######## block 1 ########
Figure 1. Wiring heat map (block 1).
Scale bar: 20 um. 11 x 11 tiles, from black (low) to pale yellow (high), scaled to the fullest tile. Values are wire area over tile area, all layers added.
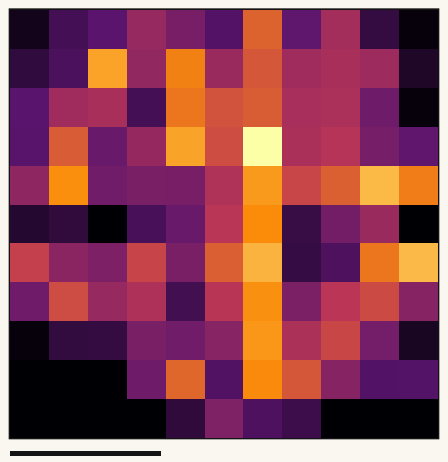

### src/rtl/operand_fetch_ctrl.sv
// Operand fetch controller: steers the 4:1 operand mux, captures A then B.
// Define OPFETCH_SAME_SRC_EN to fold src_a==src_b fetches into 2 cycles.
module operand_fetch_ctrl #(
  parameter int WIDTH = 8,
  parameter int SEL_W = 2
) (
  input  logic             clk,
  input  logic             rst_n,
  input  logic             start,
  input  logic [SEL_W-1:0] src_a,
  input  logic [SEL_W-1:0] src_b,
  input  logic [WIDTH-1:0] mux_q,
  input  logic             ready,
  output logic [SEL_W-1:0] mux_s,
  output logic [WIDTH-1:0] opa,
  output logic [WIDTH-1:0] opb,
  output logic             valid,
  output logic             busy
);

  typedef enum logic [1:0] {
    IDLE,
    SEL_A,
    SEL_B,
    HOLD
  } state_t;

  state_t           state;
  logic [SEL_W-1:0] sel_b;
  logic             take;
`ifdef OPFETCH_SAME_SRC_EN
  logic             same;
`endif

  // A new fetch is accepted from IDLE, or from HOLD as the pair drains.
  always_comb begin
    take = 1'b0;
    unique case (1'b1)
      state == IDLE:          take = start;
      state == HOLD && ready: take = start;
      default:                take = 1'b0;
    endcase
  end

  always_ff @(posedge clk or negedge rst_n) begin
    if (!rst_n) begin
      state <= IDLE;
      sel_b <= '0;
      mux_s <= '0;
      opa   <= '0;
      opb   <= '0;
      valid <= 1'b0;
      busy  <= 1'b0;
`ifdef OPFETCH_SAME_SRC_EN
      same  <= 1'b0;
`endif
    end else if (take) begin
      state <= SEL_A;
      sel_b <= src_b;
      mux_s <= src_a;
      valid <= 1'b0;
      busy  <= 1'b1;
`ifdef OPFETCH_SAME_SRC_EN
      same  <= (src_a == src_b);
`endif
    end else begin
      unique case (state)
        IDLE: begin
        end
        SEL_A: begin
          opa <= mux_q;
`ifdef OPFETCH_SAME_SRC_EN
          if (same) begin
            opb   <= mux_q;
            valid <= 1'b1;
            state <= HOLD;
          end else begin
            mux_s <= sel_b;
            state <= SEL_B;
          end
`else
          mux_s <= sel_b;
          state <= SEL_B;
`endif
        end
        SEL_B: begin
          opb   <= mux_q;
          valid <= 1'b1;
          state <= HOLD;
        end
        HOLD: begin
          if (ready) begin
            valid <= 1'b0;
            busy  <= 1'b0;
            state <= IDLE;
          end
        end
        default: state <= IDLE;
      endcase
    end
  end

endmodule

### config.mk
export PLATFORM = sky130hd
export DESIGN_NAME = operand_fetch_ctrl
export DESIGN_NICKNAME = d
export VERILOG_FILES = /design/src/rtl/operand_fetch_ctrl.sv
export SDC_FILE = /design/constraint.sdc
export NUM_CORES = 1
export LEC_CHECK = 0
export CORE_UTILIZATION = 35
export DETAILED_ROUTE_END_ITERATION = 10
export SLEW_MARGIN = 20
export SYNTH_ARGS = -nofsm -noshare
export SYNTH_HDL_FRONTEND = slang
export SYNTH_SLANG_ARGS = --single-unit
### constraint.sdc
create_clock -name clk -period 3.44 [get_ports clk]
set_input_delay 0.344 -clock clk [delete_from_list [all_inputs] [get_ports clk]]
set_output_delay 0.344 -clock clk [all_outputs]
set_load 0.02 [all_outputs]
######## block 2 ########
--- src/rtl/mc_sequencer.sv ---
// Multi-cycle control sequencer: steps FETCH/DECODE/EXEC/MEM/WB and issues one-cycle PC/IR/RF strobes.
// Moore requests and state; ready-qualified strobes are combinational. Memory waits are bounded by TIMEOUT.
module mc_sequencer #(
    parameter int OPCODE_WIDTH = 4,
    parameter int TIMEOUT      = 16,
    parameter int CNT_WIDTH    = 16
) (
    input  logic                 i_clk,
    input  logic                 i_rst_n,
    input  logic                 i_run,
    input  logic                 i_imem_ready,
    input  logic                 i_dmem_ready,
    input  logic                 i_pc_src,
    input  logic                 i_branch,
    input  logic                 i_memRead,
    input  logic                 i_memWrite,
    input  logic                 i_regWrite,
    input  logic                 i_zero,
    output logic                 o_imem_req,
    output logic                 o_ir_load,
    output logic                 o_dmem_req,
    output logic                 o_dmem_we,
    output logic                 o_reg_we,
    output logic                 o_pc_inc,
    output logic                 o_pc_load,
    output logic [2:0]           o_state,
    output logic                 o_busy,
    output logic                 o_error,
    output logic [CNT_WIDTH-1:0] o_retired
);

    typedef enum logic [2:0] {
        S_IDLE   = 3'd0,
        S_FETCH  = 3'd1,
        S_DECODE = 3'd2,
        S_EXEC   = 3'd3,
        S_MEM    = 3'd4,
        S_WB     = 3'd5,
        S_ERR    = 3'd6
    } state_t;

    localparam logic [7:0] LP_WAIT_MAX = 8'(TIMEOUT - 1);

    if (TIMEOUT < 2 || TIMEOUT > 255 || OPCODE_WIDTH < 1) begin : g_param_check
        $error("mc_sequencer: TIMEOUT must be 2..255 and OPCODE_WIDTH >= 1");
    end

    state_t               r_state;
    state_t               w_next;
    logic [7:0]           r_wait;
    logic                 r_pc_src;
    logic                 r_branch;
    logic                 r_mem_rd;
    logic                 r_mem_wr;
    logic                 r_reg_wr;
    logic [CNT_WIDTH-1:0] r_retired;
    logic                 w_retire;
    logic                 w_ir_load;
    logic                 w_pc_inc;
    logic                 w_pc_load;
    logic                 w_reg_we;

    always_ff @(posedge i_clk or negedge i_rst_n) begin
        if (!i_rst_n) begin
            r_state   <= S_IDLE;
            r_wait    <= 8'd0;
            r_pc_src  <= 1'b0;
            r_branch  <= 1'b0;
            r_mem_rd  <= 1'b0;
            r_mem_wr  <= 1'b0;
            r_reg_wr  <= 1'b0;
            r_retired <= '0;
        end else begin
            r_state <= w_next;
            // Any state change clears the counter, so entry to FETCH/MEM always starts at zero.
            if (w_next != r_state) begin
                r_wait <= 8'd0;
            end else if (r_state == S_FETCH || r_state == S_MEM) begin
                r_wait <= r_wait + 8'd1;
            end
            if (r_state == S_DECODE) begin
                r_pc_src <= i_pc_src;
                r_branch <= i_branch;
                r_mem_rd <= i_memRead;
                r_mem_wr <= i_memWrite;
                r_reg_wr <= i_regWrite;
            end
            if (w_retire) begin
                r_retired <= r_retired + 1'b1;
            end
        end
    end

    always_comb begin
        w_next    = r_state;
        w_retire  = 1'b0;
        w_ir_load = 1'b0;
        w_pc_inc  = 1'b0;
        w_pc_load = 1'b0;
        w_reg_we  = 1'b0;
        case (r_state)
            S_IDLE: begin
                if (i_run) w_next = S_FETCH;
            end
            S_FETCH: begin
                if (i_imem_ready) begin
                    w_ir_load = 1'b1;
                    w_next    = S_DECODE;
                end else if (r_wait == LP_WAIT_MAX) begin
                    w_next = S_ERR;
                end
            end
            S_DECODE: w_next = S_EXEC;
            S_EXEC: begin
                if (r_pc_src) begin
                    w_pc_load = 1'b1;
                    w_retire  = 1'b1;
                end else if (r_branch) begin
                    w_pc_load = ~i_zero;
                    w_pc_inc  = i_zero;
                    w_retire  = 1'b1;
                end else if (r_mem_rd || r_mem_wr) begin
                    w_next = S_MEM;
                end else if (r_reg_wr) begin
                    w_next = S_WB;
                end else begin
                    w_pc_inc = 1'b1;
                    w_retire = 1'b1;
                end
            end
            S_MEM: begin
                if (i_dmem_ready) begin
                    if (r_mem_rd) begin
                        w_next = S_WB;
                    end else begin
                        w_pc_inc = 1'b1;
                        w_retire = 1'b1;
                    end
                end else if (r_wait == LP_WAIT_MAX) begin
                    w_next = S_ERR;
                end
            end
            S_WB: begin
                w_reg_we = 1'b1;
                w_pc_inc = 1'b1;
                w_retire = 1'b1;
            end
            S_ERR:   w_next = S_ERR;
            default: w_next = S_IDLE;
        endcase
        if (w_retire) w_next = i_run ? S_FETCH : S_IDLE;
    end

    assign o_imem_req = (r_state == S_FETCH);
    assign o_dmem_req = (r_state == S_MEM);
    // A latched read overrides a latched write.
    assign o_dmem_we  = (r_state == S_MEM) && r_mem_wr && !r_mem_rd;
    assign o_ir_load  = w_ir_load;
    assign o_pc_inc   = w_pc_inc;
    assign o_pc_load  = w_pc_load;
    assign o_reg_we   = w_reg_we;
    assign o_state    = r_state;
    assign o_busy     = (r_state != S_IDLE);
    assign o_error    = (r_state == S_ERR);
    assign o_retired  = r_retired;

endmodule

--- config.mk ---
export PLATFORM = sky130hd
export DESIGN_NAME = mc_sequencer
export DESIGN_NICKNAME = d
export VERILOG_FILES = /design/src/rtl/mc_sequencer.sv
export SDC_FILE = /design/constraint.sdc
export NUM_CORES = 1
export LEC_CHECK = 0
export ABC_AREA = 1
export CAP_MARGIN = 40
export CORE_MARGIN = 2
export CORE_UTILIZATION = 45
export DETAILED_ROUTE_END_ITERATION = 10
export PLACE_DENSITY = 0.75
export SLEW_MARGIN = 20
export SYNTH_ARGS = -nofsm -noshare
export SYNTH_HDL_FRONTEND = slang
export SYNTH_SLANG_ARGS = --single-unit
export TNS_END_PERCENT = 50
--- constraint.sdc ---
create_clock -name i_clk -period 1.6 [get_ports i_clk]
set_input_delay 0.32 -clock i_clk [delete_from_list [all_inputs] [get_ports i_clk]]
set_output_delay 0.32 -clock i_clk [all_outputs]
set_load 0.1 [all_outputs]

## Gallery

Placed standard cells.
shot_01.png
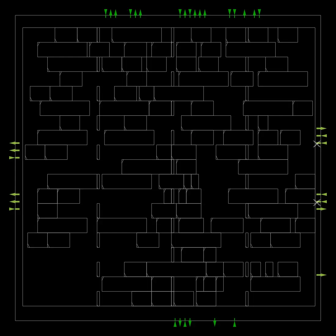
shot_02.png
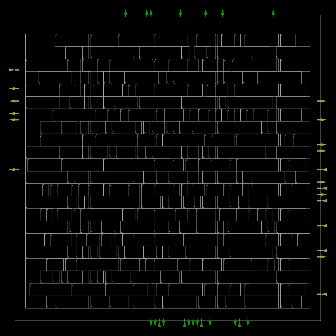
block 1: shot_01.png
block 2: shot_02.png
Of these, most sequential cells: shot_02.png
Of these, most cells: shot_02.png

Figure 2. Placed cells, one color a class (block 1).
Fill, decap, tap and diode cells in gray.
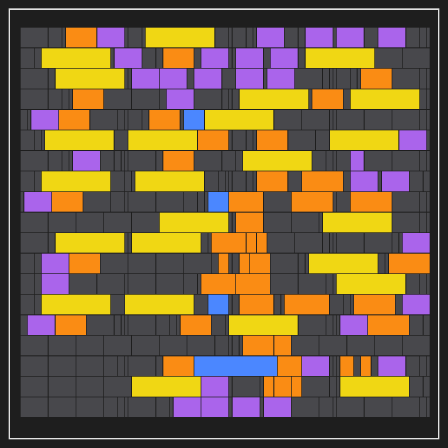
flops -> yellow  # cells 24, share of their area 42%
clock drivers and dummy loads -> blue  # cells 4, share of their area 3.7%
all other logic -> orange  # cells 42, share of their area 30%
other buffers and delay cells -> purple  # cells 35, share of their area 24%

Figure 3. Register map, names as in the netlist (block 1).
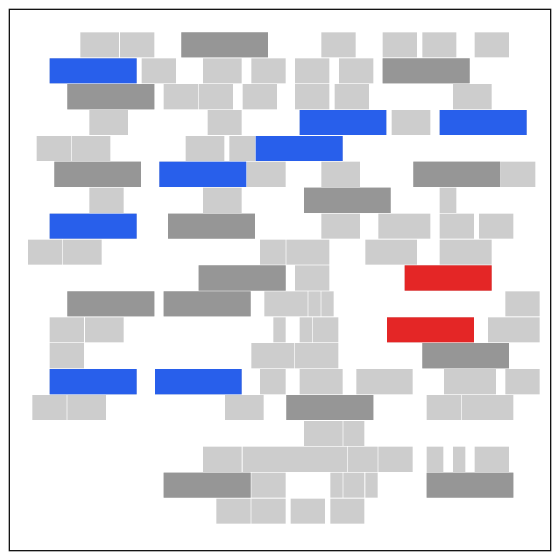
sel_b -> red  # placed flops 2
opa -> blue  # placed flops 8
not colored = 14

Notes on Figure 1 above:
emptiest ninth of the die = lower left
tiles over half the peak = 26%
fullest tile = 0.25
nearly empty tiles = 12%
mean over tiles = 0.091

==> results.ini, block 1 <==
[power]
seqPwrFrac = 0.330

[cells_and_area]
n_antenna_cell = 0
buf_share = 0.235
seq_area_frac = 0.409

[routing]
drt_wl_total_um = 1930
drc_errors = 4
top_layer_used = met3
drtIter0Drc = 13
dr_wl_met2_um = 1020

[worst_hold_path]
hp-class = primary input to asynchronous set/reset pin

[sta]
rsz0062_at_grt = false
finalHoldViolCount = 24
fin_hold_ws_ns = -0.00799
slew_headroom = 0.640
finalSetupTns_ns = 0

[global_route]
grt_pass1_vias = 733
grt_use_met3 = 0.0184

[run_status]
status = finished, violations left
violations = DRC, hold timing

[synth]
synthesis.area_sq_um = 1050
yosys.area.top_type_share = 0.573

[clocking]
post_cts_resize_count = 0
htreeDepth = 1

[place]
gp_congestion = 0.735

Figure 4. Placed cells, one color a class (block 2).
Fill, decap, tap and diode cells in gray.
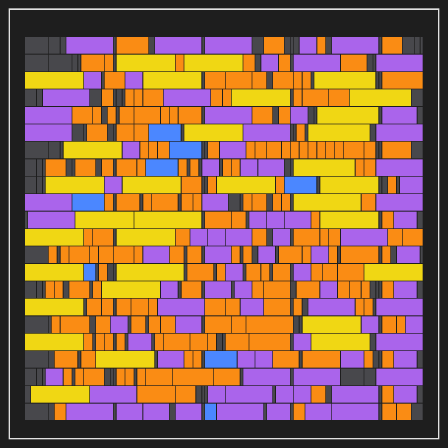
other buffers and delay cells -> purple  # cells 87, share of their area 34%
all other logic -> orange  # cells 191, share of their area 38%
flops -> yellow  # cells 32, share of their area 25%
clock drivers and dummy loads -> blue  # cells 8, share of their area 2.8%

Figure 5. Wiring heat map (block 2).
Scale bar: 20 um. 13 x 13 tiles, from black (low) to pale yellow (high), scaled to the fullest tile. Values are wire area over tile area, all layers added.
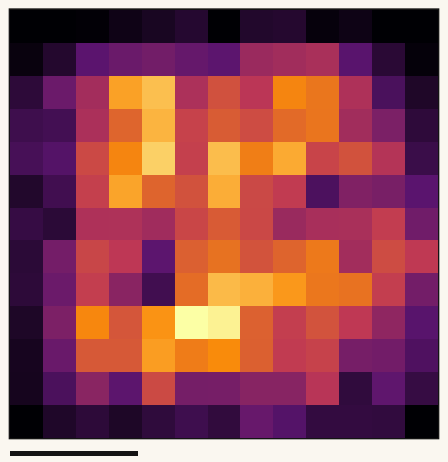
fullest tile = 0.63
densest ninth of the die = center
mean over tiles = 0.25
nearly empty tiles = 5.9%
tiles over half the peak = 40%

==> results.ini, block 2 <==
[run_status]
status = finished, violations left
violations = setup timing

[sta]
finalHoldViolCount = 0
min_period_ns = 1.89
worst_pin_slew_ns = 0.424
slew_headroom = 0.717
fin_ws_ns = -0.294
fin_skew_ns = 0.0125
setup_viol = 33
timing.fmax_mhz = 528
fin_hold_ws_ns = 0.406
period_used_share = 1.18

[routing]
top_layer_used = met4
routed_via_density = 5.53
drc_errors = 0
drt.antenna.violating_nets = 0

[synth]
ys_sh_mux = 0.00565
top_logic_kind = simple AND/OR/NAND/NOR gates
ys_seq_share = 0.452
ys.flops = 32
yosys.area.top_type_share = 0.452
top_cells_by_count = nand2_1 (48), dfrtp_1 (32), nor2_1 (31), inv_1 (26), nand3_1 (17)
synth_async_sr_flop_share = 1.00
xor_share = 0.0989
yosysTopAreaCell = dfrtp_1
synth_area_per_cell_sq_um = 7.87

[global_route]
grt_pass1_wl_um = 9250
use_met1 = 0.329
gr-total-overflow = 0
grt_antenna_before_repair = 0

[worst_setup_path]
startpoint_type = register
cp-end-kind = output port
ff2ff_path_depth = 11
critPathArrivalTime_ns = 1.57
rr_startpoint = o_state[1]
path_cells = nor2_4 > nand2_4 > buf_6 > nor3_4 > buf_12
crit_fanout = 4
critPathLaunch = o_state[1]
critPathTopFamily = flip-flops
crit_type = register to output port
r2r_slack_ns = -0.24
worstPathRequired_ns = 1.28

[clocking]
cts_tree = done
htreeDepth = 2
ctsHoldBuffers = 0
clkSinkCount = 32

[die]
fp.dieArea_sq_um = 4450
taps = 48
die_w_um = 66.7
chipHeight_um = 66.7
rows = 22

[cells_and_area]
layout_top_cell = nand2_1
largest_class = non-clock buffers
clk_share = 0.0278
synthToLayoutAreaGrowth_pct = 88.3
largest_reg_flops = 16
regArea_sq_um = 818
n_clock_buffer = 6
fin_cells = 366
nets = 330

[place]
portBuffers = 38
gp_congestion = 0.803

[power]
seqPwrFrac = 0.188
pg_clk_uw = 665
pg_seq_uw = 1390
power.switching_uw = 3900
combPwrFrac = 0.722
total_power_uw = 7370

[flow_run]
cap_violations = 0

[worst_hold_path]
hp-class = primary input to asynchronous set/reset pin


######## block 3 ########
Figure 6. Wiring heat map (block 3).
Scale bar: 20 um. 21 x 15 tiles, from black (low) to pale yellow (high), scaled to the fullest tile. Values are wire area over tile area, all layers added.
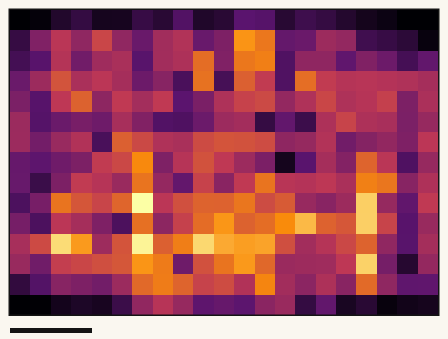

**src/rtl/memory_arbiter.sv**
```systemverilog
`default_nettype none
// ============================================================================
// Module      : memory_arbiter
// Description : Round-robin arbiter and access sequencer sharing one
//               synchronous single-clock block RAM between two requesters
//               (A and B) using a req/ack handshake.
// Revision    : 1.0 - initial release
// ============================================================================
module memory_arbiter #(
  parameter int DATA_W = 16,
  parameter int ADDR_W = 10
) (
  input  logic              clk,
  input  logic              reset,
  // Port A
  input  logic              reqA,
  input  logic              weA,
  input  logic [ADDR_W-1:0] addrA,
  input  logic [DATA_W-1:0] wdataA,
  output logic              gntA,
  output logic              ackA,
  output logic [DATA_W-1:0] rdataA,
  // Port B
  input  logic              reqB,
  input  logic              weB,
  input  logic [ADDR_W-1:0] addrB,
  input  logic [DATA_W-1:0] wdataB,
  output logic              gntB,
  output logic              ackB,
  output logic [DATA_W-1:0] rdataB,
  // RAM side
  output logic [ADDR_W-1:0] readAddress,
  output logic [ADDR_W-1:0] writeAddress,
  output logic              writeEnable,
  output logic [DATA_W-1:0] memDataIn,
  input  logic [DATA_W-1:0] memDataOut
);

  typedef enum logic [1:0] {
    ST_IDLE   = 2'd0,
    ST_ACCESS = 2'd1,
    ST_RDWAIT = 2'd2,
    ST_ACK    = 2'd3
  } state_t;

  state_t              state_q,   state_d;
  logic                sel_b_q,   sel_b_d;   // current owner: 1 = B, 0 = A
  logic                prio_b_q,  prio_b_d;  // 1 = B wins the next tie
  logic                we_q,      we_d;
  logic [ADDR_W-1:0]   addr_q,    addr_d;
  logic [DATA_W-1:0]   wdata_q,   wdata_d;
  logic [DATA_W-1:0]   rdata_a_q, rdata_a_d;
  logic [DATA_W-1:0]   rdata_b_q, rdata_b_d;
  logic                win_b;

  // Next-state logic: arbitration in IDLE, fixed walk through the access states
  always_comb begin
    state_d   = state_q;
    sel_b_d   = sel_b_q;
    prio_b_d  = prio_b_q;
    we_d      = we_q;
    addr_d    = addr_q;
    wdata_d   = wdata_q;
    rdata_a_d = rdata_a_q;
    rdata_b_d = rdata_b_q;
    // B wins if it is the only requester, or on a tie when A was served last
    win_b     = reqB && (!reqA || prio_b_q);

    case (state_q)
      ST_IDLE: begin
        if (reqA || reqB) begin
          sel_b_d  = win_b;
          prio_b_d = !win_b;
          we_d     = win_b ? weB    : weA;
          addr_d   = win_b ? addrB  : addrA;
          wdata_d  = win_b ? wdataB : wdataA;
          state_d  = ST_ACCESS;
        end
      end
      ST_ACCESS: begin
        state_d = we_q ? ST_ACK : ST_RDWAIT;
      end
      ST_RDWAIT: begin
        // RAM output corresponds to the address presented during ACCESS
        if (sel_b_q) begin
          rdata_b_d = memDataOut;
        end else begin
          rdata_a_d = memDataOut;
        end
        state_d = ST_ACK;
      end
      ST_ACK: begin
        state_d = ST_IDLE;
      end
      default: begin
        state_d = ST_IDLE;
      end
    endcase
  end

  // State and data registers with synchronous active-low reset
  always_ff @(posedge clk) begin
    if (!reset) begin
      state_q   <= ST_IDLE;
      sel_b_q   <= 1'b0;
      prio_b_q  <= 1'b0;
      we_q      <= 1'b0;
      addr_q    <= '0;
      wdata_q   <= '0;
      rdata_a_q <= '0;
      rdata_b_q <= '0;
    end else begin
      state_q   <= state_d;
      sel_b_q   <= sel_b_d;
      prio_b_q  <= prio_b_d;
      we_q      <= we_d;
      addr_q    <= addr_d;
      wdata_q   <= wdata_d;
      rdata_a_q <= rdata_a_d;
      rdata_b_q <= rdata_b_d;
    end
  end

  // Output decode; RAM controls are only non-zero during ACCESS
  always_comb begin
    gntA         = (state_q != ST_IDLE) && !sel_b_q;
    gntB         = (state_q != ST_IDLE) &&  sel_b_q;
    ackA         = (state_q == ST_ACK)  && !sel_b_q;
    ackB         = (state_q == ST_ACK)  &&  sel_b_q;
    writeEnable  = (state_q == ST_ACCESS) && we_q;
    writeAddress = writeEnable ? addr_q  : '0;
    memDataIn    = writeEnable ? wdata_q : '0;
    readAddress  = ((state_q == ST_ACCESS) && !we_q) ? addr_q : '0;
    rdataA       = rdata_a_q;
    rdataB       = rdata_b_q;
  end

endmodule
`default_nettype wire

```
**config.mk**
```make
export PLATFORM = sky130hd
export DESIGN_NAME = memory_arbiter
export DESIGN_NICKNAME = d
export VERILOG_FILES = /design/src/rtl/memory_arbiter.sv
export SDC_FILE = /design/constraint.sdc
export NUM_CORES = 1
export LEC_CHECK = 0
export CORE_ASPECT_RATIO = 0.7
export CORE_MARGIN = 2
export CORE_UTILIZATION = 39
export DETAILED_ROUTE_END_ITERATION = 6
export GPL_ROUTABILITY_DRIVEN = 0
export PLACE_DENSITY_LB_ADDON = 0.08
export SLEW_MARGIN = 5
export SYNTH_ARGS = -nofsm -noshare
export SYNTH_HDL_FRONTEND = slang
export SYNTH_SLANG_ARGS = --single-unit
```
**constraint.sdc**
```tcl
create_clock -name clk -period 1.7 [get_ports clk]
set_input_delay 0.425 -clock clk [delete_from_list [all_inputs] [get_ports clk]]
set_output_delay 0.425 -clock clk [all_outputs]
set_load 0.05 [all_outputs]
```
######## block 4 ########
--- src/rtl/mux_arb_pkg.sv ---
`default_nettype none
// ============================================================================
// Module  : mux_arb_pkg
// Brief   : Shared state encoding, stats width and helpers for mux_port_arbiter.
// Revision: 1.0 - initial release
// ============================================================================
package mux_arb_pkg;

    typedef enum logic [1:0] {
        IDLE = 2'b00,
        OWN0 = 2'b01,
        OWN1 = 2'b10
    } arb_state_t;

    localparam int STAT_W = 16;

    // Saturating increment for the optional statistics counters.
    function automatic logic [STAT_W-1:0] sat_inc(input logic [STAT_W-1:0] v);
        return (v == {STAT_W{1'b1}}) ? v : v + 1'b1;
    endfunction

endpackage
`default_nettype wire

--- src/rtl/mux_port_arbiter_hold_timer.sv ---
`default_nettype none
// ============================================================================
// Module  : hold_timer
// Brief   : Saturating hold counter; flags when the current owner has used its
//           full hold budget.
// Revision: 1.0 - initial release
// ============================================================================
module hold_timer #(
    parameter int CNT_W = 8
) (
    input  logic             clk,
    input  logic             reset,
    input  logic             clear,
    input  logic             en,
    input  logic [CNT_W-1:0] limit,
    output logic             expired
);

    logic [CNT_W-1:0] r_cnt;

    // Saturating at the limit keeps expiry asserted while an owner camps on
    // the port, so a late request from the other side is honoured promptly.
    always_ff @(posedge clk) begin
        if (reset || clear) begin
            r_cnt <= '0;
        end else if (en && (r_cnt != limit)) begin
            r_cnt <= r_cnt + 1'b1;
        end
    end

    assign expired = (r_cnt == limit);

endmodule
`default_nettype wire

--- src/rtl/mux_port_arbiter.sv ---
`default_nettype none
// ============================================================================
// Module  : mux_port_arbiter
// Brief   : Two-port round-robin arbiter owning a WIDTH-bit 2:1 mux select,
//           with hold-timeout preemption. Optional MUX_ARB_STATS_EN adds
//           grant/preempt statistics counters.
// Revision: 1.0 - initial release
// ============================================================================
module mux_port_arbiter
    import mux_arb_pkg::*;
#(
    parameter int WIDTH    = 64,
    parameter int MAX_HOLD = 8,
    parameter int CNT_W    = 8
) (
    input  logic              clk,
    input  logic              reset,
    input  logic [1:0]        req,
    input  logic [WIDTH-1:0]  d0,
    input  logic [WIDTH-1:0]  d1,
    output logic [1:0]        gnt,
    output logic              sel,
    output logic [WIDTH-1:0]  out_data,
    output logic              out_valid,
    output logic              preempt
`ifdef MUX_ARB_STATS_EN
    ,
    output logic [STAT_W-1:0] gnt_cnt0,
    output logic [STAT_W-1:0] gnt_cnt1,
    output logic [STAT_W-1:0] preempt_cnt
`endif
);

    localparam logic [CNT_W-1:0] c_limit = CNT_W'(MAX_HOLD - 1);

    arb_state_t r_state;
    arb_state_t w_next;
    logic       r_sel;
    logic       r_preempt;
    logic       r_last_srv;
    logic       w_preempt_next;
    logic       w_last_next;
    logic       w_sel_next;
    logic       w_enter;
    logic       w_stay;
    logic       w_expired;

    hold_timer #(
        .CNT_W (CNT_W)
    ) u_hold_timer (
        .clk     (clk),
        .reset   (reset),
        .clear   (w_enter),
        .en      (w_stay),
        .limit   (c_limit),
        .expired (w_expired)
    );

    always_comb begin
        w_next         = r_state;
        w_preempt_next = 1'b0;
        case (r_state)
            IDLE: begin
                case (req)
                    2'b01:   w_next = OWN0;
                    2'b10:   w_next = OWN1;
                    2'b11:   w_next = r_last_srv ? OWN0 : OWN1;
                    default: w_next = IDLE;
                endcase
            end
            OWN0: begin
                if (!req[0]) begin
                    w_next = req[1] ? OWN1 : IDLE;
                end else if (req[1] && w_expired) begin
                    w_next         = OWN1;
                    w_preempt_next = 1'b1;
                end
            end
            OWN1: begin
                if (!req[1]) begin
                    w_next = req[0] ? OWN0 : IDLE;
                end else if (req[0] && w_expired) begin
                    w_next         = OWN0;
                    w_preempt_next = 1'b1;
                end
            end
            default: w_next = IDLE;
        endcase
    end

    always_comb begin
        w_enter     = ((w_next == OWN0) || (w_next == OWN1)) && (w_next != r_state);
        w_stay      = ((r_state == OWN0) || (r_state == OWN1)) && (w_next == r_state);
        w_sel_next  = r_sel;
        w_last_next = r_last_srv;
        if (w_enter) begin
            w_sel_next  = (w_next == OWN1);
            w_last_next = (w_next == OWN1);
        end
        // A preempted owner is recorded as last served.
        if (w_preempt_next) begin
            w_last_next = (r_state == OWN1);
        end
    end

    always_ff @(posedge clk) begin
        if (reset) begin
            r_state    <= IDLE;
            r_sel      <= 1'b0;
            r_preempt  <= 1'b0;
            r_last_srv <= 1'b1;
        end else begin
            r_state    <= w_next;
            r_sel      <= w_sel_next;
            r_preempt  <= w_preempt_next;
            r_last_srv <= w_last_next;
        end
    end

    assign gnt       = {r_state == OWN1, r_state == OWN0};
    assign sel       = r_sel;
    assign out_valid = |gnt;
    assign out_data  = r_sel ? d1 : d0;
    assign preempt   = r_preempt;

`ifdef MUX_ARB_STATS_EN
    logic [STAT_W-1:0] r_gnt_cnt0;
    logic [STAT_W-1:0] r_gnt_cnt1;
    logic [STAT_W-1:0] r_preempt_cnt;

    always_ff @(posedge clk) begin
        if (reset) begin
            r_gnt_cnt0    <= '0;
            r_gnt_cnt1    <= '0;
            r_preempt_cnt <= '0;
        end else begin
            if (w_enter && (w_next == OWN0)) r_gnt_cnt0 <= sat_inc(r_gnt_cnt0);
            if (w_enter && (w_next == OWN1)) r_gnt_cnt1 <= sat_inc(r_gnt_cnt1);
            if (w_preempt_next)              r_preempt_cnt <= sat_inc(r_preempt_cnt);
        end
    end

    assign gnt_cnt0    = r_gnt_cnt0;
    assign gnt_cnt1    = r_gnt_cnt1;
    assign preempt_cnt = r_preempt_cnt;
`endif

endmodule
`default_nettype wire

--- config.mk ---
export PLATFORM = sky130hd
export DESIGN_NAME = mux_port_arbiter
export DESIGN_NICKNAME = d
export VERILOG_FILES = /design/src/rtl/mux_arb_pkg.sv /design/src/rtl/mux_port_arbiter_hold_timer.sv /design/src/rtl/mux_port_arbiter.sv
export SDC_FILE = /design/constraint.sdc
export NUM_CORES = 1
export LEC_CHECK = 0
export ABC_AREA = 1
export CELL_PAD_IN_SITES_DETAIL_PLACEMENT = 1
export CELL_PAD_IN_SITES_GLOBAL_PLACEMENT = 2
export CORE_MARGIN = 3
export CORE_UTILIZATION = 11
export DETAILED_ROUTE_END_ITERATION = 6
export MAX_ROUTING_LAYER = met4
export PLACE_DENSITY_LB_ADDON = 0.05
export SETUP_SLACK_MARGIN = 0.2
export SYNTH_ARGS = -nofsm -noshare
export SYNTH_HDL_FRONTEND = slang
export SYNTH_HIERARCHICAL = 1
export SYNTH_SLANG_ARGS = --single-unit
export TNS_END_PERCENT = 30
--- constraint.sdc ---
create_clock -name clk -period 6.3 [get_ports clk]
set_input_delay 0.945 -clock clk [delete_from_list [all_inputs] [get_ports clk]]
set_output_delay 0.945 -clock clk [all_outputs]
set_load 0.005 [all_outputs]
######## block 5 ########
`src/rtl/reg_file_wb_pkg.sv`:
```
//==============================================================================
// Module      : reg_file_wb_pkg
// Description : Shared pipeline constants and dump-FSM state encoding for the
//               architectural register file.
// Revision    : 1.0 - initial release
//==============================================================================
`default_nettype none
`timescale 1ns/1ps

package reg_file_wb_pkg;

    // Register index width (32 architectural registers)
    localparam int ADDR_W = 5;

    // Hard-wired zero register and stack pointer indices
    localparam logic [ADDR_W-1:0] REG_ZERO = 5'd0;
    localparam logic [ADDR_W-1:0] REG_SP   = 5'd29;

    // Dump streaming state encoding
    typedef enum logic [1:0] {
        IDLE = 2'd0,
        SEND = 2'd1,
        DONE = 2'd2
    } dump_state_t;

endpackage : reg_file_wb_pkg

`default_nettype wire

```
`src/rtl/reg_file_wb_if.sv`:
```
//==============================================================================
// Module      : reg_file_wb_if
// Description : Bundle of writeback, read-port and dump-stream signals between
//               the pipeline (master) and the register file (slave).
// Revision    : 1.0 - initial release
//==============================================================================
`default_nettype none
`timescale 1ns/1ps

interface reg_file_wb_if #(
    parameter int DATA_W = 32
);
    import reg_file_wb_pkg::*;

    // Writeback port
    logic              FREEZE;
    logic              do_writeback;
    logic [ADDR_W-1:0] writeRegister;
    logic [DATA_W-1:0] writeData;

    // Decode read ports
    logic [ADDR_W-1:0] readRegA;
    logic [ADDR_W-1:0] readRegB;
    logic [DATA_W-1:0] readDataA;
    logic [DATA_W-1:0] readDataB;

    // Dump stream
    logic              dump_req;
    logic              dump_valid;
    logic              dump_ready;
    logic [ADDR_W-1:0] dump_index;
    logic [DATA_W-1:0] dump_data;
    logic              dump_busy;
    logic              dump_done;

    // Pipeline / testbench side
    modport master (
        output FREEZE, do_writeback, writeRegister, writeData,
        output readRegA, readRegB,
        output dump_req, dump_ready,
        input  readDataA, readDataB,
        input  dump_valid, dump_index, dump_data, dump_busy, dump_done
    );

    // Register file side
    modport slave (
        input  FREEZE, do_writeback, writeRegister, writeData,
        input  readRegA, readRegB,
        input  dump_req, dump_ready,
        output readDataA, readDataB,
        output dump_valid, dump_index, dump_data, dump_busy, dump_done
    );

endinterface : reg_file_wb_if

`default_nettype wire

```
`src/rtl/reg_file_wb_dump_fsm.sv`:
```
//==============================================================================
// Module      : reg_file_dump_fsm
// Description : Streams every register out as valid/ready beats. The parent
//               supplies the value of the index named by cap_idx (including
//               same-edge writeback bypass); this block registers it.
// Revision    : 1.0 - initial release
//==============================================================================
`default_nettype none
`timescale 1ns/1ps

module reg_file_dump_fsm
    import reg_file_wb_pkg::*;
#(
    parameter int DATA_W   = 32,
    parameter int NUM_REGS = 32
) (
    input  wire logic              CLK,
    input  wire logic              RESET,
    input  wire logic              dump_req,
    input  wire logic              dump_ready,
    input  wire logic [DATA_W-1:0] cap_data,
    output logic      [ADDR_W-1:0] cap_idx,
    output logic                   dump_valid,
    output logic      [ADDR_W-1:0] dump_index,
    output logic      [DATA_W-1:0] dump_data,
    output logic                   dump_busy,
    output logic                   dump_done
);

    localparam logic [ADDR_W-1:0] c_last_idx = ADDR_W'(NUM_REGS - 1);

    dump_state_t r_state;
    logic        w_accept;

    assign w_accept = dump_valid && dump_ready;

    // Index whose value gets registered at the next edge: register 0 when a
    // dump starts, otherwise the one following the beat being presented.
    assign cap_idx = (r_state == SEND) ? (dump_index + 5'd1) : REG_ZERO;

    // Dump state machine with registered handshake outputs
    always_ff @(posedge CLK or negedge RESET) begin
        if (!RESET) begin
            r_state    <= IDLE;
            dump_valid <= 1'b0;
            dump_busy  <= 1'b0;
            dump_done  <= 1'b0;
            dump_index <= REG_ZERO;
            dump_data  <= '0;
        end else begin
            case (r_state)
                IDLE: begin
                    dump_done <= 1'b0;
                    if (dump_req) begin
                        r_state    <= SEND;
                        dump_valid <= 1'b1;
                        dump_busy  <= 1'b1;
                        dump_index <= REG_ZERO;
                        dump_data  <= cap_data;
                    end
                end
                SEND: begin
                    if (w_accept) begin
                        if (dump_index == c_last_idx) begin
                            r_state    <= DONE;
                            dump_valid <= 1'b0;
                            dump_busy  <= 1'b0;
                            dump_done  <= 1'b1;
                        end else begin
                            dump_index <= dump_index + 5'd1;
                            dump_data  <= cap_data;
                        end
                    end
                end
                DONE: begin
                    r_state   <= IDLE;
                    dump_done <= 1'b0;
                end
                default: begin
                    r_state    <= IDLE;
                    dump_valid <= 1'b0;
                    dump_busy  <= 1'b0;
                    dump_done  <= 1'b0;
                end
            endcase
        end
    end

endmodule : reg_file_dump_fsm

`default_nettype wire

```
`src/rtl/reg_file_wb.sv`:
```
//==============================================================================
// Module      : reg_file_wb
// Description : Architectural register file at the end of the writeback path.
//               One write per cycle, two combinational read ports with
//               write-through bypass, and a valid/ready dump stream.
// Revision    : 1.0 - initial release
//==============================================================================
`default_nettype none
`timescale 1ns/1ps

module reg_file_wb
    import reg_file_wb_pkg::*;
#(
    parameter int                  DATA_W   = 32,
    parameter int                  NUM_REGS = 32,
    parameter logic [DATA_W-1:0]   SP_RESET = 32'h0000_0000
) (
    input  wire logic     CLK,
    input  wire logic     RESET,
    reg_file_wb_if.slave  bus
);

    logic [DATA_W-1:0] r_regs [NUM_REGS];
    logic              w_we;
    logic [DATA_W-1:0] w_rd_a;
    logic [DATA_W-1:0] w_rd_b;
    logic [ADDR_W-1:0] w_cap_idx;
    logic [DATA_W-1:0] w_cap_data;

    // Architectural write: frozen pipeline holds the write, r0 is never written
    assign w_we = bus.do_writeback && !bus.FREEZE && (bus.writeRegister != REG_ZERO);

    // Register array with stack pointer reset value
    always_ff @(posedge CLK or negedge RESET) begin
        if (!RESET) begin
            for (int i = 0; i < NUM_REGS; i++) begin
                r_regs[i] <= (i == int'(REG_SP)) ? SP_RESET : '0;
            end
        end else if (w_we) begin
            r_regs[bus.writeRegister] <= bus.writeData;
        end
    end

    // Read port A: the bypass ignores FREEZE since a held WB value commits
    // on the first unfrozen edge anyway.
    always_comb begin
        w_rd_a = r_regs[bus.readRegA];
        if (bus.readRegA == REG_ZERO) begin
            w_rd_a = '0;
        end else if (bus.do_writeback && (bus.writeRegister == bus.readRegA)) begin
            w_rd_a = bus.writeData;
        end
    end

    // Read port B: same structure as port A
    always_comb begin
        w_rd_b = r_regs[bus.readRegB];
        if (bus.readRegB == REG_ZERO) begin
            w_rd_b = '0;
        end else if (bus.do_writeback && (bus.writeRegister == bus.readRegB)) begin
            w_rd_b = bus.writeData;
        end
    end

    // Dump capture mux: forwards only a write that actually commits at this
    // edge, so the dump reflects the architectural state after the edge.
    always_comb begin
        w_cap_data = r_regs[w_cap_idx];
        if (w_cap_idx == REG_ZERO) begin
            w_cap_data = '0;
        end else if (w_we && (bus.writeRegister == w_cap_idx)) begin
            w_cap_data = bus.writeData;
        end
    end

    assign bus.readDataA = w_rd_a;
    assign bus.readDataB = w_rd_b;

    reg_file_dump_fsm #(
        .DATA_W   (DATA_W),
        .NUM_REGS (NUM_REGS)
    ) u_dump_fsm (
        .CLK        (CLK),
        .RESET      (RESET),
        .dump_req   (bus.dump_req),
        .dump_ready (bus.dump_ready),
        .cap_data   (w_cap_data),
        .cap_idx    (w_cap_idx),
        .dump_valid (bus.dump_valid),
        .dump_index (bus.dump_index),
        .dump_data  (bus.dump_data),
        .dump_busy  (bus.dump_busy),
        .dump_done  (bus.dump_done)
    );

endmodule : reg_file_wb

`default_nettype wire

```
`src/flat_wrapper.sv`:
```
// flat-port wrapper written by rule: the top's interface ports become plain ports
module reg_file_wb_flat import reg_file_wb_pkg::*;
#(
    parameter int                  DATA_W   = 32,
    parameter int                  NUM_REGS = 32,
    parameter logic [DATA_W-1:0]   SP_RESET = 32'h0000_0000
)
  (CLK, RESET, bus_FREEZE, bus_do_writeback, bus_writeRegister, bus_writeData, bus_readRegA, bus_readRegB, bus_dump_req, bus_dump_ready, bus_readDataA, bus_readDataB, bus_dump_valid, bus_dump_index, bus_dump_data, bus_dump_busy, bus_dump_done);
  reg_file_wb_if #(.DATA_W(DATA_W)) bus_i ();
  input  wire logic CLK;
  input  wire logic RESET;
  input wire logic [$bits(bus_i.FREEZE)-1:0] bus_FREEZE;
  input wire logic [$bits(bus_i.do_writeback)-1:0] bus_do_writeback;
  input wire logic [$bits(bus_i.writeRegister)-1:0] bus_writeRegister;
  input wire logic [$bits(bus_i.writeData)-1:0] bus_writeData;
  input wire logic [$bits(bus_i.readRegA)-1:0] bus_readRegA;
  input wire logic [$bits(bus_i.readRegB)-1:0] bus_readRegB;
  input wire logic [$bits(bus_i.dump_req)-1:0] bus_dump_req;
  input wire logic [$bits(bus_i.dump_ready)-1:0] bus_dump_ready;
  output wire logic [$bits(bus_i.readDataA)-1:0] bus_readDataA;
  output wire logic [$bits(bus_i.readDataB)-1:0] bus_readDataB;
  output wire logic [$bits(bus_i.dump_valid)-1:0] bus_dump_valid;
  output wire logic [$bits(bus_i.dump_index)-1:0] bus_dump_index;
  output wire logic [$bits(bus_i.dump_data)-1:0] bus_dump_data;
  output wire logic [$bits(bus_i.dump_busy)-1:0] bus_dump_busy;
  output wire logic [$bits(bus_i.dump_done)-1:0] bus_dump_done;
  assign bus_i.FREEZE = bus_FREEZE;
  assign bus_i.do_writeback = bus_do_writeback;
  assign bus_i.writeRegister = bus_writeRegister;
  assign bus_i.writeData = bus_writeData;
  assign bus_i.readRegA = bus_readRegA;
  assign bus_i.readRegB = bus_readRegB;
  assign bus_i.dump_req = bus_dump_req;
  assign bus_i.dump_ready = bus_dump_ready;
  assign bus_readDataA = bus_i.readDataA;
  assign bus_readDataB = bus_i.readDataB;
  assign bus_dump_valid = bus_i.dump_valid;
  assign bus_dump_index = bus_i.dump_index;
  assign bus_dump_data = bus_i.dump_data;
  assign bus_dump_busy = bus_i.dump_busy;
  assign bus_dump_done = bus_i.dump_done;
  reg_file_wb #(.DATA_W(DATA_W), .NUM_REGS(NUM_REGS), .SP_RESET(SP_RESET)) u_core (.CLK(CLK), .RESET(RESET), .bus(bus_i));
endmodule
```
`config.mk`:
```
export PLATFORM = sky130hd
export DESIGN_NAME = reg_file_wb_flat
export DESIGN_NICKNAME = d
export VERILOG_FILES = /design/src/rtl/reg_file_wb_pkg.sv /design/src/rtl/reg_file_wb_if.sv /design/src/rtl/reg_file_wb_dump_fsm.sv /design/src/rtl/reg_file_wb.sv /design/src/flat_wrapper.sv
export SDC_FILE = /design/constraint.sdc
export NUM_CORES = 2
export LEC_CHECK = 0
export CAP_MARGIN = 5
export CORE_ASPECT_RATIO = 0.7
export CORE_MARGIN = 5
export CORE_UTILIZATION = 25
export CTS_CLUSTER_SIZE = 12
export DETAILED_ROUTE_END_ITERATION = 10
export SYNTH_ARGS = -nofsm -noshare
export SYNTH_HDL_FRONTEND = slang
export SYNTH_HIERARCHICAL = 1
export SYNTH_SLANG_ARGS = --single-unit
export TNS_END_PERCENT = 20
```
`constraint.sdc`:
```
create_clock -name CLK -period 3.57 [get_ports CLK]
set_input_delay 0.5355 -clock CLK [delete_from_list [all_inputs] [get_ports CLK]]
set_output_delay 0.5355 -clock CLK [all_outputs]
set_load 0.05 [all_outputs]
```
######## block 6 ########
[config.mk]
export PLATFORM = sky130hd
export DESIGN_NAME = fetch_unit
export DESIGN_NICKNAME = d
export VERILOG_FILES = /design/src/rtl/fetch_unit.sv
export SDC_FILE = /design/constraint.sdc
export NUM_CORES = 1
export LEC_CHECK = 0
export CELL_PAD_IN_SITES_DETAIL_PLACEMENT = 1
export CELL_PAD_IN_SITES_GLOBAL_PLACEMENT = 1
export CORE_UTILIZATION = 52
export DETAILED_ROUTE_END_ITERATION = 16
export GPL_ROUTABILITY_DRIVEN = 0
export GPL_TIMING_DRIVEN = 0
export HOLD_SLACK_MARGIN = 0.02
export PLACE_DENSITY = 0.95
export SLEW_MARGIN = 30
export SYNTH_ARGS = -nofsm -noshare
export SYNTH_HDL_FRONTEND = slang
export SYNTH_SLANG_ARGS = --single-unit
[constraint.sdc]
create_clock -name clk -period 4.3 [get_ports clk]
set_input_delay 0.86 -clock clk [delete_from_list [all_inputs] [get_ports clk]]
set_output_delay 0.86 -clock clk [all_outputs]
set_load 0.05 [all_outputs]
[src/rtl/fetch_unit.sv]
`timescale 1ns/1ps
`default_nettype none
// ============================================================================
//  Module      : fetch_unit
//  Description : Instruction fetch stage with a single instruction register,
//                control-flow redirect (GOTO/CALL/RETURN/RETFIE/RETLW), skip
//                squashing and a circular return-address stack with sticky
//                overflow/underflow flags.
//  Revision    : 1.0 - initial release
// ============================================================================
module fetch_unit #(
  parameter int STACK_DEPTH = 8
) (
  input  logic        clk,
  input  logic        rst,
  input  logic        stall,
  input  logic        skip,
  input  logic [13:0] rom_data,
  output logic [10:0] rom_addr,
  output logic [13:0] ir,
  output logic [10:0] ir_addr,
  output logic        ir_valid,
  output logic        stack_ovf,
  output logic        stack_unf
);

  localparam int c_PTR_W = $clog2(STACK_DEPTH);
  localparam int c_OCC_W = $clog2(STACK_DEPTH + 1);
  localparam logic [c_OCC_W-1:0] c_FULL  = c_OCC_W'(STACK_DEPTH);
  localparam logic [c_OCC_W-1:0] c_EMPTY = '0;
  localparam logic [13:0] c_NOP = 14'h0000;

  // Fetch and instruction registers
  logic [10:0] r_pc;
  logic [13:0] r_ir;
  logic [10:0] r_ir_addr;
  logic        r_ir_valid;

  // Return-address stack; entries are deliberately left out of reset
  logic [10:0]        r_stack [STACK_DEPTH];
  logic [c_PTR_W-1:0] r_sp;
  logic [c_OCC_W-1:0] r_occ;
  logic               r_ovf;
  logic               r_unf;

  // Decode of the instruction currently held for execute
  logic               w_is_goto;
  logic               w_is_call;
  logic               w_is_ret;
  logic               w_is_cf;
  logic [c_PTR_W-1:0] w_sp_dec;
  logic [10:0]        w_tos;
  logic [10:0]        w_pc_inc;

  // Control-flow decode; a squashed slot holds NOP so it never redirects
  always_comb begin
    w_is_goto = (r_ir[13:11] == 3'b101);
    w_is_call = (r_ir[13:11] == 3'b100);
    w_is_ret  = (r_ir == 14'h0008) || (r_ir == 14'h0009) ||
                (r_ir[13:10] == 4'b1101);
    w_is_cf   = w_is_goto || w_is_call || w_is_ret;
    w_sp_dec  = r_sp - c_PTR_W'(1);
    w_tos     = r_stack[w_sp_dec];
    w_pc_inc  = r_pc + 11'd1;
  end

  // Pipeline registers: redirect beats skip beats sequential fetch
  always_ff @(posedge clk or posedge rst) begin
    if (rst) begin
      r_pc       <= 11'd0;
      r_ir       <= c_NOP;
      r_ir_addr  <= 11'd0;
      r_ir_valid <= 1'b0;
    end else if (!stall) begin
      if (w_is_cf) begin
        r_ir       <= c_NOP;
        r_ir_valid <= 1'b0;
        if (w_is_ret) begin
          r_pc <= w_tos;
        end else begin
          r_pc <= r_ir[10:0];
        end
      end else if (skip) begin
        r_ir       <= c_NOP;
        r_ir_valid <= 1'b0;
        r_ir_addr  <= r_pc;
        r_pc       <= w_pc_inc;
      end else begin
        r_ir       <= rom_data;
        r_ir_valid <= 1'b1;
        r_ir_addr  <= r_pc;
        r_pc       <= w_pc_inc;
      end
    end
  end

  // Stack pointer, occupancy and sticky error flags
  always_ff @(posedge clk or posedge rst) begin
    if (rst) begin
      r_sp  <= '0;
      r_occ <= c_EMPTY;
      r_ovf <= 1'b0;
      r_unf <= 1'b0;
    end else if (!stall) begin
      if (w_is_call) begin
        r_sp <= r_sp + c_PTR_W'(1);
        if (r_occ == c_FULL) begin
          r_ovf <= 1'b1;
        end else begin
          r_occ <= r_occ + c_OCC_W'(1);
        end
      end else if (w_is_ret) begin
        r_sp <= w_sp_dec;
        if (r_occ == c_EMPTY) begin
          r_unf <= 1'b1;
        end else begin
          r_occ <= r_occ - c_OCC_W'(1);
        end
      end
    end
  end

  // Stack storage write; r_ir is cleared by reset so no push happens then
  always_ff @(posedge clk) begin
    if (!stall && w_is_call) begin
      r_stack[r_sp] <= r_pc;
    end
  end

  assign rom_addr  = r_pc;
  assign ir        = r_ir;
  assign ir_addr   = r_ir_addr;
  assign ir_valid  = r_ir_valid;
  assign stack_ovf = r_ovf;
  assign stack_unf = r_unf;

endmodule
`default_nettype wire


==> gallery <==
Wiring heat map.
(a)
Scale bar: 200 um. 31 x 22 tiles, from black (low) to pale yellow (high), scaled to the fullest tile. Values are wire area over tile area, all layers added.
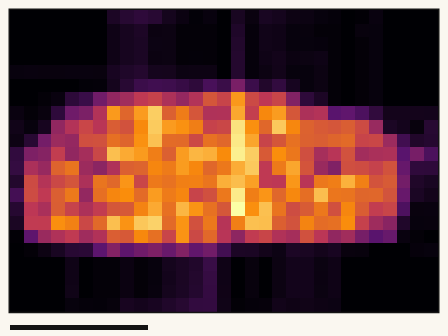
(b)
Scale bar: 50 um. 27 x 27 tiles, from black (low) to pale yellow (high), scaled to the fullest tile. Values are wire area over tile area, all layers added.
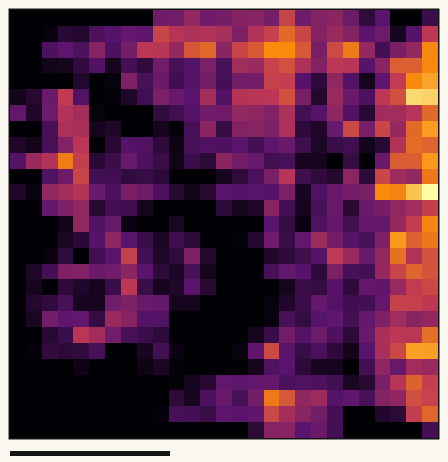
(c)
Scale bar: 20 um. 21 x 21 tiles, from black (low) to pale yellow (high), scaled to the fullest tile. Values are wire area over tile area, all layers added.
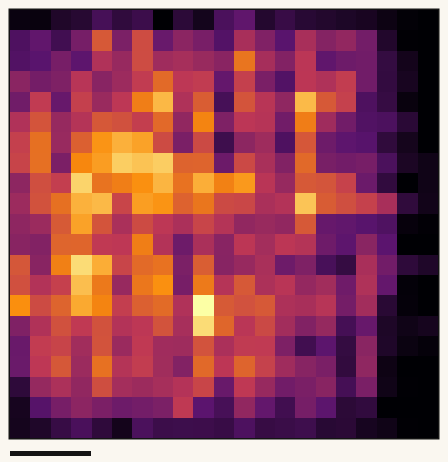
- smallest die: (c)
- largest die: (a)
Block 5 is (a).
Block 4 is (b).
Block 6 is (c).

Figure 7. Placed standard cells (block 4).
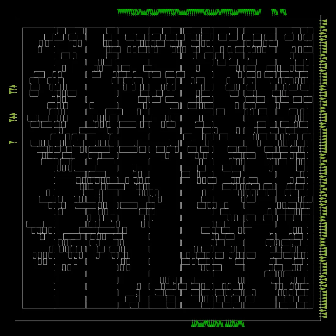
Core ar.: 15500 sq um
flop share of the area: 0.0634

Figure 8. Placed cells, one color a class (block 4).
Fill, decap, tap and diode cells in gray.
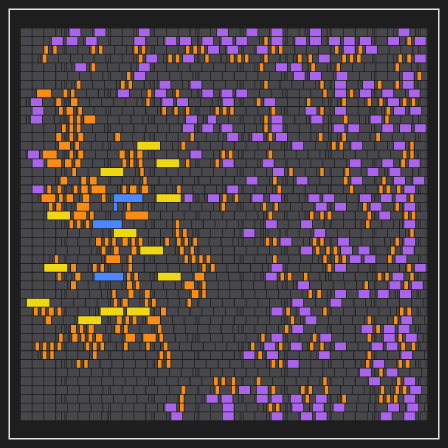
other buffers and delay cells -> purple  # cells 202, share of their area 52%
clock drivers and dummy loads -> blue  # cells 4, share of their area 2.0%
flops -> yellow  # cells 13, share of their area 6.8%
all other logic -> orange  # cells 349, share of their area 39%

==> results.ini, block 4 <==
[worst_setup_path]
rr_startpoint = u_hold_timer/r_cnt[2]
cp-endpoint = out_data[18]
worst-path-buf-inv = 2
path_cells = clkdlybuf4s50_1 > nand2_1 > nand2_1 > clkdlybuf4s50_1
cpPeakStageDelay_ns = 0.54
critPathLaunch = d1[18]
crit_slowest_cell = clkdlybuf4s50_1
critPathTopFamily = buffers and inverters

[power]
maxPowerGroup = combinational logic
pg_clk_uw = 120
combPwrFrac = 0.789
pg_seq_uw = 104
p_leak_uw = 0.00192

[synth]
synthTopCellsByArea = nand2_1 (49%), dfxtp_1 (15%), inv_1 (5.3%)
synth_async_sr_flop_share = 0
xor_share = 0.0147
ys.flops = 13
synthesis.instances = 366
top_logic_kind = simple AND/OR/NAND/NOR gates
ys_cells = 366
ys_seq_share = 0.146
yosys_area_sq_um = 1790
ys_sh_simple = 0.672

[cells_and_area]
layout_top_cell = nand2_1
logic_area_sq_um = 1400
flops = 13
n_clock_buffer = 4
final_area_sq_um = 4130
nets = 707
comb_cells = 322
top_register = u_hold_timer/r_cnt
inverters_excl_clock = 27
drive_gt1_frac = 0.0458

[place]
gp_congestion = 0.760
dpl.hpwl_um = 9710
portBuffers = 200

[run_status]
status = complete, no violations

[sta]
finalSetupTns_ns = 0
fin_skew_ns = 0.000894

[routing]
firstDrtPassIters = 4
route.met3.wl_um = 836
wl_met1_um = 5230
top_layer_used = met4
drtIter0Drc = 74

[die]
chipHeight_um = 133
pin_count = 201
fp.dieArea_sq_um = 17800
taps = 211
die_w_um = 133

[global_route]
grt_pass1_vias = 2726
grt_busiest_layer = met2
grt_antenna_before_repair = 1

[clocking]
numCtsBuffers = 3
clockBufferDepth = 2
post_cts_resize_count = 0

[worst_hold_path]
hold_end = r_last_srv

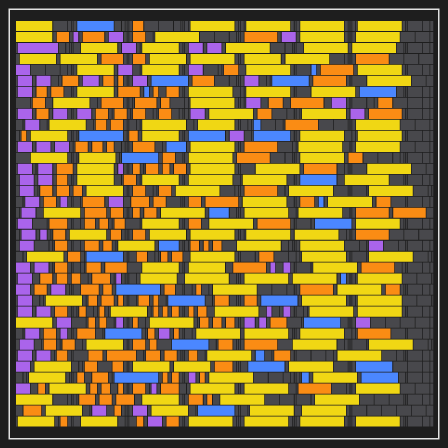
Figure 9: block 6, placed cells, one color a class.
Fill, decap, tap and diode cells in gray.
all other logic -> orange  # cells 177, share of their area 26%
clock drivers and dummy loads -> blue  # cells 32, share of their area 9.3%
flops -> yellow  # cells 134, share of their area 55%
other buffers and delay cells -> purple  # cells 74, share of their area 9.8%

Figure 10. Register map, names as in the netlist (block 6).
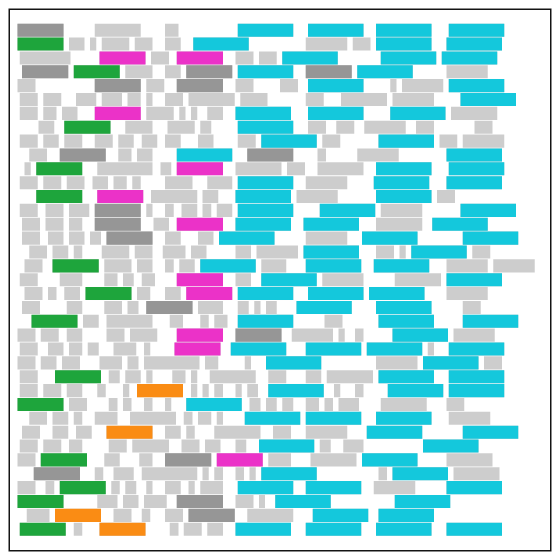
rom_addr -> magenta  # placed flops 11
r_occ -> orange  # placed flops 4, where lower left
ir -> green  # placed flops 14
r_stack -> cyan  # placed flops 88
not colored = 17

==> results.ini, block 6 <==
[run_status]
status = complete, no violations

[synth]
ys_sh_simple = 0.0548
yosys.area.top_type_share = 0.470
yosysMostFrequentCell = edfxtp_1
synth_area_per_cell_sq_um = 17.2
top_cells_by_count = edfxtp_1 (88), dfrtp_1 (46), mux4_2 (22), a22o_1 (14)
synth_async_sr_flop_share = 0.343
ys_seq_share = 0.675

[sta]
min_period_ns = 3.31
fin_hold_ws_ns = 0.496
worst_pin_slew_ns = 0.830
slew_headroom = 0.446

[global_route]
gr-usage-met2 = 0.563

[clocking]
htreeDepth = 4
clock_latency_ns = 0.54
root_buffer = clkbuf_8

[cells_and_area]
clk_share = 0.0904
top_register = r_stack
regArea_sq_um = 3790
synthToLayoutAreaGrowth_pct = 25.6

[worst_hold_path]
hp-class = register to register

[power]
pg_seq_uw = 1900
power.switching_uw = 1930

[die]
fp.dieArea_sq_um = 11200
taps = 136

Figure 11. Placed cells, one color a class (block 3).
Fill, decap, tap and diode cells in gray.
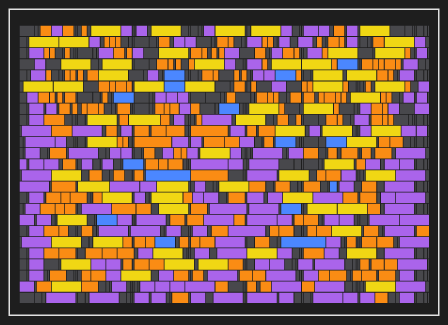
clock drivers and dummy loads -> blue  # cells 15, share of their area 4.4%
other buffers and delay cells -> purple  # cells 173, share of their area 40%
all other logic -> orange  # cells 220, share of their area 31%
flops -> yellow  # cells 63, share of their area 24%

About Figure 6:
densest ninth of the die = bottom center
fullest tile = 0.49
mean over tiles = 0.21

==> results.ini, block 3 <==
[power]
combPwrFrac = 0.493
sw_frac_of_total = 0.377

[routing]
routed_via_density = 5.24

[worst_setup_path]
crit_slowest_cell = dfxtp_2
startpoint_type = register
r2r_end = wdata_q[4]
cp-endpoint = readAddress[0]

[sta]
setup_viol = 54
fin_ws_ns = -0.204
worst_pin_slew_ns = 0.319

[global_route]
use_met1 = 0.306
gr-usage-met2 = 0.394

[place]
dpl_cell_area_sq_um = 4800
placed_cells = 545

[die]
die_w_um = 105
taps = 94
rows = 25
pin_count = 147

[cells_and_area]
inverters_excl_clock = 2

[synth]
top_logic_kind = simple AND/OR/NAND/NOR gates
synth-edff-count = 0
synthesis.nets = 387
adder_share = 0.0181
yosysMostFrequentCell = nand2_1

[run_status]
violations = setup timing
status = finished, violations left

[flow_run]
warning_count = 32

[clocking]
root_buffer = clkbuf_8

Figure 12. Zoomed window (block 5).
Scale bar: 20 um. Region (130, 84) to (180, 134) um. Cells in gray, sequential cells in the stronger gray; small squares are vias.
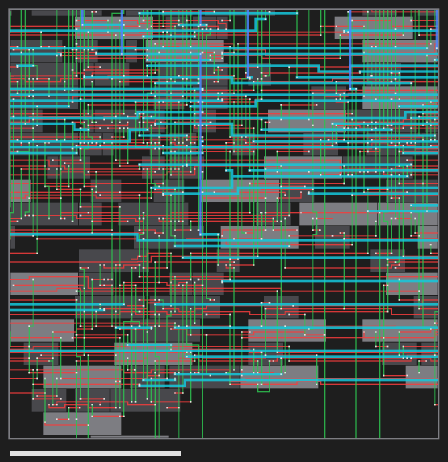
met3 -> cyan
met2 -> green
met4 -> blue
met1 -> red
sequential cells in the window = 20
cells with their middle in the window = 87
netlist names of flops here include = u_core/r_regs (20)
most frequent = dfrtp_1 (20), mux2_2 (19), mux4_2 (16)

==> results.ini, block 5 <==
[global_route]
grt_use_met3 = 0.0775
grt_start_max_net_pins = 138

[power]
pg_seq_uw = 15600

[routing]
drc_errors = 0
wl_met1_um = 110000

[cells_and_area]
final_cell_mix = dfrtp_1 (1065), mux2_2 (1021), mux4_2 (595)
largest_reg_flops = 1024
seq_area_frac = 0.340
top_register = u_core/r_regs
reg_top3 = u_core/r_regs: 1024 flops, u_core/u_dump_fsm/dump_data: 32 flops, u_core/u_dump_fsm/dump_index: 5 flops
n_clock_buffer = 141

[place]
dpl.hpwl_um = 189000

[run_status]
status = complete, no violations

[worst_setup_path]
crit_fanout = 4

[clocking]
clkSinkCount = 1065
clockBufferDepth = 3
cts_tree = done

[synth]
adder_share = 0.000384
yosys.area.top_type_share = 0.409


######## block 7 ########
## config.mk

```make
export PLATFORM = sky130hd
export DESIGN_NAME = rv16_boot_ctrl
export DESIGN_NICKNAME = d
export VERILOG_FILES = /design/src/rtl/rv16_ctrl_pkg.sv /design/src/rtl/rv16_halt_detect.sv /design/src/rtl/rv16_boot_ctrl.sv
export SDC_FILE = /design/constraint.sdc
export NUM_CORES = 1
export LEC_CHECK = 0
export CELL_PAD_IN_SITES_DETAIL_PLACEMENT = 0
export CELL_PAD_IN_SITES_GLOBAL_PLACEMENT = 1
export CORE_UTILIZATION = 34
export DETAILED_ROUTE_END_ITERATION = 10
export PLACE_DENSITY_LB_ADDON = 0.1
export SETUP_SLACK_MARGIN = 0.1
export SLEW_MARGIN = 20
export SYNTH_ARGS = -nofsm -noshare
export SYNTH_HDL_FRONTEND = slang
export SYNTH_SLANG_ARGS = --single-unit
```

## constraint.sdc

```tcl
create_clock -name clk -period 2.4 [get_ports clk]
set_input_delay 0.6 -clock clk [delete_from_list [all_inputs] [get_ports clk]]
set_output_delay 0.6 -clock clk [all_outputs]
set_load 0.02 [all_outputs]
```

## src/rtl/rv16_ctrl_pkg.sv

```systemverilog
// Shared types and constants for the rv16r run controller.
package rv16_ctrl_pkg;

    typedef enum logic [2:0] {
        ST_IDLE,
        ST_LOAD,
        ST_SETTLE,
        ST_RUN,
        ST_DONE,
        ST_ERR
    } state_t;

    localparam logic [1:0] ERR_NONE    = 2'd0;
    localparam logic [1:0] ERR_OVF     = 2'd1;
    localparam logic [1:0] ERR_TIMEOUT = 2'd2;

    // Highest PC the core reaches; it parks here when it runs off the program.
    localparam logic [15:0] PC_SAT = 16'h0fff;

endpackage

```

## src/rtl/rv16_halt_detect.sv

```systemverilog
// Halt detector: flags a halt once core_pc has been stable long enough.
module rv16_halt_detect
    import rv16_ctrl_pkg::*;
#(
    parameter int HALT_HOLD = 8
) (
    input  logic        clk,
    input  logic        rst,
    input  logic        clear,
    input  logic [15:0] core_pc,
    output logic        halt
);

    localparam int CW = $clog2(HALT_HOLD);
    localparam logic [CW-1:0] SAME_MAX = CW'(HALT_HOLD - 1);

    logic [15:0]   pc_prev;
    logic [CW-1:0] same_cnt;

    // Previous PC sample; data only, so it carries no reset.
    always_ff @(posedge clk) begin
        pc_prev <= core_pc;
    end

    // Count consecutive cycles with an unchanged PC, saturating at the halt threshold.
    always_ff @(posedge clk) begin
        if (rst) begin
            same_cnt <= '0;
        end else if (clear || (core_pc != pc_prev)) begin
            same_cnt <= '0;
        end else if (same_cnt != SAME_MAX) begin
            same_cnt <= same_cnt + 1'b1;
        end
    end

    assign halt = (same_cnt == SAME_MAX);

endmodule

```

## src/rtl/rv16_boot_ctrl.sv

```systemverilog
// Boot/run controller: loads a program into imem, releases the core, watches for halt or timeout.
module rv16_boot_ctrl
    import rv16_ctrl_pkg::*;
#(
    parameter int ADDR_W     = 12,
    parameter int RST_HOLD   = 2,
    parameter int HALT_HOLD  = 8,
    parameter int MAX_CYCLES = 100000,
    parameter int CNT_W      = 32
) (
    input  logic              clk,
    input  logic              rst,
    input  logic              start,
    input  logic              abort,
    input  logic              load_valid,
    input  logic [15:0]       load_data,
    input  logic              load_last,
    output logic              load_ready,
    output logic              imem_we,
    output logic [ADDR_W-1:0] imem_addr,
    output logic [15:0]       imem_wdata,
    output logic              core_rst,
    input  logic [15:0]       core_pc,
    output logic              busy,
    output logic              done,
    output logic              error,
    output logic [1:0]        err_code,
    output logic [ADDR_W:0]   words_loaded,
    output logic [CNT_W-1:0]  cycle_count
);

    localparam int SW = (RST_HOLD > 1) ? $clog2(RST_HOLD) : 1;
    localparam logic [SW-1:0]    SETTLE_LAST = SW'(RST_HOLD - 1);
    localparam logic [CNT_W-1:0] TIMEOUT_AT  = CNT_W'(MAX_CYCLES - 1);

    state_t            state, state_d;
    logic [SW-1:0]     settle_cnt, settle_d;
    logic [ADDR_W:0]   words_d;
    logic [CNT_W-1:0]  cyc_d;
    logic [1:0]        err_d;
    logic              accept;
    logic              halt;

    function automatic logic [CNT_W-1:0] sat_inc(input logic [CNT_W-1:0] v);
        return (&v) ? v : v + 1'b1;
    endfunction

    rv16_halt_detect #(
        .HALT_HOLD(HALT_HOLD)
    ) u_halt (
        .clk    (clk),
        .rst    (rst),
        .clear  (state != ST_RUN),
        .core_pc(core_pc),
        .halt   (halt)
    );

    // The write port is driven straight from the handshake so a word lands in the cycle it is accepted.
    assign load_ready = (state == ST_LOAD);
    assign accept     = load_valid & load_ready;
    assign imem_we    = accept;
    assign imem_addr  = accept ? words_loaded[ADDR_W-1:0] : '0;
    assign imem_wdata = accept ? load_data : '0;

    // Next-state and next-value logic; abort beats start, start beats everything else.
    always_comb begin
        state_d  = state;
        settle_d = '0;
        words_d  = words_loaded;
        cyc_d    = cycle_count;
        err_d    = err_code;
        if (accept) begin
            words_d = words_loaded + 1'b1;
        end
        if (abort) begin
            state_d = ST_IDLE;
        end else begin
            case (state)
                ST_IDLE, ST_DONE, ST_ERR: begin
                    if (start) begin
                        state_d = ST_LOAD;
                        words_d = '0;
                        cyc_d   = '0;
                        err_d   = ERR_NONE;
                    end
                end
                ST_LOAD: begin
                    if (accept) begin
                        if (load_last) begin
                            state_d = ST_SETTLE;
                        end else if (&words_loaded[ADDR_W-1:0]) begin
                            state_d = ST_ERR;
                            err_d   = ERR_OVF;
                        end
                    end
                end
                ST_SETTLE: begin
                    if (settle_cnt == SETTLE_LAST) begin
                        state_d = ST_RUN;
                    end else begin
                        settle_d = settle_cnt + 1'b1;
                    end
                end
                ST_RUN: begin
                    cyc_d = sat_inc(cycle_count);
                    if (halt) begin
                        state_d = ST_DONE;
                    end else if (cycle_count == TIMEOUT_AT) begin
                        state_d = ST_ERR;
                        err_d   = ERR_TIMEOUT;
                    end
                end
                default: state_d = ST_IDLE;
            endcase
        end
    end

    // State, counters and registered status outputs.
    always_ff @(posedge clk) begin
        if (rst) begin
            state        <= ST_IDLE;
            settle_cnt   <= '0;
            words_loaded <= '0;
            cycle_count  <= '0;
            err_code     <= ERR_NONE;
            core_rst     <= 1'b1;
            busy         <= 1'b0;
            done         <= 1'b0;
            error        <= 1'b0;
        end else begin
            state        <= state_d;
            settle_cnt   <= settle_d;
            words_loaded <= words_d;
            cycle_count  <= cyc_d;
            err_code     <= err_d;
            core_rst     <= !((state_d == ST_RUN) || (state_d == ST_DONE));
            busy         <= (state_d == ST_LOAD) || (state_d == ST_SETTLE) || (state_d == ST_RUN);
            done         <= (state_d == ST_DONE);
            error        <= (state_d == ST_ERR);
        end
    end

endmodule

```

######## block 8 ########
## src/rtl/fu_sequencer.sv

```systemverilog
// fu_sequencer: walks the operand ROM and drives the 8-bit function unit.
// Each operand pair is run with a fixed function select or a 0..15 sweep.
// Every result is captured with its V/C/N/Z flags and an address/FS tag.
// Results are handed out over a valid/ready port.
module fu_sequencer #(
  parameter int ADDR_W = 4
) (
  input  logic              clk,
  input  logic              reset_n,
  input  logic              start,
  input  logic              abort,
  input  logic              sweep,
  input  logic [3:0]        fs_sel,
  input  logic [ADDR_W-1:0] last_addr,
  output logic [ADDR_W-1:0] rom_addr,
  input  logic [15:0]       rom_data,
  output logic [7:0]        fu_opa,
  output logic [7:0]        fu_opb,
  output logic [3:0]        fu_fs,
  input  logic [7:0]        fu_result,
  input  logic              fu_v,
  input  logic              fu_c,
  input  logic              fu_n,
  input  logic              fu_z,
  output logic              res_valid,
  input  logic              res_ready,
  output logic [7:0]        res_data,
  output logic [3:0]        res_flags,
  output logic [ADDR_W-1:0] res_addr,
  output logic [3:0]        res_fs,
  output logic [3:0]        flag_acc,
  output logic              busy,
  output logic              done
);

  typedef enum logic [2:0] {
    S_IDLE    = 3'd0,
    S_FETCH   = 3'd1,
    S_LOAD    = 3'd2,
    S_EXEC    = 3'd3,
    S_PRESENT = 3'd4,
    S_DONE    = 3'd5
  } state_t;

  state_t            state_r;
  state_t            state_nxt_s;
  logic              sweep_r;
  logic [3:0]        fs_fix_r;
  logic [ADDR_W-1:0] last_r;
  logic              busy_nxt_s;
  logic              done_nxt_s;
  logic              valid_nxt_s;

  // State register.
  always_ff @(posedge clk or negedge reset_n) begin
    if (!reset_n) begin
      state_r <= S_IDLE;
    end else begin
      state_r <= state_nxt_s;
    end
  end

  // Next-state decision; abort from any active state overrides everything else.
  always_comb begin
    state_nxt_s = state_r;
    case (state_r)
      S_IDLE: begin
        if (start) state_nxt_s = S_FETCH;
        else       state_nxt_s = S_IDLE;
      end
      S_FETCH:   state_nxt_s = S_LOAD;
      S_LOAD:    state_nxt_s = S_EXEC;
      S_EXEC:    state_nxt_s = S_PRESENT;
      S_PRESENT: begin
        if (!res_ready)                     state_nxt_s = S_PRESENT;
        else if (sweep_r && fu_fs != 4'hF)  state_nxt_s = S_EXEC;
        else if (rom_addr != last_r)        state_nxt_s = S_FETCH;
        else                                state_nxt_s = S_DONE;
      end
      S_DONE:    state_nxt_s = S_IDLE;
      default:   state_nxt_s = S_IDLE;
    endcase
    if (abort && state_r != S_IDLE) state_nxt_s = S_IDLE;
    else                            state_nxt_s = state_nxt_s;
  end

  // Status outputs for the upcoming state, registered below so they align with it.
  always_comb begin
    busy_nxt_s  = (state_nxt_s != S_IDLE);
    done_nxt_s  = (state_nxt_s == S_DONE);
    valid_nxt_s = (state_nxt_s == S_PRESENT);
  end

  // Registered status outputs.
  always_ff @(posedge clk or negedge reset_n) begin
    if (!reset_n) begin
      busy      <= 1'b0;
      done      <= 1'b0;
      res_valid <= 1'b0;
    end else begin
      busy      <= busy_nxt_s;
      done      <= done_nxt_s;
      res_valid <= valid_nxt_s;
    end
  end

  // Run configuration, ROM address, operand/FS drive, result capture and flag accumulation.
  always_ff @(posedge clk or negedge reset_n) begin
    if (!reset_n) begin
      sweep_r   <= 1'b0;
      fs_fix_r  <= 4'd0;
      last_r    <= {ADDR_W{1'b0}};
      rom_addr  <= {ADDR_W{1'b0}};
      fu_opa    <= 8'd0;
      fu_opb    <= 8'd0;
      fu_fs     <= 4'd0;
      res_data  <= 8'd0;
      res_flags <= 4'd0;
      res_addr  <= {ADDR_W{1'b0}};
      res_fs    <= 4'd0;
      flag_acc  <= 4'd0;
    end else begin
      case (state_r)
        S_IDLE: begin
          if (start) begin
            sweep_r  <= sweep;
            fs_fix_r <= fs_sel;
            last_r   <= last_addr;
            rom_addr <= {ADDR_W{1'b0}};
            flag_acc <= 4'd0;
            fu_fs    <= sweep ? 4'd0 : fs_sel;
          end
        end
        S_LOAD: begin
          if (!abort) begin
            fu_opa <= rom_data[15:8];
            fu_opb <= rom_data[7:0];
          end
        end
        S_EXEC: begin
          if (!abort) begin
            res_data  <= fu_result;
            res_flags <= {fu_v, fu_c, fu_n, fu_z};
            res_addr  <= rom_addr;
            res_fs    <= fu_fs;
          end
        end
        S_PRESENT: begin
          if (!abort && res_ready) begin
            flag_acc <= flag_acc | res_flags;
            if (state_nxt_s == S_EXEC) begin
              fu_fs <= fu_fs + 4'd1;
            end else if (state_nxt_s == S_FETCH) begin
              rom_addr <= rom_addr + {{(ADDR_W-1){1'b0}}, 1'b1};
              fu_fs    <= sweep_r ? 4'd0 : fs_fix_r;
            end
          end
        end
        default: begin
        end
      endcase
    end
  end

endmodule
```

## config.mk

```make
export PLATFORM = sky130hd
export DESIGN_NAME = fu_sequencer
export DESIGN_NICKNAME = d
export VERILOG_FILES = /design/src/rtl/fu_sequencer.sv
export SDC_FILE = /design/constraint.sdc
export NUM_CORES = 1
export LEC_CHECK = 0
export CAP_MARGIN = 0
export CORE_AREA = 4 4 81 83
export CTS_CLUSTER_SIZE = 8
export DETAILED_ROUTE_END_ITERATION = 12
export DIE_AREA = 0 0 85 87
export HOLD_SLACK_MARGIN = 0.06
export PLACE_DENSITY = 0.83
export SETUP_SLACK_MARGIN = 0.4
export SYNTH_ARGS = -nofsm -noshare
export SYNTH_HDL_FRONTEND = slang
export SYNTH_SLANG_ARGS = --single-unit
```

## constraint.sdc

```tcl
create_clock -name clk -period 2.85 [get_ports clk]
set_input_delay 0.4275 -clock clk [delete_from_list [all_inputs] [get_ports clk]]
set_output_delay 0.4275 -clock clk [all_outputs]
set_load 0.01 [all_outputs]
```

Figure 13. Routed metal, one color a layer (block 8).
Scale bar: 20 um. Only two layers are drawn.
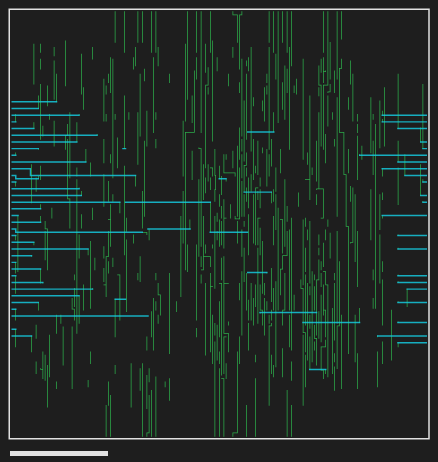
met2 -> green  # wire length 3050 um
met3 -> cyan  # wire length 513 um

Figure 14. Placed standard cells (block 8).
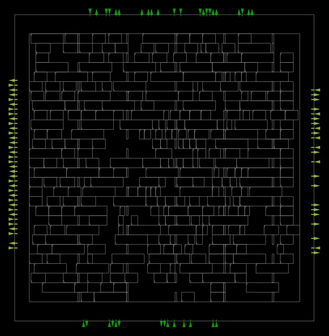
flop share of the area: 0.398
Layout Cells excl Fill: 396
flop count: 63
Core ar.: 5850 sq um
Final Util: 0.678

==> results.ini, block 8 <==
[run_status]
status = complete, no violations

[synth]
ys_sh_mux = 0.178
synth_area_per_cell_sq_um = 12.9
top_cells_by_count = dfrtp_1 (63), mux2_2 (42), nand2_1 (11), nor2_1 (11), o21ai_0 (9)
yosys.area_share.aoi = 0.0733
yosys_area_sq_um = 2780
ys_cells = 216
synthesis.area_sq_um = 2780
synth_async_sr_flop_share = 1.00
yosysWarnings = 0
top_logic_kind = multiplexers
synth-edff-count = 0

[worst_setup_path]
rr_startpoint = fu_fs[0]
worst-path-buf-inv = 0
startpoint_type = register
crit_slowest_cell = dfrtp_1
cpMostUsedCell = nand3_1
path_cells = ha_1 > nand3_1 > a211o_1 > nor4_4 > or3_1 > nand3_1
crit_type = register to register
cp.depth = 6
r2r_slack_ns = 0.90
worstPathRequired_ns = 3.06
critPathArrivalTime_ns = 2.15
cp-endpoint = rom_addr[3]
critPathLaunch = fu_fs[0]

[routing]
dr_wl_met2_um = 3050
drt_wl_total_um = 6190
drt.antenna.violating_nets = 0
route.met3.wl_um = 513
top_layer_used = met4
drc_errors = 0
wl_met1_um = 2540

[global_route]
grt_use_met3 = 0.0634
grt_pass1_vias = 2232
gr-total-overflow = 0
use_met1 = 0.213
gr-usage-met2 = 0.301

[power]
powerComb_uw = 1480
maxPowerGroup = registers

[cells_and_area]
synthToLayoutAreaGrowth_pct = 42.4
nFillCells = 447
comb_share = 0.285
nets = 360
n_clock_buffer = 12
drive_gt1_frac = 0.231
buf_share = 0.242
n_all_buffers = 98
clk_share = 0.0480

[clocking]
post_cts_resize_count = 0
numCtsBuffers = 9
post_cts.repair.setup_buffers = 0
clock_latency_ns = 0.33
clockBufferDepth = 2
ctsHoldBuffers = 0

[die]
fp.dieArea_sq_um = 7400
taps = 75

[sta]
slew_headroom = 0.461
worst_pin_slew_ns = 0.809

[place]
dpl.hpwl_um = 4650
dpl_cell_area_sq_um = 3770
portBuffers = 92

[worst_hold_path]
hp-class = primary input to asynchronous set/reset pin

Figure 15. Register map, names as in the netlist (block 7).
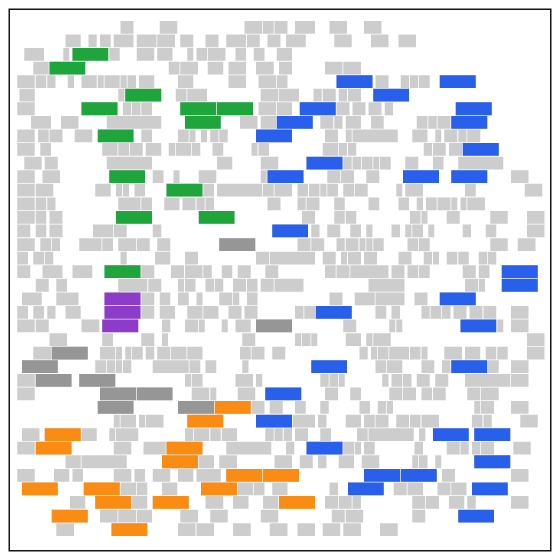
cycle_count -> blue  # placed flops 32
state -> purple  # placed flops 3
words_loaded -> green  # placed flops 13, where upper left
u_halt.pc_prev -> orange  # placed flops 16
not colored = 10

Figure 16. Placed cells, one color a class (block 7).
Fill, decap, tap and diode cells in gray.
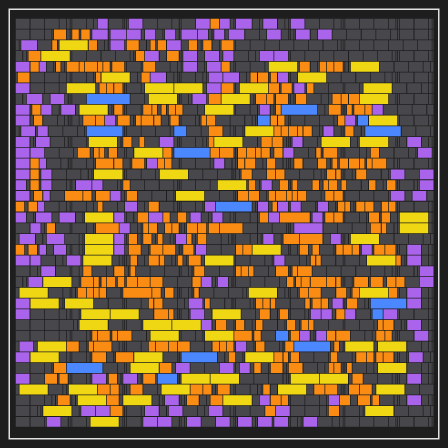
flops -> yellow  # cells 74, share of their area 26%
other buffers and delay cells -> purple  # cells 169, share of their area 28%
all other logic -> orange  # cells 349, share of their area 41%
clock drivers and dummy loads -> blue  # cells 16, share of their area 5.5%

==> results.ini, block 7 <==
[cells_and_area]
nets = 646
n_antenna_cell = 0
flops = 74
final_area_sq_um = 5780
n_all_buffers = 169
largest_class = multi-input combinational cells
top_register = cycle_count
comb_share = 0.388

[worst_hold_path]
hold_depth = 2
hp-class = register to register

[power]
power_density_nw_per_um2 = 501
pg_seq_uw = 1250

[synth]
top_cells_by_count = dfxtp_1 (74), and2_1 (34), nand2_1 (30), a21oi_1 (27), nor2_1 (27)

[place]
portBuffers = 118
dpl.hpwl_um = 8490
dpl_cell_area_sq_um = 5460

[worst_setup_path]
r2r_slack_ns = 0.23
crit_type = register to register
crit_fanout = 10
critPathTopFamily = simple AND/OR/NAND/NOR gates

[routing]
top_layer_used = met4

[global_route]
grt_start_max_net_pins = 19
grt_busiest_layer = met2
gr-total-overflow = 0

[sta]
finalHoldViolCount = 0
finalSetupTns_ns = 0

[run_status]
status = complete, no violations

[die]
die_w_um = 108
chipHeight_um = 108


######## block 9 ########
[src/rtl/m4_sync_conditioner.sv]
// m4_sync_conditioner
// Front end for the TRS-80 Model 4 input monitor, clocked by dotclk.
// Synchronizes and glitch-filters the raw hsync/vsync pins, delay-matches
// video, produces one-cycle line/frame strobes, measures dots per line and
// lines per frame, and decides 64/80-column mode with multi-frame confirmation.
//
// Ports:
//   dotclk          in   M4 dot clock, all logic on the rising edge
//   rst_n           in   synchronous active-low reset
//   hsync_in        in   raw hsync (async, active low)
//   vsync_in        in   raw vsync (async, active low)
//   video_in        in   raw video (async)
//   hsync_clean     out  filtered hsync
//   vsync_clean     out  filtered vsync
//   video_q         out  synchronized video, same latency as the sync outputs
//   line_strobe     out  1-cycle pulse after hsync_clean falls
//   frame_strobe    out  1-cycle pulse after vsync_clean falls
//   line_len[9:0]   out  cycles between the last two line strobes (sat. 1023)
//   line_len_valid  out  set once two line strobes have been seen
//   lines_per_frame out  accumulated lines of the last closed frame (sat. 511)
//   mode_80col      out  0 = 64-column, 1 = 80-column
//   mode_change     out  1-cycle pulse when mode_80col flips
module m4_sync_conditioner #(
  parameter int SYNC_FILT    = 3,
  parameter int MIN_LINE     = 320,
  parameter int MODE_THRESH  = 720,
  parameter int MODE_CONFIRM = 2
) (
  input  logic       dotclk,
  input  logic       rst_n,
  input  logic       hsync_in,
  input  logic       vsync_in,
  input  logic       video_in,
  output logic       hsync_clean,
  output logic       vsync_clean,
  output logic       video_q,
  output logic       line_strobe,
  output logic       frame_strobe,
  output logic [9:0] line_len,
  output logic       line_len_valid,
  output logic [8:0] lines_per_frame,
  output logic       mode_80col,
  output logic       mode_change
);

  localparam logic [3:0] FILT_LAST = 4'(SYNC_FILT - 1);
  localparam logic [2:0] CONFIRM   = 3'(MODE_CONFIRM);
  localparam logic [9:0] MIN_LEN   = 10'(MIN_LINE);
  localparam logic [9:0] THRESH    = 10'(MODE_THRESH);
  localparam logic [0:0] MODE64    = 1'b0;
  localparam logic [0:0] MODE80    = 1'b1;

  function automatic logic [9:0] sat_inc10(input logic [9:0] v);
    return (v == 10'h3FF) ? v : v + 10'd1;
  endfunction

  function automatic logic [8:0] sat_inc9(input logic [8:0] v);
    return (v == 9'h1FF) ? v : v + 9'd1;
  endfunction

  logic                 r_hs_s1, r_hs_s2, r_vs_s1, r_vs_s2, r_vid_s1, r_vid_s2;
  logic [3:0]           r_hs_cnt, r_vs_cnt;
  logic                 r_hs_clean, r_vs_clean, r_hs_d, r_vs_d;
  logic [SYNC_FILT-1:0] r_vid_sh;
  logic                 r_line_strobe, r_frame_strobe;
  logic [9:0]           r_dot_cnt, r_line_len, r_frame_max;
  logic                 r_seen, r_len_valid;
  logic [8:0]           r_line_cnt, r_lines_per_frame;
  logic [0:0]           r_state;
  logic [2:0]           r_vote;
  logic                 r_mode_80col, r_mode_change;

  logic [9:0]           w_len_nx, w_fmax_nx;
  logic [8:0]           w_lcnt_nx;
  logic                 w_acc;
  logic [0:0]           w_cand;

  // Two-flop synchronizers for all three raw pins.
  always_ff @(posedge dotclk) begin
    if (!rst_n) begin
      {r_hs_s1, r_hs_s2, r_vs_s1, r_vs_s2, r_vid_s1, r_vid_s2} <= 6'b111111;
    end else begin
      r_hs_s1  <= hsync_in;  r_hs_s2  <= r_hs_s1;
      r_vs_s1  <= vsync_in;  r_vs_s2  <= r_vs_s1;
      r_vid_s1 <= video_in;  r_vid_s2 <= r_vid_s1;
    end
  end

  // hsync persistence filter: clean level follows after SYNC_FILT differing cycles.
  always_ff @(posedge dotclk) begin
    if (!rst_n) begin
      r_hs_cnt <= 4'd0; r_hs_clean <= 1'b1;
    end else if (r_hs_s2 == r_hs_clean) begin
      r_hs_cnt <= 4'd0;
    end else if (r_hs_cnt == FILT_LAST) begin
      r_hs_cnt <= 4'd0; r_hs_clean <= r_hs_s2;
    end else begin
      r_hs_cnt <= r_hs_cnt + 4'd1;
    end
  end

  // vsync persistence filter, identical to the hsync one.
  always_ff @(posedge dotclk) begin
    if (!rst_n) begin
      r_vs_cnt <= 4'd0; r_vs_clean <= 1'b1;
    end else if (r_vs_s2 == r_vs_clean) begin
      r_vs_cnt <= 4'd0;
    end else if (r_vs_cnt == FILT_LAST) begin
      r_vs_cnt <= 4'd0; r_vs_clean <= r_vs_s2;
    end else begin
      r_vs_cnt <= r_vs_cnt + 4'd1;
    end
  end

  // Video delay line, SYNC_FILT deep so it lines up with the filtered syncs.
  always_ff @(posedge dotclk) begin
    if (!rst_n) begin
      r_vid_sh <= {SYNC_FILT{1'b0}};
    end else begin
      r_vid_sh[0] <= r_vid_s2;
      for (int i = 1; i < SYNC_FILT; i++) r_vid_sh[i] <= r_vid_sh[i-1];
    end
  end

  // Falling-edge detectors on the clean syncs.
  always_ff @(posedge dotclk) begin
    if (!rst_n) begin
      r_hs_d <= 1'b1; r_vs_d <= 1'b1;
      r_line_strobe <= 1'b0; r_frame_strobe <= 1'b0;
    end else begin
      r_hs_d <= r_hs_clean; r_vs_d <= r_vs_clean;
      r_line_strobe  <= r_hs_d & ~r_hs_clean;
      r_frame_strobe <= r_vs_d & ~r_vs_clean;
    end
  end

  // A strobe closes a measurable line only when an earlier strobe opened it.
  // Lines count toward the frame while vsync is high, or when their strobe
  // lands on the frame strobe itself (that line belongs to the closing frame).
  assign w_len_nx  = sat_inc10(r_dot_cnt);
  assign w_acc     = r_line_strobe & r_seen & (r_vs_clean | r_frame_strobe);
  assign w_fmax_nx = (w_acc && (w_len_nx > r_frame_max)) ? w_len_nx : r_frame_max;
  assign w_lcnt_nx = w_acc ? sat_inc9(r_line_cnt) : r_line_cnt;
  assign w_cand    = (w_fmax_nx > THRESH) ? MODE80 : MODE64;

  // Dot counter and line length measurement.
  always_ff @(posedge dotclk) begin
    if (!rst_n) begin
      r_dot_cnt <= 10'd0; r_line_len <= 10'd0; r_seen <= 1'b0; r_len_valid <= 1'b0;
    end else if (r_line_strobe) begin
      r_dot_cnt <= 10'd0;
      r_seen    <= 1'b1;
      if (r_seen) begin
        r_line_len  <= w_len_nx;
        r_len_valid <= 1'b1;
      end else begin
        r_line_len  <= r_line_len;
      end
    end else begin
      r_dot_cnt <= w_len_nx;
    end
  end

  // Per-frame max line length and line count; snapshot on frame close.
  always_ff @(posedge dotclk) begin
    if (!rst_n) begin
      r_frame_max <= 10'd0; r_line_cnt <= 9'd0; r_lines_per_frame <= 9'd0;
    end else if (r_frame_strobe) begin
      r_lines_per_frame <= w_lcnt_nx;
      r_frame_max <= 10'd0; r_line_cnt <= 9'd0;
    end else begin
      r_frame_max <= w_fmax_nx; r_line_cnt <= w_lcnt_nx;
    end
  end

  // Mode FSM with vote counter; outputs trail the state by one register.
  always_ff @(posedge dotclk) begin
    if (!rst_n) begin
      r_state <= MODE64; r_vote <= 3'd0; r_mode_80col <= 1'b0; r_mode_change <= 1'b0;
    end else begin
      r_mode_80col  <= (r_state == MODE80);
      r_mode_change <= (r_state == MODE80) != r_mode_80col;
      // Short-line frames (e.g. garbage during a mode switch) cast no vote.
      if (r_frame_strobe && (w_fmax_nx > MIN_LEN)) begin
        case (r_state)
          MODE64, MODE80: begin
            if (w_cand == r_state) begin
              r_vote <= 3'd0;
            end else if ((r_vote + 3'd1) == CONFIRM) begin
              r_state <= w_cand; r_vote <= 3'd0;
            end else begin
              r_vote <= r_vote + 3'd1;
            end
          end
          default: begin
            r_state <= MODE64; r_vote <= 3'd0;
          end
        endcase
      end
    end
  end

  assign hsync_clean     = r_hs_clean;
  assign vsync_clean     = r_vs_clean;
  assign video_q         = r_vid_sh[SYNC_FILT-1];
  assign line_strobe     = r_line_strobe;
  assign frame_strobe    = r_frame_strobe;
  assign line_len        = r_line_len;
  assign line_len_valid  = r_len_valid;
  assign lines_per_frame = r_lines_per_frame;
  assign mode_80col      = r_mode_80col;
  assign mode_change     = r_mode_change;

endmodule

[config.mk]
export PLATFORM = sky130hd
export DESIGN_NAME = m4_sync_conditioner
export DESIGN_NICKNAME = d
export VERILOG_FILES = /design/src/rtl/m4_sync_conditioner.sv
export SDC_FILE = /design/constraint.sdc
export NUM_CORES = 1
export LEC_CHECK = 0
export CELL_PAD_IN_SITES_DETAIL_PLACEMENT = 1
export CELL_PAD_IN_SITES_GLOBAL_PLACEMENT = 1
export CORE_MARGIN = 2
export CORE_UTILIZATION = 39
export DETAILED_ROUTE_END_ITERATION = 6
export PLACE_DENSITY = 0.8
export SKIP_LAST_GASP = 1
export SLEW_MARGIN = 10
export SYNTH_ARGS = -nofsm -noshare
export SYNTH_HDL_FRONTEND = slang
export SYNTH_SLANG_ARGS = --single-unit
[constraint.sdc]
create_clock -name dotclk -period 3.3 [get_ports dotclk]
set_input_delay 0.66 -clock dotclk [delete_from_list [all_inputs] [get_ports dotclk]]
set_output_delay 0.66 -clock dotclk [all_outputs]
set_load 0.1 [all_outputs]
######## block 10 ########
$ cat src/rtl/bcd_pkg.sv
// Purpose : shared types and constants for the binary-to-BCD / seven-segment display path.
// Latency : n/a (declarations only).
// Backpressure: n/a.
// Contents: FSM state enum, blank segment code, digit->segment LUT, pow10 helper for parameter checks.
package bcd_pkg;

  typedef enum logic [1:0] {
    IDLE  = 2'd0,
    SHIFT = 2'd1,
    DONE  = 2'd2
  } bcd_state_t;

  // Segment codes are {g,f,e,d,c,b,a}, active-low.
  localparam logic [6:0] SEG_BLANK = 7'h7F;

  // Entry 0 sits in the least-significant slot; codes 10..15 show blank.
  localparam logic [15:0][6:0] SEG_LUT = {
    7'h7F, 7'h7F, 7'h7F, 7'h7F, 7'h7F, 7'h7F,  // 15..10
    7'h10, 7'h00, 7'h78, 7'h02, 7'h12,         // 9..5
    7'h19, 7'h30, 7'h24, 7'h79, 7'h40          // 4..0
  };

  function automatic longint unsigned pow10(input int n);
    longint unsigned r;
    r = 1;
    for (int i = 0; i < n; i++) r = r * 10;
    return r;
  endfunction

endpackage

$ cat src/rtl/seven_seg_decoder.sv
// Purpose : one BCD digit to active-low seven-segment code, with forced blank.
// Latency : combinational.
// Backpressure: none.
// Ports   : digit[3:0] in, blank in (1 = all segments off), seg[6:0] out {g,f,e,d,c,b,a}.
module seven_seg_decoder
  import bcd_pkg::*;
(
  input  logic [3:0] digit,
  input  logic       blank,
  output logic [6:0] seg
);

  assign seg = blank ? SEG_BLANK : SEG_LUT[digit];

endmodule

$ cat src/rtl/bin_to_bcd_7seg.sv
// Purpose : iterative double-dabble binary-to-BCD converter with per-digit seven-segment outputs.
// Latency : start accepted at edge k, result and done in the cycle after edge k+WIDTH.
// Backpressure: start only honoured in IDLE; requests during SHIFT/DONE are dropped, not queued.
// Ports   : clk, rst_n (sync, active-low), start, bin[WIDTH], blank_lz in;
//           busy, done, bcd[4*DIGITS], hex[7*DIGITS] out (bcd/hex held until next completion).
module bin_to_bcd_7seg
  import bcd_pkg::*;
#(
  parameter int WIDTH  = 8,
  parameter int DIGITS = 3
) (
  input  logic                  clk,
  input  logic                  rst_n,
  input  logic                  start,
  input  logic [WIDTH-1:0]      bin,
  input  logic                  blank_lz,
  output logic                  busy,
  output logic                  done,
  output logic [4*DIGITS-1:0]   bcd,
  output logic [7*DIGITS-1:0]   hex
);

  localparam int CW = $clog2(WIDTH + 1);
  localparam int AW = 4 * DIGITS;

  // The accumulator must hold the largest input, otherwise digits would be lost.
  if ((WIDTH < 1) || (WIDTH > 16) ||
      (pow10(DIGITS) <= ((64'd1 << WIDTH) - 64'd1))) begin : g_param_err
    $error("bin_to_bcd_7seg: need 1<=WIDTH<=16 and 10**DIGITS > 2**WIDTH-1");
  end

  bcd_state_t           state_q, state_d;
  logic [WIDTH-1:0]     sr_q, sr_d;
  logic [AW-1:0]        acc_q, acc_d;
  logic [CW-1:0]        cnt_q, cnt_d;
  logic                 blz_q, blz_d;
  logic [AW-1:0]        bcd_q, bcd_d;
  logic [7*DIGITS-1:0]  hex_q, hex_d;

  logic [AW-1:0]        acc_adj;
  logic [AW-1:0]        acc_shift;
  logic [DIGITS-1:0]    blank_w;
  logic [7*DIGITS-1:0]  seg_w;
  logic                 seen;

  // One double-dabble step: correct digits >=5 so the shift carries into the next digit.
  always_comb begin
    acc_adj = acc_q;
    for (int i = 0; i < DIGITS; i++) begin
      if (acc_q[4*i +: 4] >= 4'd5) acc_adj[4*i +: 4] = acc_q[4*i +: 4] + 4'd3;
    end
    acc_shift = {acc_adj[AW-2:0], sr_q[WIDTH-1]};
  end

  // Blank every digit above the most-significant nonzero one; units always shown.
  always_comb begin
    seen    = 1'b0;
    blank_w = '0;
    for (int i = DIGITS - 1; i >= 0; i--) begin
      if (acc_shift[4*i +: 4] != 4'd0) seen = 1'b1;
      blank_w[i] = blz_q && !seen && (i != 0);
    end
  end

  for (genvar g = 0; g < DIGITS; g++) begin : g_dec
    seven_seg_decoder u_dec (
      .digit (acc_shift[4*g +: 4]),
      .blank (blank_w[g]),
      .seg   (seg_w[7*g +: 7])
    );
  end

  always_comb begin
    state_d = state_q;
    sr_d    = sr_q;
    acc_d   = acc_q;
    cnt_d   = cnt_q;
    blz_d   = blz_q;
    bcd_d   = bcd_q;
    hex_d   = hex_q;
    case (state_q)
      IDLE: begin
        if (start) begin
          state_d = SHIFT;
          sr_d    = bin;
          acc_d   = '0;
          blz_d   = blank_lz;
          cnt_d   = CW'(WIDTH);
        end
      end
      SHIFT: begin
        acc_d = acc_shift;
        sr_d  = sr_q << 1;
        cnt_d = cnt_q - CW'(1);
        // Last bit shifted on this edge: publish the finished accumulator.
        if (cnt_q == CW'(1)) begin
          state_d = DONE;
          bcd_d   = acc_shift;
          hex_d   = seg_w;
        end
      end
      DONE:    state_d = IDLE;
      default: state_d = IDLE;
    endcase
  end

  always_ff @(posedge clk) begin
    if (!rst_n) begin
      state_q <= IDLE;
      sr_q    <= '0;
      acc_q   <= '0;
      cnt_q   <= '0;
      blz_q   <= 1'b0;
      bcd_q   <= '0;
      hex_q   <= {DIGITS{SEG_BLANK}};
    end else begin
      state_q <= state_d;
      sr_q    <= sr_d;
      acc_q   <= acc_d;
      cnt_q   <= cnt_d;
      blz_q   <= blz_d;
      bcd_q   <= bcd_d;
      hex_q   <= hex_d;
    end
  end

  assign busy = (state_q == SHIFT);
  assign done = (state_q == DONE);
  assign bcd  = bcd_q;
  assign hex  = hex_q;

endmodule

$ cat config.mk
export PLATFORM = sky130hd
export DESIGN_NAME = bin_to_bcd_7seg
export DESIGN_NICKNAME = d
export VERILOG_FILES = /design/src/rtl/bcd_pkg.sv /design/src/rtl/seven_seg_decoder.sv /design/src/rtl/bin_to_bcd_7seg.sv
export SDC_FILE = /design/constraint.sdc
export NUM_CORES = 1
export LEC_CHECK = 0
export ABC_AREA = 1
export CAP_MARGIN = 20
export CORE_MARGIN = 10
export CORE_UTILIZATION = 40
export CTS_CLUSTER_DIAMETER = 30
export DETAILED_ROUTE_END_ITERATION = 8
export GPL_TIMING_DRIVEN = 0
export SYNTH_ARGS = -nofsm -noshare
export SYNTH_HDL_FRONTEND = slang
export SYNTH_SLANG_ARGS = --single-unit
$ cat constraint.sdc
create_clock -name clk -period 5.1 [get_ports clk]
set_input_delay 0.51 -clock clk [delete_from_list [all_inputs] [get_ports clk]]
set_output_delay 0.51 -clock clk [all_outputs]
set_load 0.1 [all_outputs]
######## block 11 ########
### src/rtl/motor_mode_ctrl_pkg.sv
// Shared encodings for the motor mode controller: mode and timer-selection
// enumerations plus the width of the remaining-seconds counter.
package motor_mode_ctrl_pkg;

  typedef enum logic [1:0] {
    MODE_OFF  = 2'd0,
    MODE_LOW  = 2'd1,
    MODE_MID  = 2'd2,
    MODE_HIGH = 2'd3
  } mode_t;

  typedef enum logic [1:0] {
    TMR_NONE = 2'd0,
    TMR_T1   = 2'd1,
    TMR_T2   = 2'd2,
    TMR_T3   = 2'd3
  } timer_t;

  localparam int REMAIN_W = 9;

endpackage

### src/rtl/motor_mode_ctrl_pwm_gen.sv
// PWM generator: free-running period counter with a registered duty compare.
// The first enabled edge only arms the counter, so o_pwm lags the enable by one clock.
module pwm_gen #(
  parameter int PERIOD = 4000,
  parameter int CNT_W  = $clog2(PERIOD)
) (
  input  logic             i_clk,
  input  logic             i_reset_n,
  input  logic             i_enable,
  input  logic [CNT_W-1:0] i_duty,
  output logic             o_pwm
);

  logic [CNT_W-1:0] cnt_reg;
  logic [CNT_W-1:0] duty_reg;
  logic             en_reg;
  logic             pwm_reg;

  // duty_reg captures the duty of the mode being entered, so the compare
  // always uses the duty of the mode currently presented on o_mode.
  always_ff @(posedge i_clk or negedge i_reset_n) begin
    if (!i_reset_n) begin
      cnt_reg  <= '0;
      duty_reg <= '0;
      en_reg   <= 1'b0;
      pwm_reg  <= 1'b0;
    end else begin
      en_reg   <= i_enable;
      duty_reg <= i_duty;
      if (!i_enable) begin
        cnt_reg <= '0;
        pwm_reg <= 1'b0;
      end else if (en_reg) begin
        pwm_reg <= (cnt_reg < duty_reg);
        cnt_reg <= (cnt_reg == CNT_W'(PERIOD - 1)) ? '0 : cnt_reg + 1'b1;
      end
    end
  end

  assign o_pwm = pwm_reg;

endmodule

### src/rtl/motor_mode_ctrl.sv
// Motor mode controller: mode and timer FSMs driven by button pulses, a
// one-second prescaler for the auto-off countdown, and the motor PWM.
module motor_mode_ctrl
  import motor_mode_ctrl_pkg::*;
#(
  parameter int PWM_PERIOD   = 4000,
  parameter int DUTY_LOW     = 1000,
  parameter int DUTY_MID     = 2000,
  parameter int DUTY_HIGH    = 3000,
  parameter int TICK_PER_SEC = 100_000_000,
  parameter int T1_SEC       = 60,
  parameter int T2_SEC       = 180,
  parameter int T3_SEC       = 300
) (
  input  logic                i_clk,
  input  logic                i_reset_n,
  input  logic                i_btn_mode,
  input  logic                i_btn_timer,
  input  logic                i_btn_stop,
  output logic                o_pwm,
  output logic [1:0]          o_mode,
  output logic [1:0]          o_timer_sel,
  output logic [REMAIN_W-1:0] o_remain_sec,
  output logic                o_running
);

  localparam int CNT_W   = (PWM_PERIOD > 1) ? $clog2(PWM_PERIOD) : 1;
  localparam int PRESC_W = (TICK_PER_SEC > 1) ? $clog2(TICK_PER_SEC) : 1;

  mode_t               mode_reg, mode_next;
  timer_t              timer_reg, timer_next;
  logic [REMAIN_W-1:0] remain_reg, remain_next;
  logic [PRESC_W-1:0]  presc_reg, presc_next;
  logic                running_reg;
  logic                counting;
  logic                tick;
  logic                expire;
  logic [CNT_W-1:0]    duty_next;

  function automatic logic [REMAIN_W-1:0] preset(input timer_t sel);
    case (sel)
      TMR_T1:  preset = REMAIN_W'(T1_SEC);
      TMR_T2:  preset = REMAIN_W'(T2_SEC);
      TMR_T3:  preset = REMAIN_W'(T3_SEC);
      default: preset = '0;
    endcase
  endfunction

  function automatic logic [CNT_W-1:0] duty_of(input mode_t m);
    case (m)
      MODE_LOW:  duty_of = CNT_W'(DUTY_LOW);
      MODE_MID:  duty_of = CNT_W'(DUTY_MID);
      MODE_HIGH: duty_of = CNT_W'(DUTY_HIGH);
      default:   duty_of = '0;
    endcase
  endfunction

  always_ff @(posedge i_clk or negedge i_reset_n) begin
    if (!i_reset_n) begin
      mode_reg    <= MODE_OFF;
      timer_reg   <= TMR_NONE;
      remain_reg  <= '0;
      presc_reg   <= '0;
      running_reg <= 1'b0;
    end else begin
      mode_reg    <= mode_next;
      timer_reg   <= timer_next;
      remain_reg  <= remain_next;
      presc_reg   <= presc_next;
      running_reg <= (mode_next != MODE_OFF);
    end
  end

  always_comb begin
    mode_next   = mode_reg;
    timer_next  = timer_reg;
    remain_next = remain_reg;
    presc_next  = presc_reg;

    counting = (timer_reg != TMR_NONE) && (mode_reg != MODE_OFF);
    tick     = counting && (presc_reg == PRESC_W'(TICK_PER_SEC - 1));
    expire   = tick && (remain_reg == REMAIN_W'(1));

    if (counting) begin
      presc_next = tick ? '0 : presc_reg + 1'b1;
    end
    if (tick) begin
      remain_next = remain_reg - 1'b1;
    end

    // Stop outranks expiry, which outranks a mode advance.
    if (i_btn_stop || expire) begin
      mode_next = MODE_OFF;
    end else if (i_btn_mode) begin
      mode_next = mode_t'(mode_reg + 2'd1);
    end

    // Timer pulses are judged against the mode being entered, not the current one.
    if (mode_next == MODE_OFF) begin
      timer_next  = TMR_NONE;
      remain_next = '0;
      presc_next  = '0;
    end else if (i_btn_timer) begin
      timer_next  = timer_t'(timer_reg + 2'd1);
      remain_next = preset(timer_next);
      presc_next  = '0;
    end

    duty_next = duty_of(mode_next);
  end

  pwm_gen #(
    .PERIOD (PWM_PERIOD),
    .CNT_W  (CNT_W)
  ) u_pwm_gen (
    .i_clk     (i_clk),
    .i_reset_n (i_reset_n),
    .i_enable  (mode_next != MODE_OFF),
    .i_duty    (duty_next),
    .o_pwm     (o_pwm)
  );

  assign o_mode       = mode_reg;
  assign o_timer_sel  = timer_reg;
  assign o_remain_sec = remain_reg;
  assign o_running    = running_reg;

endmodule
### config.mk
export PLATFORM = sky130hd
export DESIGN_NAME = motor_mode_ctrl
export DESIGN_NICKNAME = d
export VERILOG_FILES = /design/src/rtl/motor_mode_ctrl_pkg.sv /design/src/rtl/motor_mode_ctrl_pwm_gen.sv /design/src/rtl/motor_mode_ctrl.sv
export SDC_FILE = /design/constraint.sdc
export NUM_CORES = 1
export LEC_CHECK = 0
export CAP_MARGIN = 20
export CORE_MARGIN = 1.5
export CORE_UTILIZATION = 60
export DETAILED_ROUTE_END_ITERATION = 12
export PLACE_DENSITY = 0.83
export RECOVER_POWER = 25
export SYNTH_ARGS = -nofsm -noshare
export SYNTH_HDL_FRONTEND = slang
export SYNTH_SLANG_ARGS = --single-unit
export TNS_END_PERCENT = 50
### constraint.sdc
create_clock -name i_clk -period 8.45 [get_ports i_clk]
set_input_delay 1.69 -clock i_clk [delete_from_list [all_inputs] [get_ports i_clk]]
set_output_delay 1.69 -clock i_clk [all_outputs]
set_load 0.005 [all_outputs]
Figure 17. Placed standard cells (block 10).
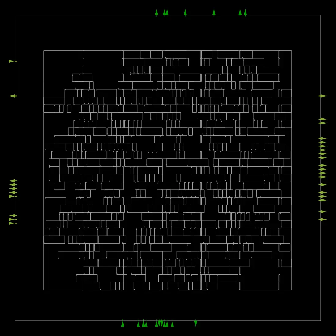
Core ar.: 7370 sq um
flop share of the area: 0.312
flop count: 60
Final Util: 0.522
fillers: 735

Figure 18. Wiring heat map (block 10).
Scale bar: 20 um. 22 x 22 tiles, from black (low) to pale yellow (high), scaled to the fullest tile. Values are wire area over tile area, all layers added.
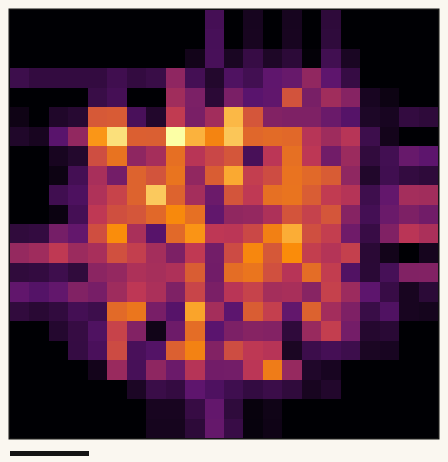
fullest tile = 0.43
mean over tiles = 0.11
nearly empty tiles = 28%
emptiest ninth of the die = lower right
tiles over half the peak = 20%

==> results.ini, block 10 <==
[run_status]
status = complete, no violations

[sta]
slew_headroom = 0.336
rsz0062_at_grt = false

[synth]
synth_area_per_cell_sq_um = 7.05
yosysWarnings = 0
yosys.area.top_type_share = 0.390
yosys.area_share.aoi = 0.132
ys_cells = 437

[power]
clkPwrFrac = 0.395
maxPowerGroup = registers
p_leak_uw = 0.00162

[global_route]
grt_use_met3 = 0.0377
grt_start_max_net_pins = 11
use_met1 = 0.171
gr-total-overflow = 0

[worst_hold_path]
hp-start = hex[15]
hold_depth = 2

[clocking]
root_buffer = clkbuf_8
numCtsBuffers = 9
clk_pin_slew_ns = 0.07
clock_latency_ns = 0.33

[worst_setup_path]
cpPeakStageDelay_ns = 1.24

[routing]
route.met3.wl_um = 587

[die]
pin_count = 47

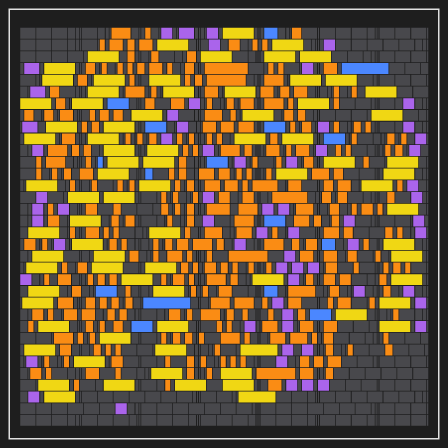
Figure 19: block 9, placed cells, one color a class.
Fill, decap, tap and diode cells in gray.
all other logic -> orange  # cells 313, share of their area 46%
clock drivers and dummy loads -> blue  # cells 16, share of their area 5.1%
other buffers and delay cells -> purple  # cells 64, share of their area 11%
flops -> yellow  # cells 79, share of their area 37%

==> results.ini, block 9 <==
[run_status]
status = finished, violations left
violations = setup timing

[place]
gp_congestion = 0.885
dp_worst_setup_slack_ns = -0.0654
placed_cells = 558
dpl.hpwl_um = 6300
dpl_cell_area_sq_um = 4040

[sta]
timing.fmax_mhz = 294
fin_skew_ns = 0.0130
setup_viol = 3
fin_ws_ns = -0.104

[cells_and_area]
nFillCells = 1057
n_all_buffers = 64
final_area_sq_um = 4400
buf_share = 0.111
inverters_excl_clock = 26
logic_area_sq_um = 1870
n_clock_buffer = 10
drive_gt1_frac = 0.231

[clocking]
ctsHoldBuffers = 0

[routing]
via_count = 3068

[power]
vdd_drop_max_uv = 310

[flow_run]
warning_count = 30

[die]
taps = 108

[worst_setup_path]
cpMostUsedCell = ha_4
critPathLaunch = r_dot_cnt[0]
ff2ff_path_depth = 15

[worst_hold_path]
hold_end = r_vs_s2

[synth]
synth-edff-count = 0

[global_route]
use_met1 = 0.221

Figure 20. Wiring heat map (block 11).
Scale bar: 20 um. 16 x 16 tiles, from black (low) to pale yellow (high), scaled to the fullest tile. Values are wire area over tile area, all layers added.
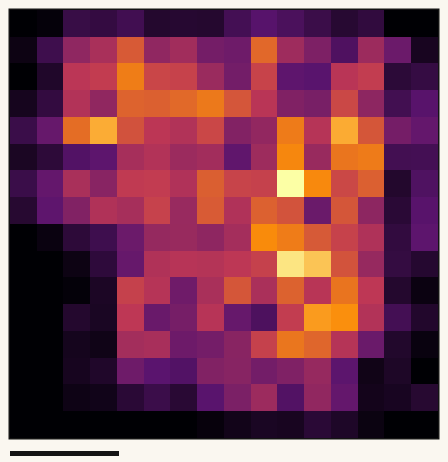
mean over tiles = 0.20
tiles over half the peak = 22%
nearly empty tiles = 12%
emptiest ninth of the die = lower left

==> results.ini, block 11 <==
[run_status]
status = finished, violations left
violations = capacitance limit, slew limit

[worst_setup_path]
cp.depth = 13
critPathArrivalTime_ns = 4.87

[routing]
wire_per_inst_um = 17.0
routed_via_density = 6.22
drt.antenna.violating_nets = 0

[flow_run]
cap_violations = 1

[synth]
synthesis.area_sq_um = 3390
yosys.area_share.aoi = 0.114
xor_share = 0.0826
yosysTopAreaCell = dfrtp_1
top_cells_by_count = dfrtp_1 (58), nor2_1 (54), nand2_1 (27), ha_1 (20), xor2_1 (18)

[worst_hold_path]
hold_depth = 1

[cells_and_area]
comb_cells = 274
n_all_buffers = 20
final_area_sq_um = 3820
n_antenna_cell = 0

[sta]
min_period_ns = 4.66
final_max_slew_viol_count = 59

[clocking]
clkSinkCount = 58


######## block 12 ########
### config.mk
export PLATFORM = sky130hd
export DESIGN_NAME = bserialsub
export DESIGN_NICKNAME = d
export VERILOG_FILES = /design/src/rtl/bserialsub.sv
export SDC_FILE = /design/constraint.sdc
export NUM_CORES = 1
export LEC_CHECK = 0
export ABC_AREA = 0
export CORE_ASPECT_RATIO = 2
export CORE_MARGIN = 2
export CORE_UTILIZATION = 40
export DETAILED_ROUTE_END_ITERATION = 8
export PLACE_DENSITY = 0.66
export SLEW_MARGIN = 5
export SYNTH_ARGS = -nofsm -noshare
export SYNTH_HDL_FRONTEND = slang
export SYNTH_SLANG_ARGS = --single-unit
### constraint.sdc
create_clock -name clk -period 1.6 [get_ports clk]
set_input_delay 0.16 -clock clk [delete_from_list [all_inputs] [get_ports clk]]
set_output_delay 0.16 -clock clk [all_outputs]
set_load 0.1 [all_outputs]
### src/rtl/bserialsub.sv
// Bit-serial N-bit subtractor: {bout,diff} = a - b - bin, one bit per clock, LSB first.
// Latency: done pulses WIDTH cycles after the accepting edge; one op per WIDTH+2 cycles.
// Backpressure: none; start is sampled only in IDLE and ignored while busy.
module bserialsub #(
  parameter int WIDTH = 8
) (
  input  logic             clk,
  input  logic             rst_n,
  input  logic             start,
  input  logic [WIDTH-1:0] a,
  input  logic [WIDTH-1:0] b,
  input  logic             bin,
  output logic             busy,
  output logic             done,
  output logic [WIDTH-1:0] diff,
  output logic             bout,
  output logic             d_bit,
  output logic             d_valid
);

  // Counter must hold 0..WIDTH-1; keep at least one bit for tiny widths.
  localparam int CW = (WIDTH > 1) ? $clog2(WIDTH) : 1;
  localparam logic [CW-1:0] LAST_CNT = CW'(WIDTH - 1);

  typedef enum logic [1:0] {
    S_IDLE  = 2'd0,
    S_SHIFT = 2'd1,
    S_DONE  = 2'd2
  } state_t;

  state_t           r_state;
  logic [WIDTH-1:0] r_sa;
  logic [WIDTH-1:0] r_sb;
  logic [WIDTH-1:0] r_res;
  logic             r_br;
  logic [CW-1:0]    r_cnt;
  logic             r_busy;
  logic             r_done;
  logic [WIDTH-1:0] r_diff;
  logic             r_bout;
  logic             r_d_bit;
  logic             r_d_valid;

  logic             w_x;
  logic             w_y;
  logic             w_d;
  logic             w_br_next;
  logic             w_last;
  logic [WIDTH-1:0] w_res_next;

  // Full-subtractor cell on the current LSBs plus the running borrow.
  assign w_x        = r_sa[0];
  assign w_y        = r_sb[0];
  assign w_d        = w_x ^ w_y ^ r_br;
  assign w_br_next  = (~w_x & w_y) | (~(w_x ^ w_y) & r_br);
  assign w_last     = (r_cnt == LAST_CNT);
  // Difference bits enter at the MSB so that after WIDTH shifts bit 0 sits at the LSB.
  assign w_res_next = {w_d, r_res[WIDTH-1:1]};

  // Control FSM and datapath; the last shift writes diff/bout directly so done,
  // diff and bout all become visible in the same registered cycle.
  always_ff @(posedge clk or negedge rst_n) begin
    if (!rst_n) begin
      r_state   <= S_IDLE;
      r_sa      <= '0;
      r_sb      <= '0;
      r_res     <= '0;
      r_br      <= 1'b0;
      r_cnt     <= '0;
      r_busy    <= 1'b0;
      r_done    <= 1'b0;
      r_diff    <= '0;
      r_bout    <= 1'b0;
      r_d_bit   <= 1'b0;
      r_d_valid <= 1'b0;
    end else begin
      case (r_state)
        S_IDLE: begin
          r_done    <= 1'b0;
          r_d_valid <= 1'b0;
          if (start) begin
            r_sa    <= a;
            r_sb    <= b;
            r_br    <= bin;
            r_res   <= '0;
            r_cnt   <= '0;
            r_busy  <= 1'b1;
            r_state <= S_SHIFT;
          end
        end
        S_SHIFT: begin
          r_sa      <= r_sa >> 1;
          r_sb      <= r_sb >> 1;
          r_res     <= w_res_next;
          r_br      <= w_br_next;
          r_d_bit   <= w_d;
          r_d_valid <= 1'b1;
          r_cnt     <= r_cnt + CW'(1);
          if (w_last) begin
            r_done  <= 1'b1;
            r_diff  <= w_res_next;
            r_bout  <= w_br_next;
            r_state <= S_DONE;
          end
        end
        S_DONE: begin
          // Single-cycle done pulse; a start seen here is dropped.
          r_done    <= 1'b0;
          r_d_valid <= 1'b0;
          r_busy    <= 1'b0;
          r_state   <= S_IDLE;
        end
        default: begin
          r_state <= S_IDLE;
          r_busy  <= 1'b0;
          r_done  <= 1'b0;
        end
      endcase
    end
  end

  assign busy    = r_busy;
  assign done    = r_done;
  assign diff    = r_diff;
  assign bout    = r_bout;
  assign d_bit   = r_d_bit;
  assign d_valid = r_d_valid;

endmodule

######## block 13 ########
==> config.mk <==
export PLATFORM = sky130hd
export DESIGN_NAME = multi_cycle_comparator_flat
export DESIGN_NICKNAME = d
export VERILOG_FILES = /design/src/rtl/multi_cycle_comparator_if.sv /design/src/rtl/multi_cycle_comparator.sv /design/src/flat_wrapper.sv
export SDC_FILE = /design/constraint.sdc
export NUM_CORES = 1
export LEC_CHECK = 0
export CAP_MARGIN = 20
export CORE_MARGIN = 1
export CORE_UTILIZATION = 50
export CTS_BUF_LIST = sky130_fd_sc_hd__clkbuf_4 sky130_fd_sc_hd__clkbuf_8 sky130_fd_sc_hd__clkbuf_16
export DETAILED_ROUTE_END_ITERATION = 7
export PLACE_DENSITY = 0.84
export SYNTH_ARGS = -nofsm -noshare
export SYNTH_HDL_FRONTEND = slang
export SYNTH_SLANG_ARGS = --single-unit
==> constraint.sdc <==
create_clock -name clk -period 4.5 [get_ports clk]
set_input_delay 0.675 -clock clk [delete_from_list [all_inputs] [get_ports clk]]
set_output_delay 0.675 -clock clk [all_outputs]
set_load 0.02 [all_outputs]
==> src/rtl/multi_cycle_comparator_if.sv <==
// Start/done handshake bundle for multi_cycle_comparator.
// The master issues operands and start; the slave (comparator) returns busy, done and flags.
interface multi_cycle_comparator_if #(
    parameter int WIDTH = 8
);
    logic             start;
    logic             signed_mode;
    logic [WIDTH-1:0] a;
    logic [WIDTH-1:0] b;
    logic             busy;
    logic             done;
    logic [7:0]       flags;

    modport master (
        output start, signed_mode, a, b,
        input  busy, done, flags
    );

    modport slave (
        input  start, signed_mode, a, b,
        output busy, done, flags
    );
endinterface

==> src/rtl/multi_cycle_comparator.sv <==
// MSB-first magnitude comparator, CHUNK bits per clock, producing the XXXXXGEL flag word.
// Define COMP_EARLY_EXIT_EN to finish on the first differing chunk instead of after NCHUNK cycles.
module multi_cycle_comparator #(
    parameter int WIDTH = 8,
    parameter int CHUNK = 2
) (
    input  logic                    clk,
    input  logic                    rst,
    multi_cycle_comparator_if.slave bus
);
    localparam int NCHUNK = WIDTH / CHUNK;
    localparam int CW     = (NCHUNK > 1) ? $clog2(NCHUNK) : 1;
    localparam logic [WIDTH-1:0] MSB_MASK = WIDTH'(1) << (WIDTH - 1);
    localparam logic [CW-1:0]    CNT_TOP  = CW'(NCHUNK - 1);

    typedef enum logic {IDLE, RUN} state_e;

    state_e           state_q, state_d;
    logic [WIDTH-1:0] a_q, a_d;
    logic [WIDTH-1:0] b_q, b_d;
    logic [CW-1:0]    cnt_q, cnt_d;
    logic             decided_q, decided_d;
    logic             gt_q, gt_d;
    logic             done_q, done_d;
    logic [2:0]       gel_q, gel_d;

    logic [CHUNK-1:0] chunk_a, chunk_b;
    logic             chunk_gt, chunk_lt;
    logic             decided_now, gt_now, last_step;

    assign chunk_a  = a_q[int'(cnt_q) * CHUNK +: CHUNK];
    assign chunk_b  = b_q[int'(cnt_q) * CHUNK +: CHUNK];
    assign chunk_gt = (chunk_a > chunk_b);
    assign chunk_lt = (chunk_a < chunk_b);

    // Once a higher chunk has decided, lower chunks can no longer change the outcome.
    assign decided_now = decided_q | chunk_gt | chunk_lt;
    assign gt_now      = decided_q ? gt_q : chunk_gt;

`ifdef COMP_EARLY_EXIT_EN
    assign last_step = (cnt_q == '0) | chunk_gt | chunk_lt;
`else
    assign last_step = (cnt_q == '0);
`endif

    always_comb begin
        // NOTE: every signal gets a default first so no path leaves one unassigned (no latches).
        state_d   = state_q;
        a_d       = a_q;
        b_d       = b_q;
        cnt_d     = cnt_q;
        decided_d = decided_q;
        gt_d      = gt_q;
        done_d    = 1'b0;
        gel_d     = gel_q;

        unique case (state_q)
            IDLE: begin
                if (bus.start) begin
                    state_d   = RUN;
                    // Flipping both MSBs maps two's complement onto offset binary.
                    a_d       = bus.a ^ (MSB_MASK & {WIDTH{bus.signed_mode}});
                    b_d       = bus.b ^ (MSB_MASK & {WIDTH{bus.signed_mode}});
                    cnt_d     = CNT_TOP;
                    decided_d = 1'b0;
                    gt_d      = 1'b0;
                end
            end
            RUN: begin
                decided_d = decided_now;
                gt_d      = gt_now;
                cnt_d     = cnt_q - 1'b1;
                if (last_step) begin
                    state_d = IDLE;
                    done_d  = 1'b1;
                    gel_d   = {gt_now, ~decided_now, decided_now & ~gt_now};
                end
            end
            default: state_d = IDLE;
        endcase
    end

    // NOTE: state flops use non-blocking assignments so every flop samples pre-edge values.
    always_ff @(posedge clk or posedge rst) begin
        if (rst) begin
            state_q   <= IDLE;
            a_q       <= '0;
            b_q       <= '0;
            cnt_q     <= '0;
            decided_q <= 1'b0;
            gt_q      <= 1'b0;
            done_q    <= 1'b0;
            gel_q     <= 3'b000;
        end else begin
            state_q   <= state_d;
            a_q       <= a_d;
            b_q       <= b_d;
            cnt_q     <= cnt_d;
            decided_q <= decided_d;
            gt_q      <= gt_d;
            done_q    <= done_d;
            gel_q     <= gel_d;
        end
    end

    assign bus.busy  = (state_q == RUN);
    assign bus.done  = done_q;
    assign bus.flags = {5'b00000, gel_q};
endmodule

==> src/flat_wrapper.sv <==
// flat-port wrapper written by rule: the top's interface ports become plain ports
module multi_cycle_comparator_flat 
#(
    parameter int WIDTH = 8,
    parameter int CHUNK = 2
)
  (clk, rst, bus_start, bus_signed_mode, bus_a, bus_b, bus_busy, bus_done, bus_flags);
  multi_cycle_comparator_if #(.WIDTH(WIDTH)) bus_i ();
  input  logic clk;
  input  logic rst;
  input wire logic [$bits(bus_i.start)-1:0] bus_start;
  input wire logic [$bits(bus_i.signed_mode)-1:0] bus_signed_mode;
  input wire logic [$bits(bus_i.a)-1:0] bus_a;
  input wire logic [$bits(bus_i.b)-1:0] bus_b;
  output wire logic [$bits(bus_i.busy)-1:0] bus_busy;
  output wire logic [$bits(bus_i.done)-1:0] bus_done;
  output wire logic [$bits(bus_i.flags)-1:0] bus_flags;
  assign bus_i.start = bus_start;
  assign bus_i.signed_mode = bus_signed_mode;
  assign bus_i.a = bus_a;
  assign bus_i.b = bus_b;
  assign bus_busy = bus_i.busy;
  assign bus_done = bus_i.done;
  assign bus_flags = bus_i.flags;
  multi_cycle_comparator #(.WIDTH(WIDTH), .CHUNK(CHUNK)) u_core (.clk(clk), .rst(rst), .bus(bus_i));
endmodule
Figure 21. Routed metal, one color a layer (block 12).
Scale bar: 20 um. Only two layers are drawn.
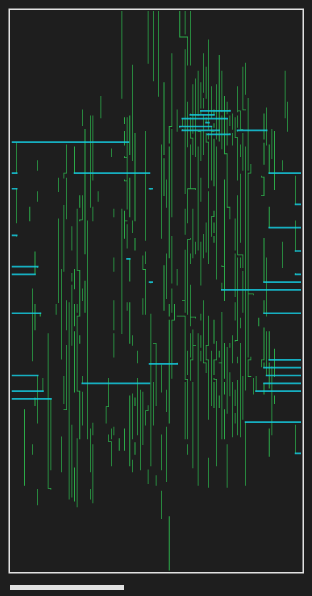
met2 -> green  # wire length 2120 um
met3 -> cyan  # wire length 202 um

==> results.ini, block 12 <==
[sta]
rsz0062_at_grt = false
finalSetupTns_ns = 0
final_max_slew_viol_count = 0
fin_ws_ns = 0.0987
slew_headroom = 0.674

[synth]
xor_share = 0
synth_area_per_cell_sq_um = 11.8
yosysMostFrequentCell = dfrtp_1
adder_share = 0.0254
ys_sh_simple = 0.0529
synth_async_sr_flop_share = 1.00
yosysWarnings = 0
yosys.area_share.aoi = 0.221
ys_seq_share = 0.592
yosys.area.top_type_share = 0.592

[clocking]
root_buffer = clkbuf_8
ctsHoldBuffers = 1
cts_tree = done
clk_pin_slew_ns = 0.08
htreeDepth = 2

[worst_setup_path]
r2r_slack_ns = 0.1
cp-endpoint = diff[6]
worstPathRequired_ns = 1.77
critPathTopFamily = adder cells
crit_fanout = 11
cpPeakStageDelay_ns = 0.41

[cells_and_area]
final_cell_mix = dfrtp_1 (42), o22ai_1 (26), clkdlybuf4s50_1 (18)
n_antenna_cell = 0
nFillCells = 366
final_area_sq_um = 2420
fin_cells = 243

[place]
placed_cells = 234
gp_congestion = 0.805
dpl.hpwl_um = 2830

[power]
total_power_uw = 5520
power.switching_uw = 2470
p_leak_uw = 0.00107
maxPowerGroup = combinational logic

[global_route]
grt_antenna_before_repair = 0
grt_usage = 0.174
gr-usage-met2 = 0.296
grt_pass1_vias = 1418
gr-total-overflow = 0
grt_busiest_layer = met2

[routing]
routed_via_density = 5.56
wire_per_inst_um = 16.2
top_layer_used = met4
drc_errors = 0
dr_wl_met2_um = 2120

[run_status]
status = complete, no violations

[flow_run]
warning_count = 26

[worst_hold_path]
hp-class = primary input to asynchronous set/reset pin

[die]
taps = 54
pin_count = 33

Figure 22. Placed cells, one color a class (block 13).
Fill, decap, tap and diode cells in gray.
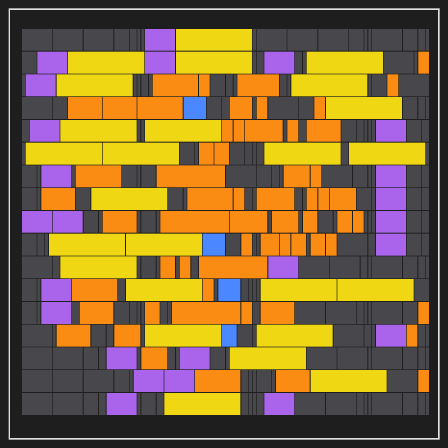
flops -> yellow  # cells 25, share of their area 44%
other buffers and delay cells -> purple  # cells 24, share of their area 17%
clock drivers and dummy loads -> blue  # cells 4, share of their area 2.0%
all other logic -> orange  # cells 60, share of their area 36%

Figure 23. Routed metal, one color a layer (block 13).
Scale bar: 20 um. Only two layers are drawn.
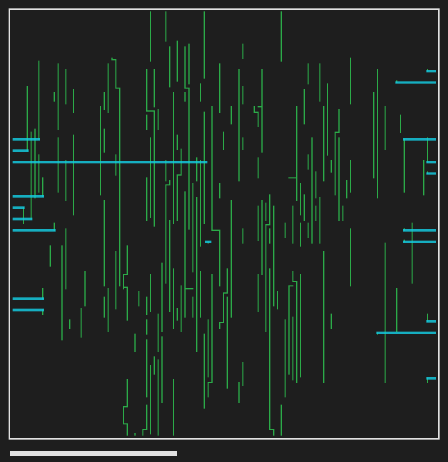
met3 -> cyan  # wire length 72.7 um
met2 -> green  # wire length 1010 um

==> results.ini, block 13 <==
[clocking]
numCtsBuffers = 3
post_cts_resize_count = 0
cts_tree = done
clock_latency_ns = 0.31
clockBufferDepth = 2
clkSinkCount = 25
post_cts.repair.setup_buffers = 0
root_buffer = clkbuf_4

[synth]
synthesis.instances = 90
ys_dominant_reg_cell = dfrtp_1
yosysTopAreaCell = dfrtp_1
synth-edff-count = 0
xor_share = 0.0145
ys_seq_share = 0.518
top_cells_by_count = dfrtp_1 (25), mux2_2 (9), inv_1 (7), mux2_4 (6), nand2_1 (6)
yosys_area_sq_um = 1210
top_logic_kind = multiplexers
ys_cells = 90
yosys.area_share.aoi = 0.0569
yosysMostFrequentCell = dfrtp_1
synth_async_sr_flop_share = 1.00
ys.flops = 25

[die]
chipHeight_um = 51.2
fp.dieArea_sq_um = 2620
coreArea_sq_um = 2250

[worst_setup_path]
worst-path-buf-inv = 1
ff2ff_path_depth = 6
worstPathRequired_ns = 3.83
cp-end-kind = output port
cpPeakStageDelay_ns = 0.67
path_cells = clkdlybuf4s50_1

[place]
placed_cells = 137
dpl_cell_area_sq_um = 1410

[cells_and_area]
drive_gt1_frac = 0.212
logic_area_sq_um = 487
seq_area_frac = 0.434
nFillCells = 195
flops = 25
n_clock_buffer = 3
regArea_sq_um = 626
nets = 137
final_util = 0.639
reg_top3 = u_core.a_q: 8 flops, u_core.b_q: 8 flops, u_core.gel_q: 3 flops
buf_share = 0.167
comb_share = 0.338
n_antenna_cell = 0
synthToLayoutAreaGrowth_pct = 19.3
fin_cells = 141

[sta]
timing.fmax_mhz = 453
fin_ws_ns = 2.29
fin_skew_ns = 0.00433
setup_viol = 0
min_period_ns = 2.21
finalSetupTns_ns = 0
period_used_share = 0.491

[power]
maxPowerGroup = combinational logic
intPower_uw = 617
sw_frac_of_total = 0.334
combPwrFrac = 0.450

[global_route]
gr-usage-met2 = 0.294
grt_start_max_net_pins = 26
grt_pass1_vias = 702
use_met1 = 0.215
grt_busiest_layer = met2
grt_usage = 0.170

[routing]
drtIter0Drc = 4
firstDrtPassIters = 3
route.met3.wl_um = 72

[run_status]
status = complete, no violations

[flow_run]
cap_violations = 0


==> layout pictures side by side <==
Register map, names as in the netlist.
Plate I
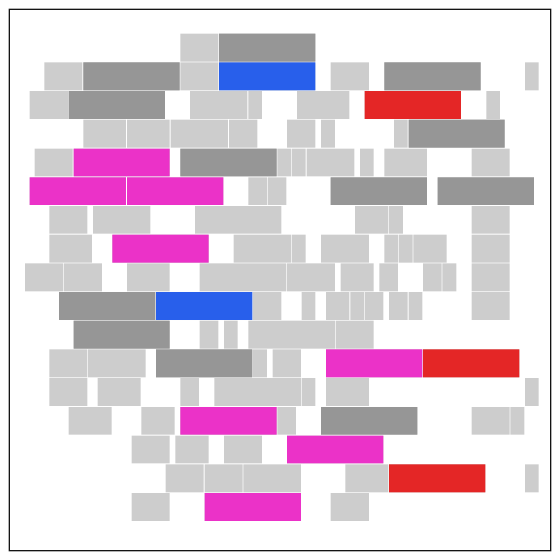
Plate II
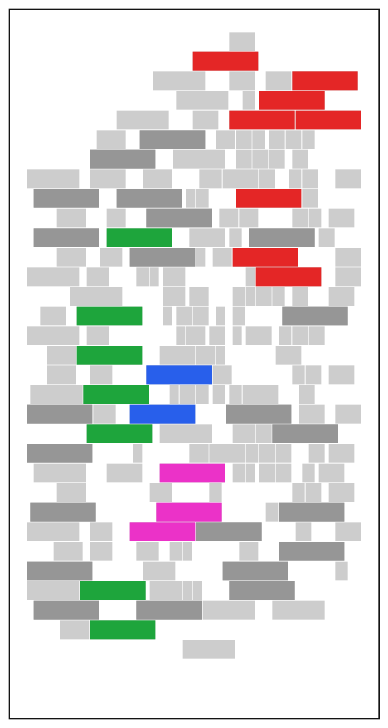
block 12: Plate II
block 13: Plate I
- most sequential cells: Plate II
- most cells: Plate II

Key to Plate II:
r_res -> green  # placed flops 7
r_cnt -> magenta  # placed flops 3
r_sa -> red  # placed flops 8, where upper right
r_state -> blue  # placed flops 2
not colored = 22



==> layout pictures side by side <==
Register map, names as in the netlist.
picture 1
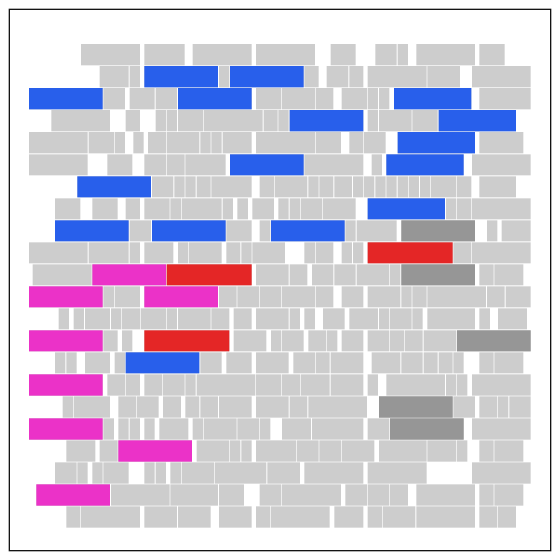
picture 2
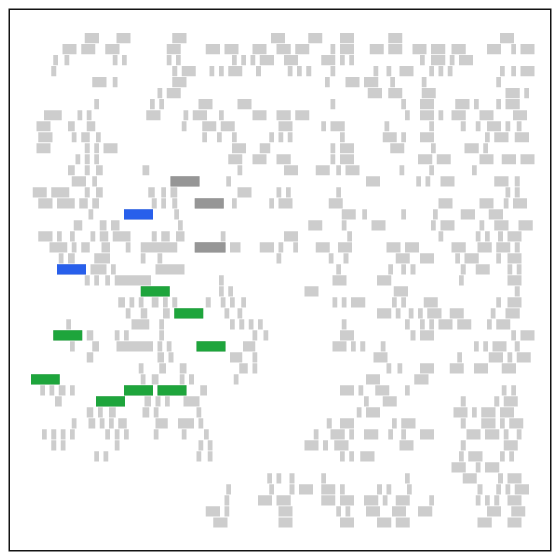
picture 3
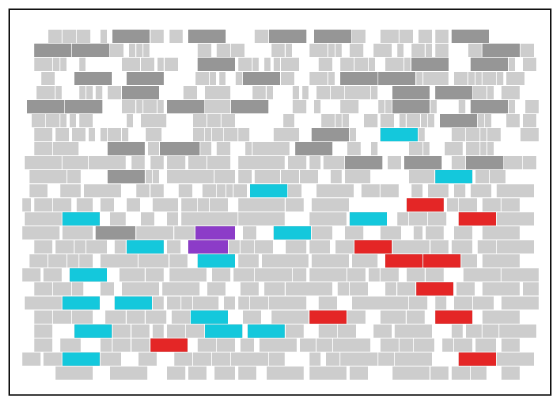
picture 4
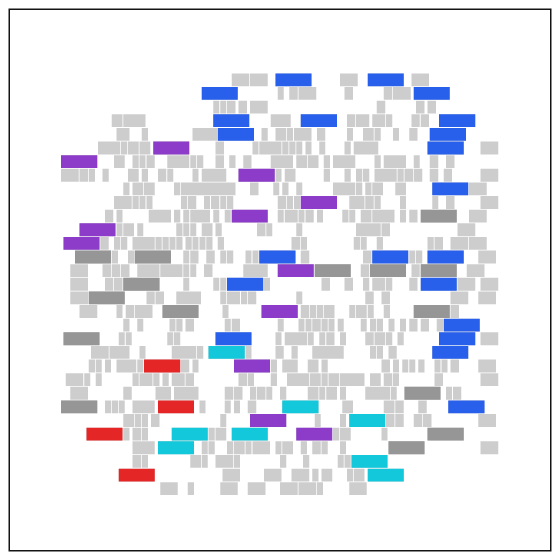
picture 5
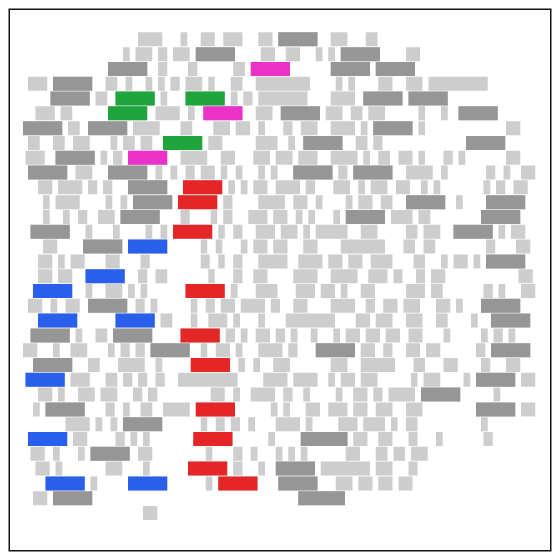
picture 6
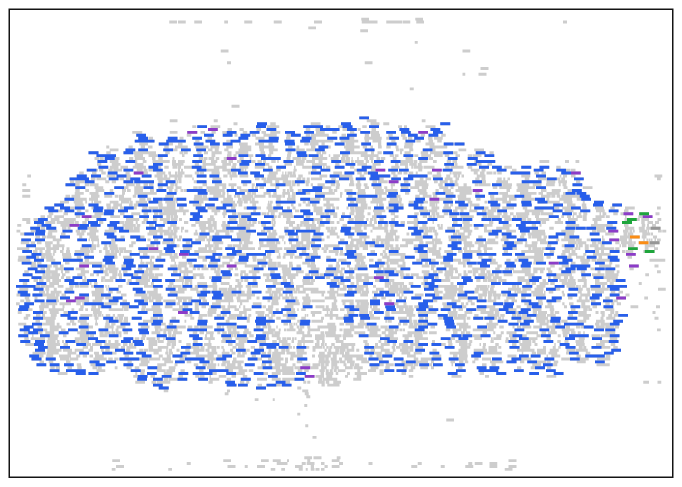
picture 4: block 10
picture 2: block 4
picture 1: block 2
picture 6: block 5
picture 5: block 9
picture 3: block 3

Key to picture 2:
r_state -> blue  # placed flops 2
u_hold_timer/r_cnt -> green  # placed flops 8


## Gallery

Routed metal, one color a layer.
Scale bar: 20 um. Only two layers are drawn.
panel A
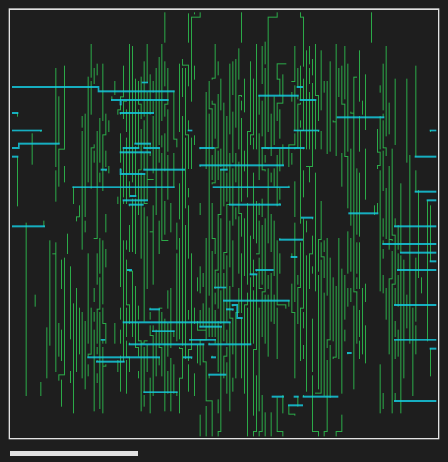
panel B
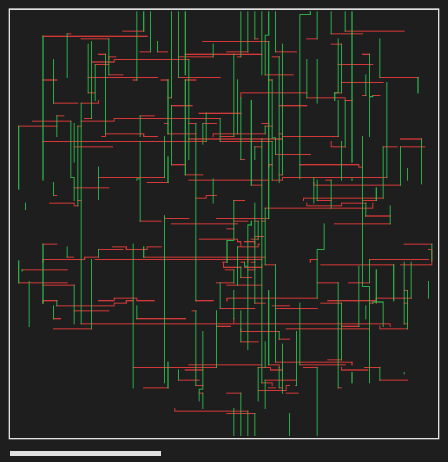
panel C
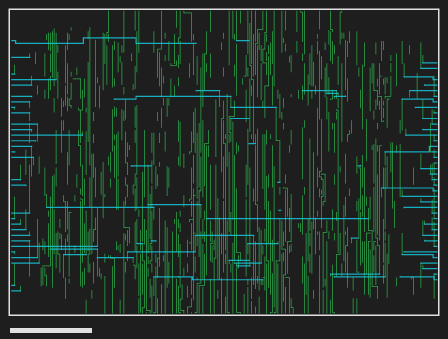
Panel A comes from block 2.
Panel B comes from block 1.
Panel C comes from block 3.
The one with the most wire is panel C.

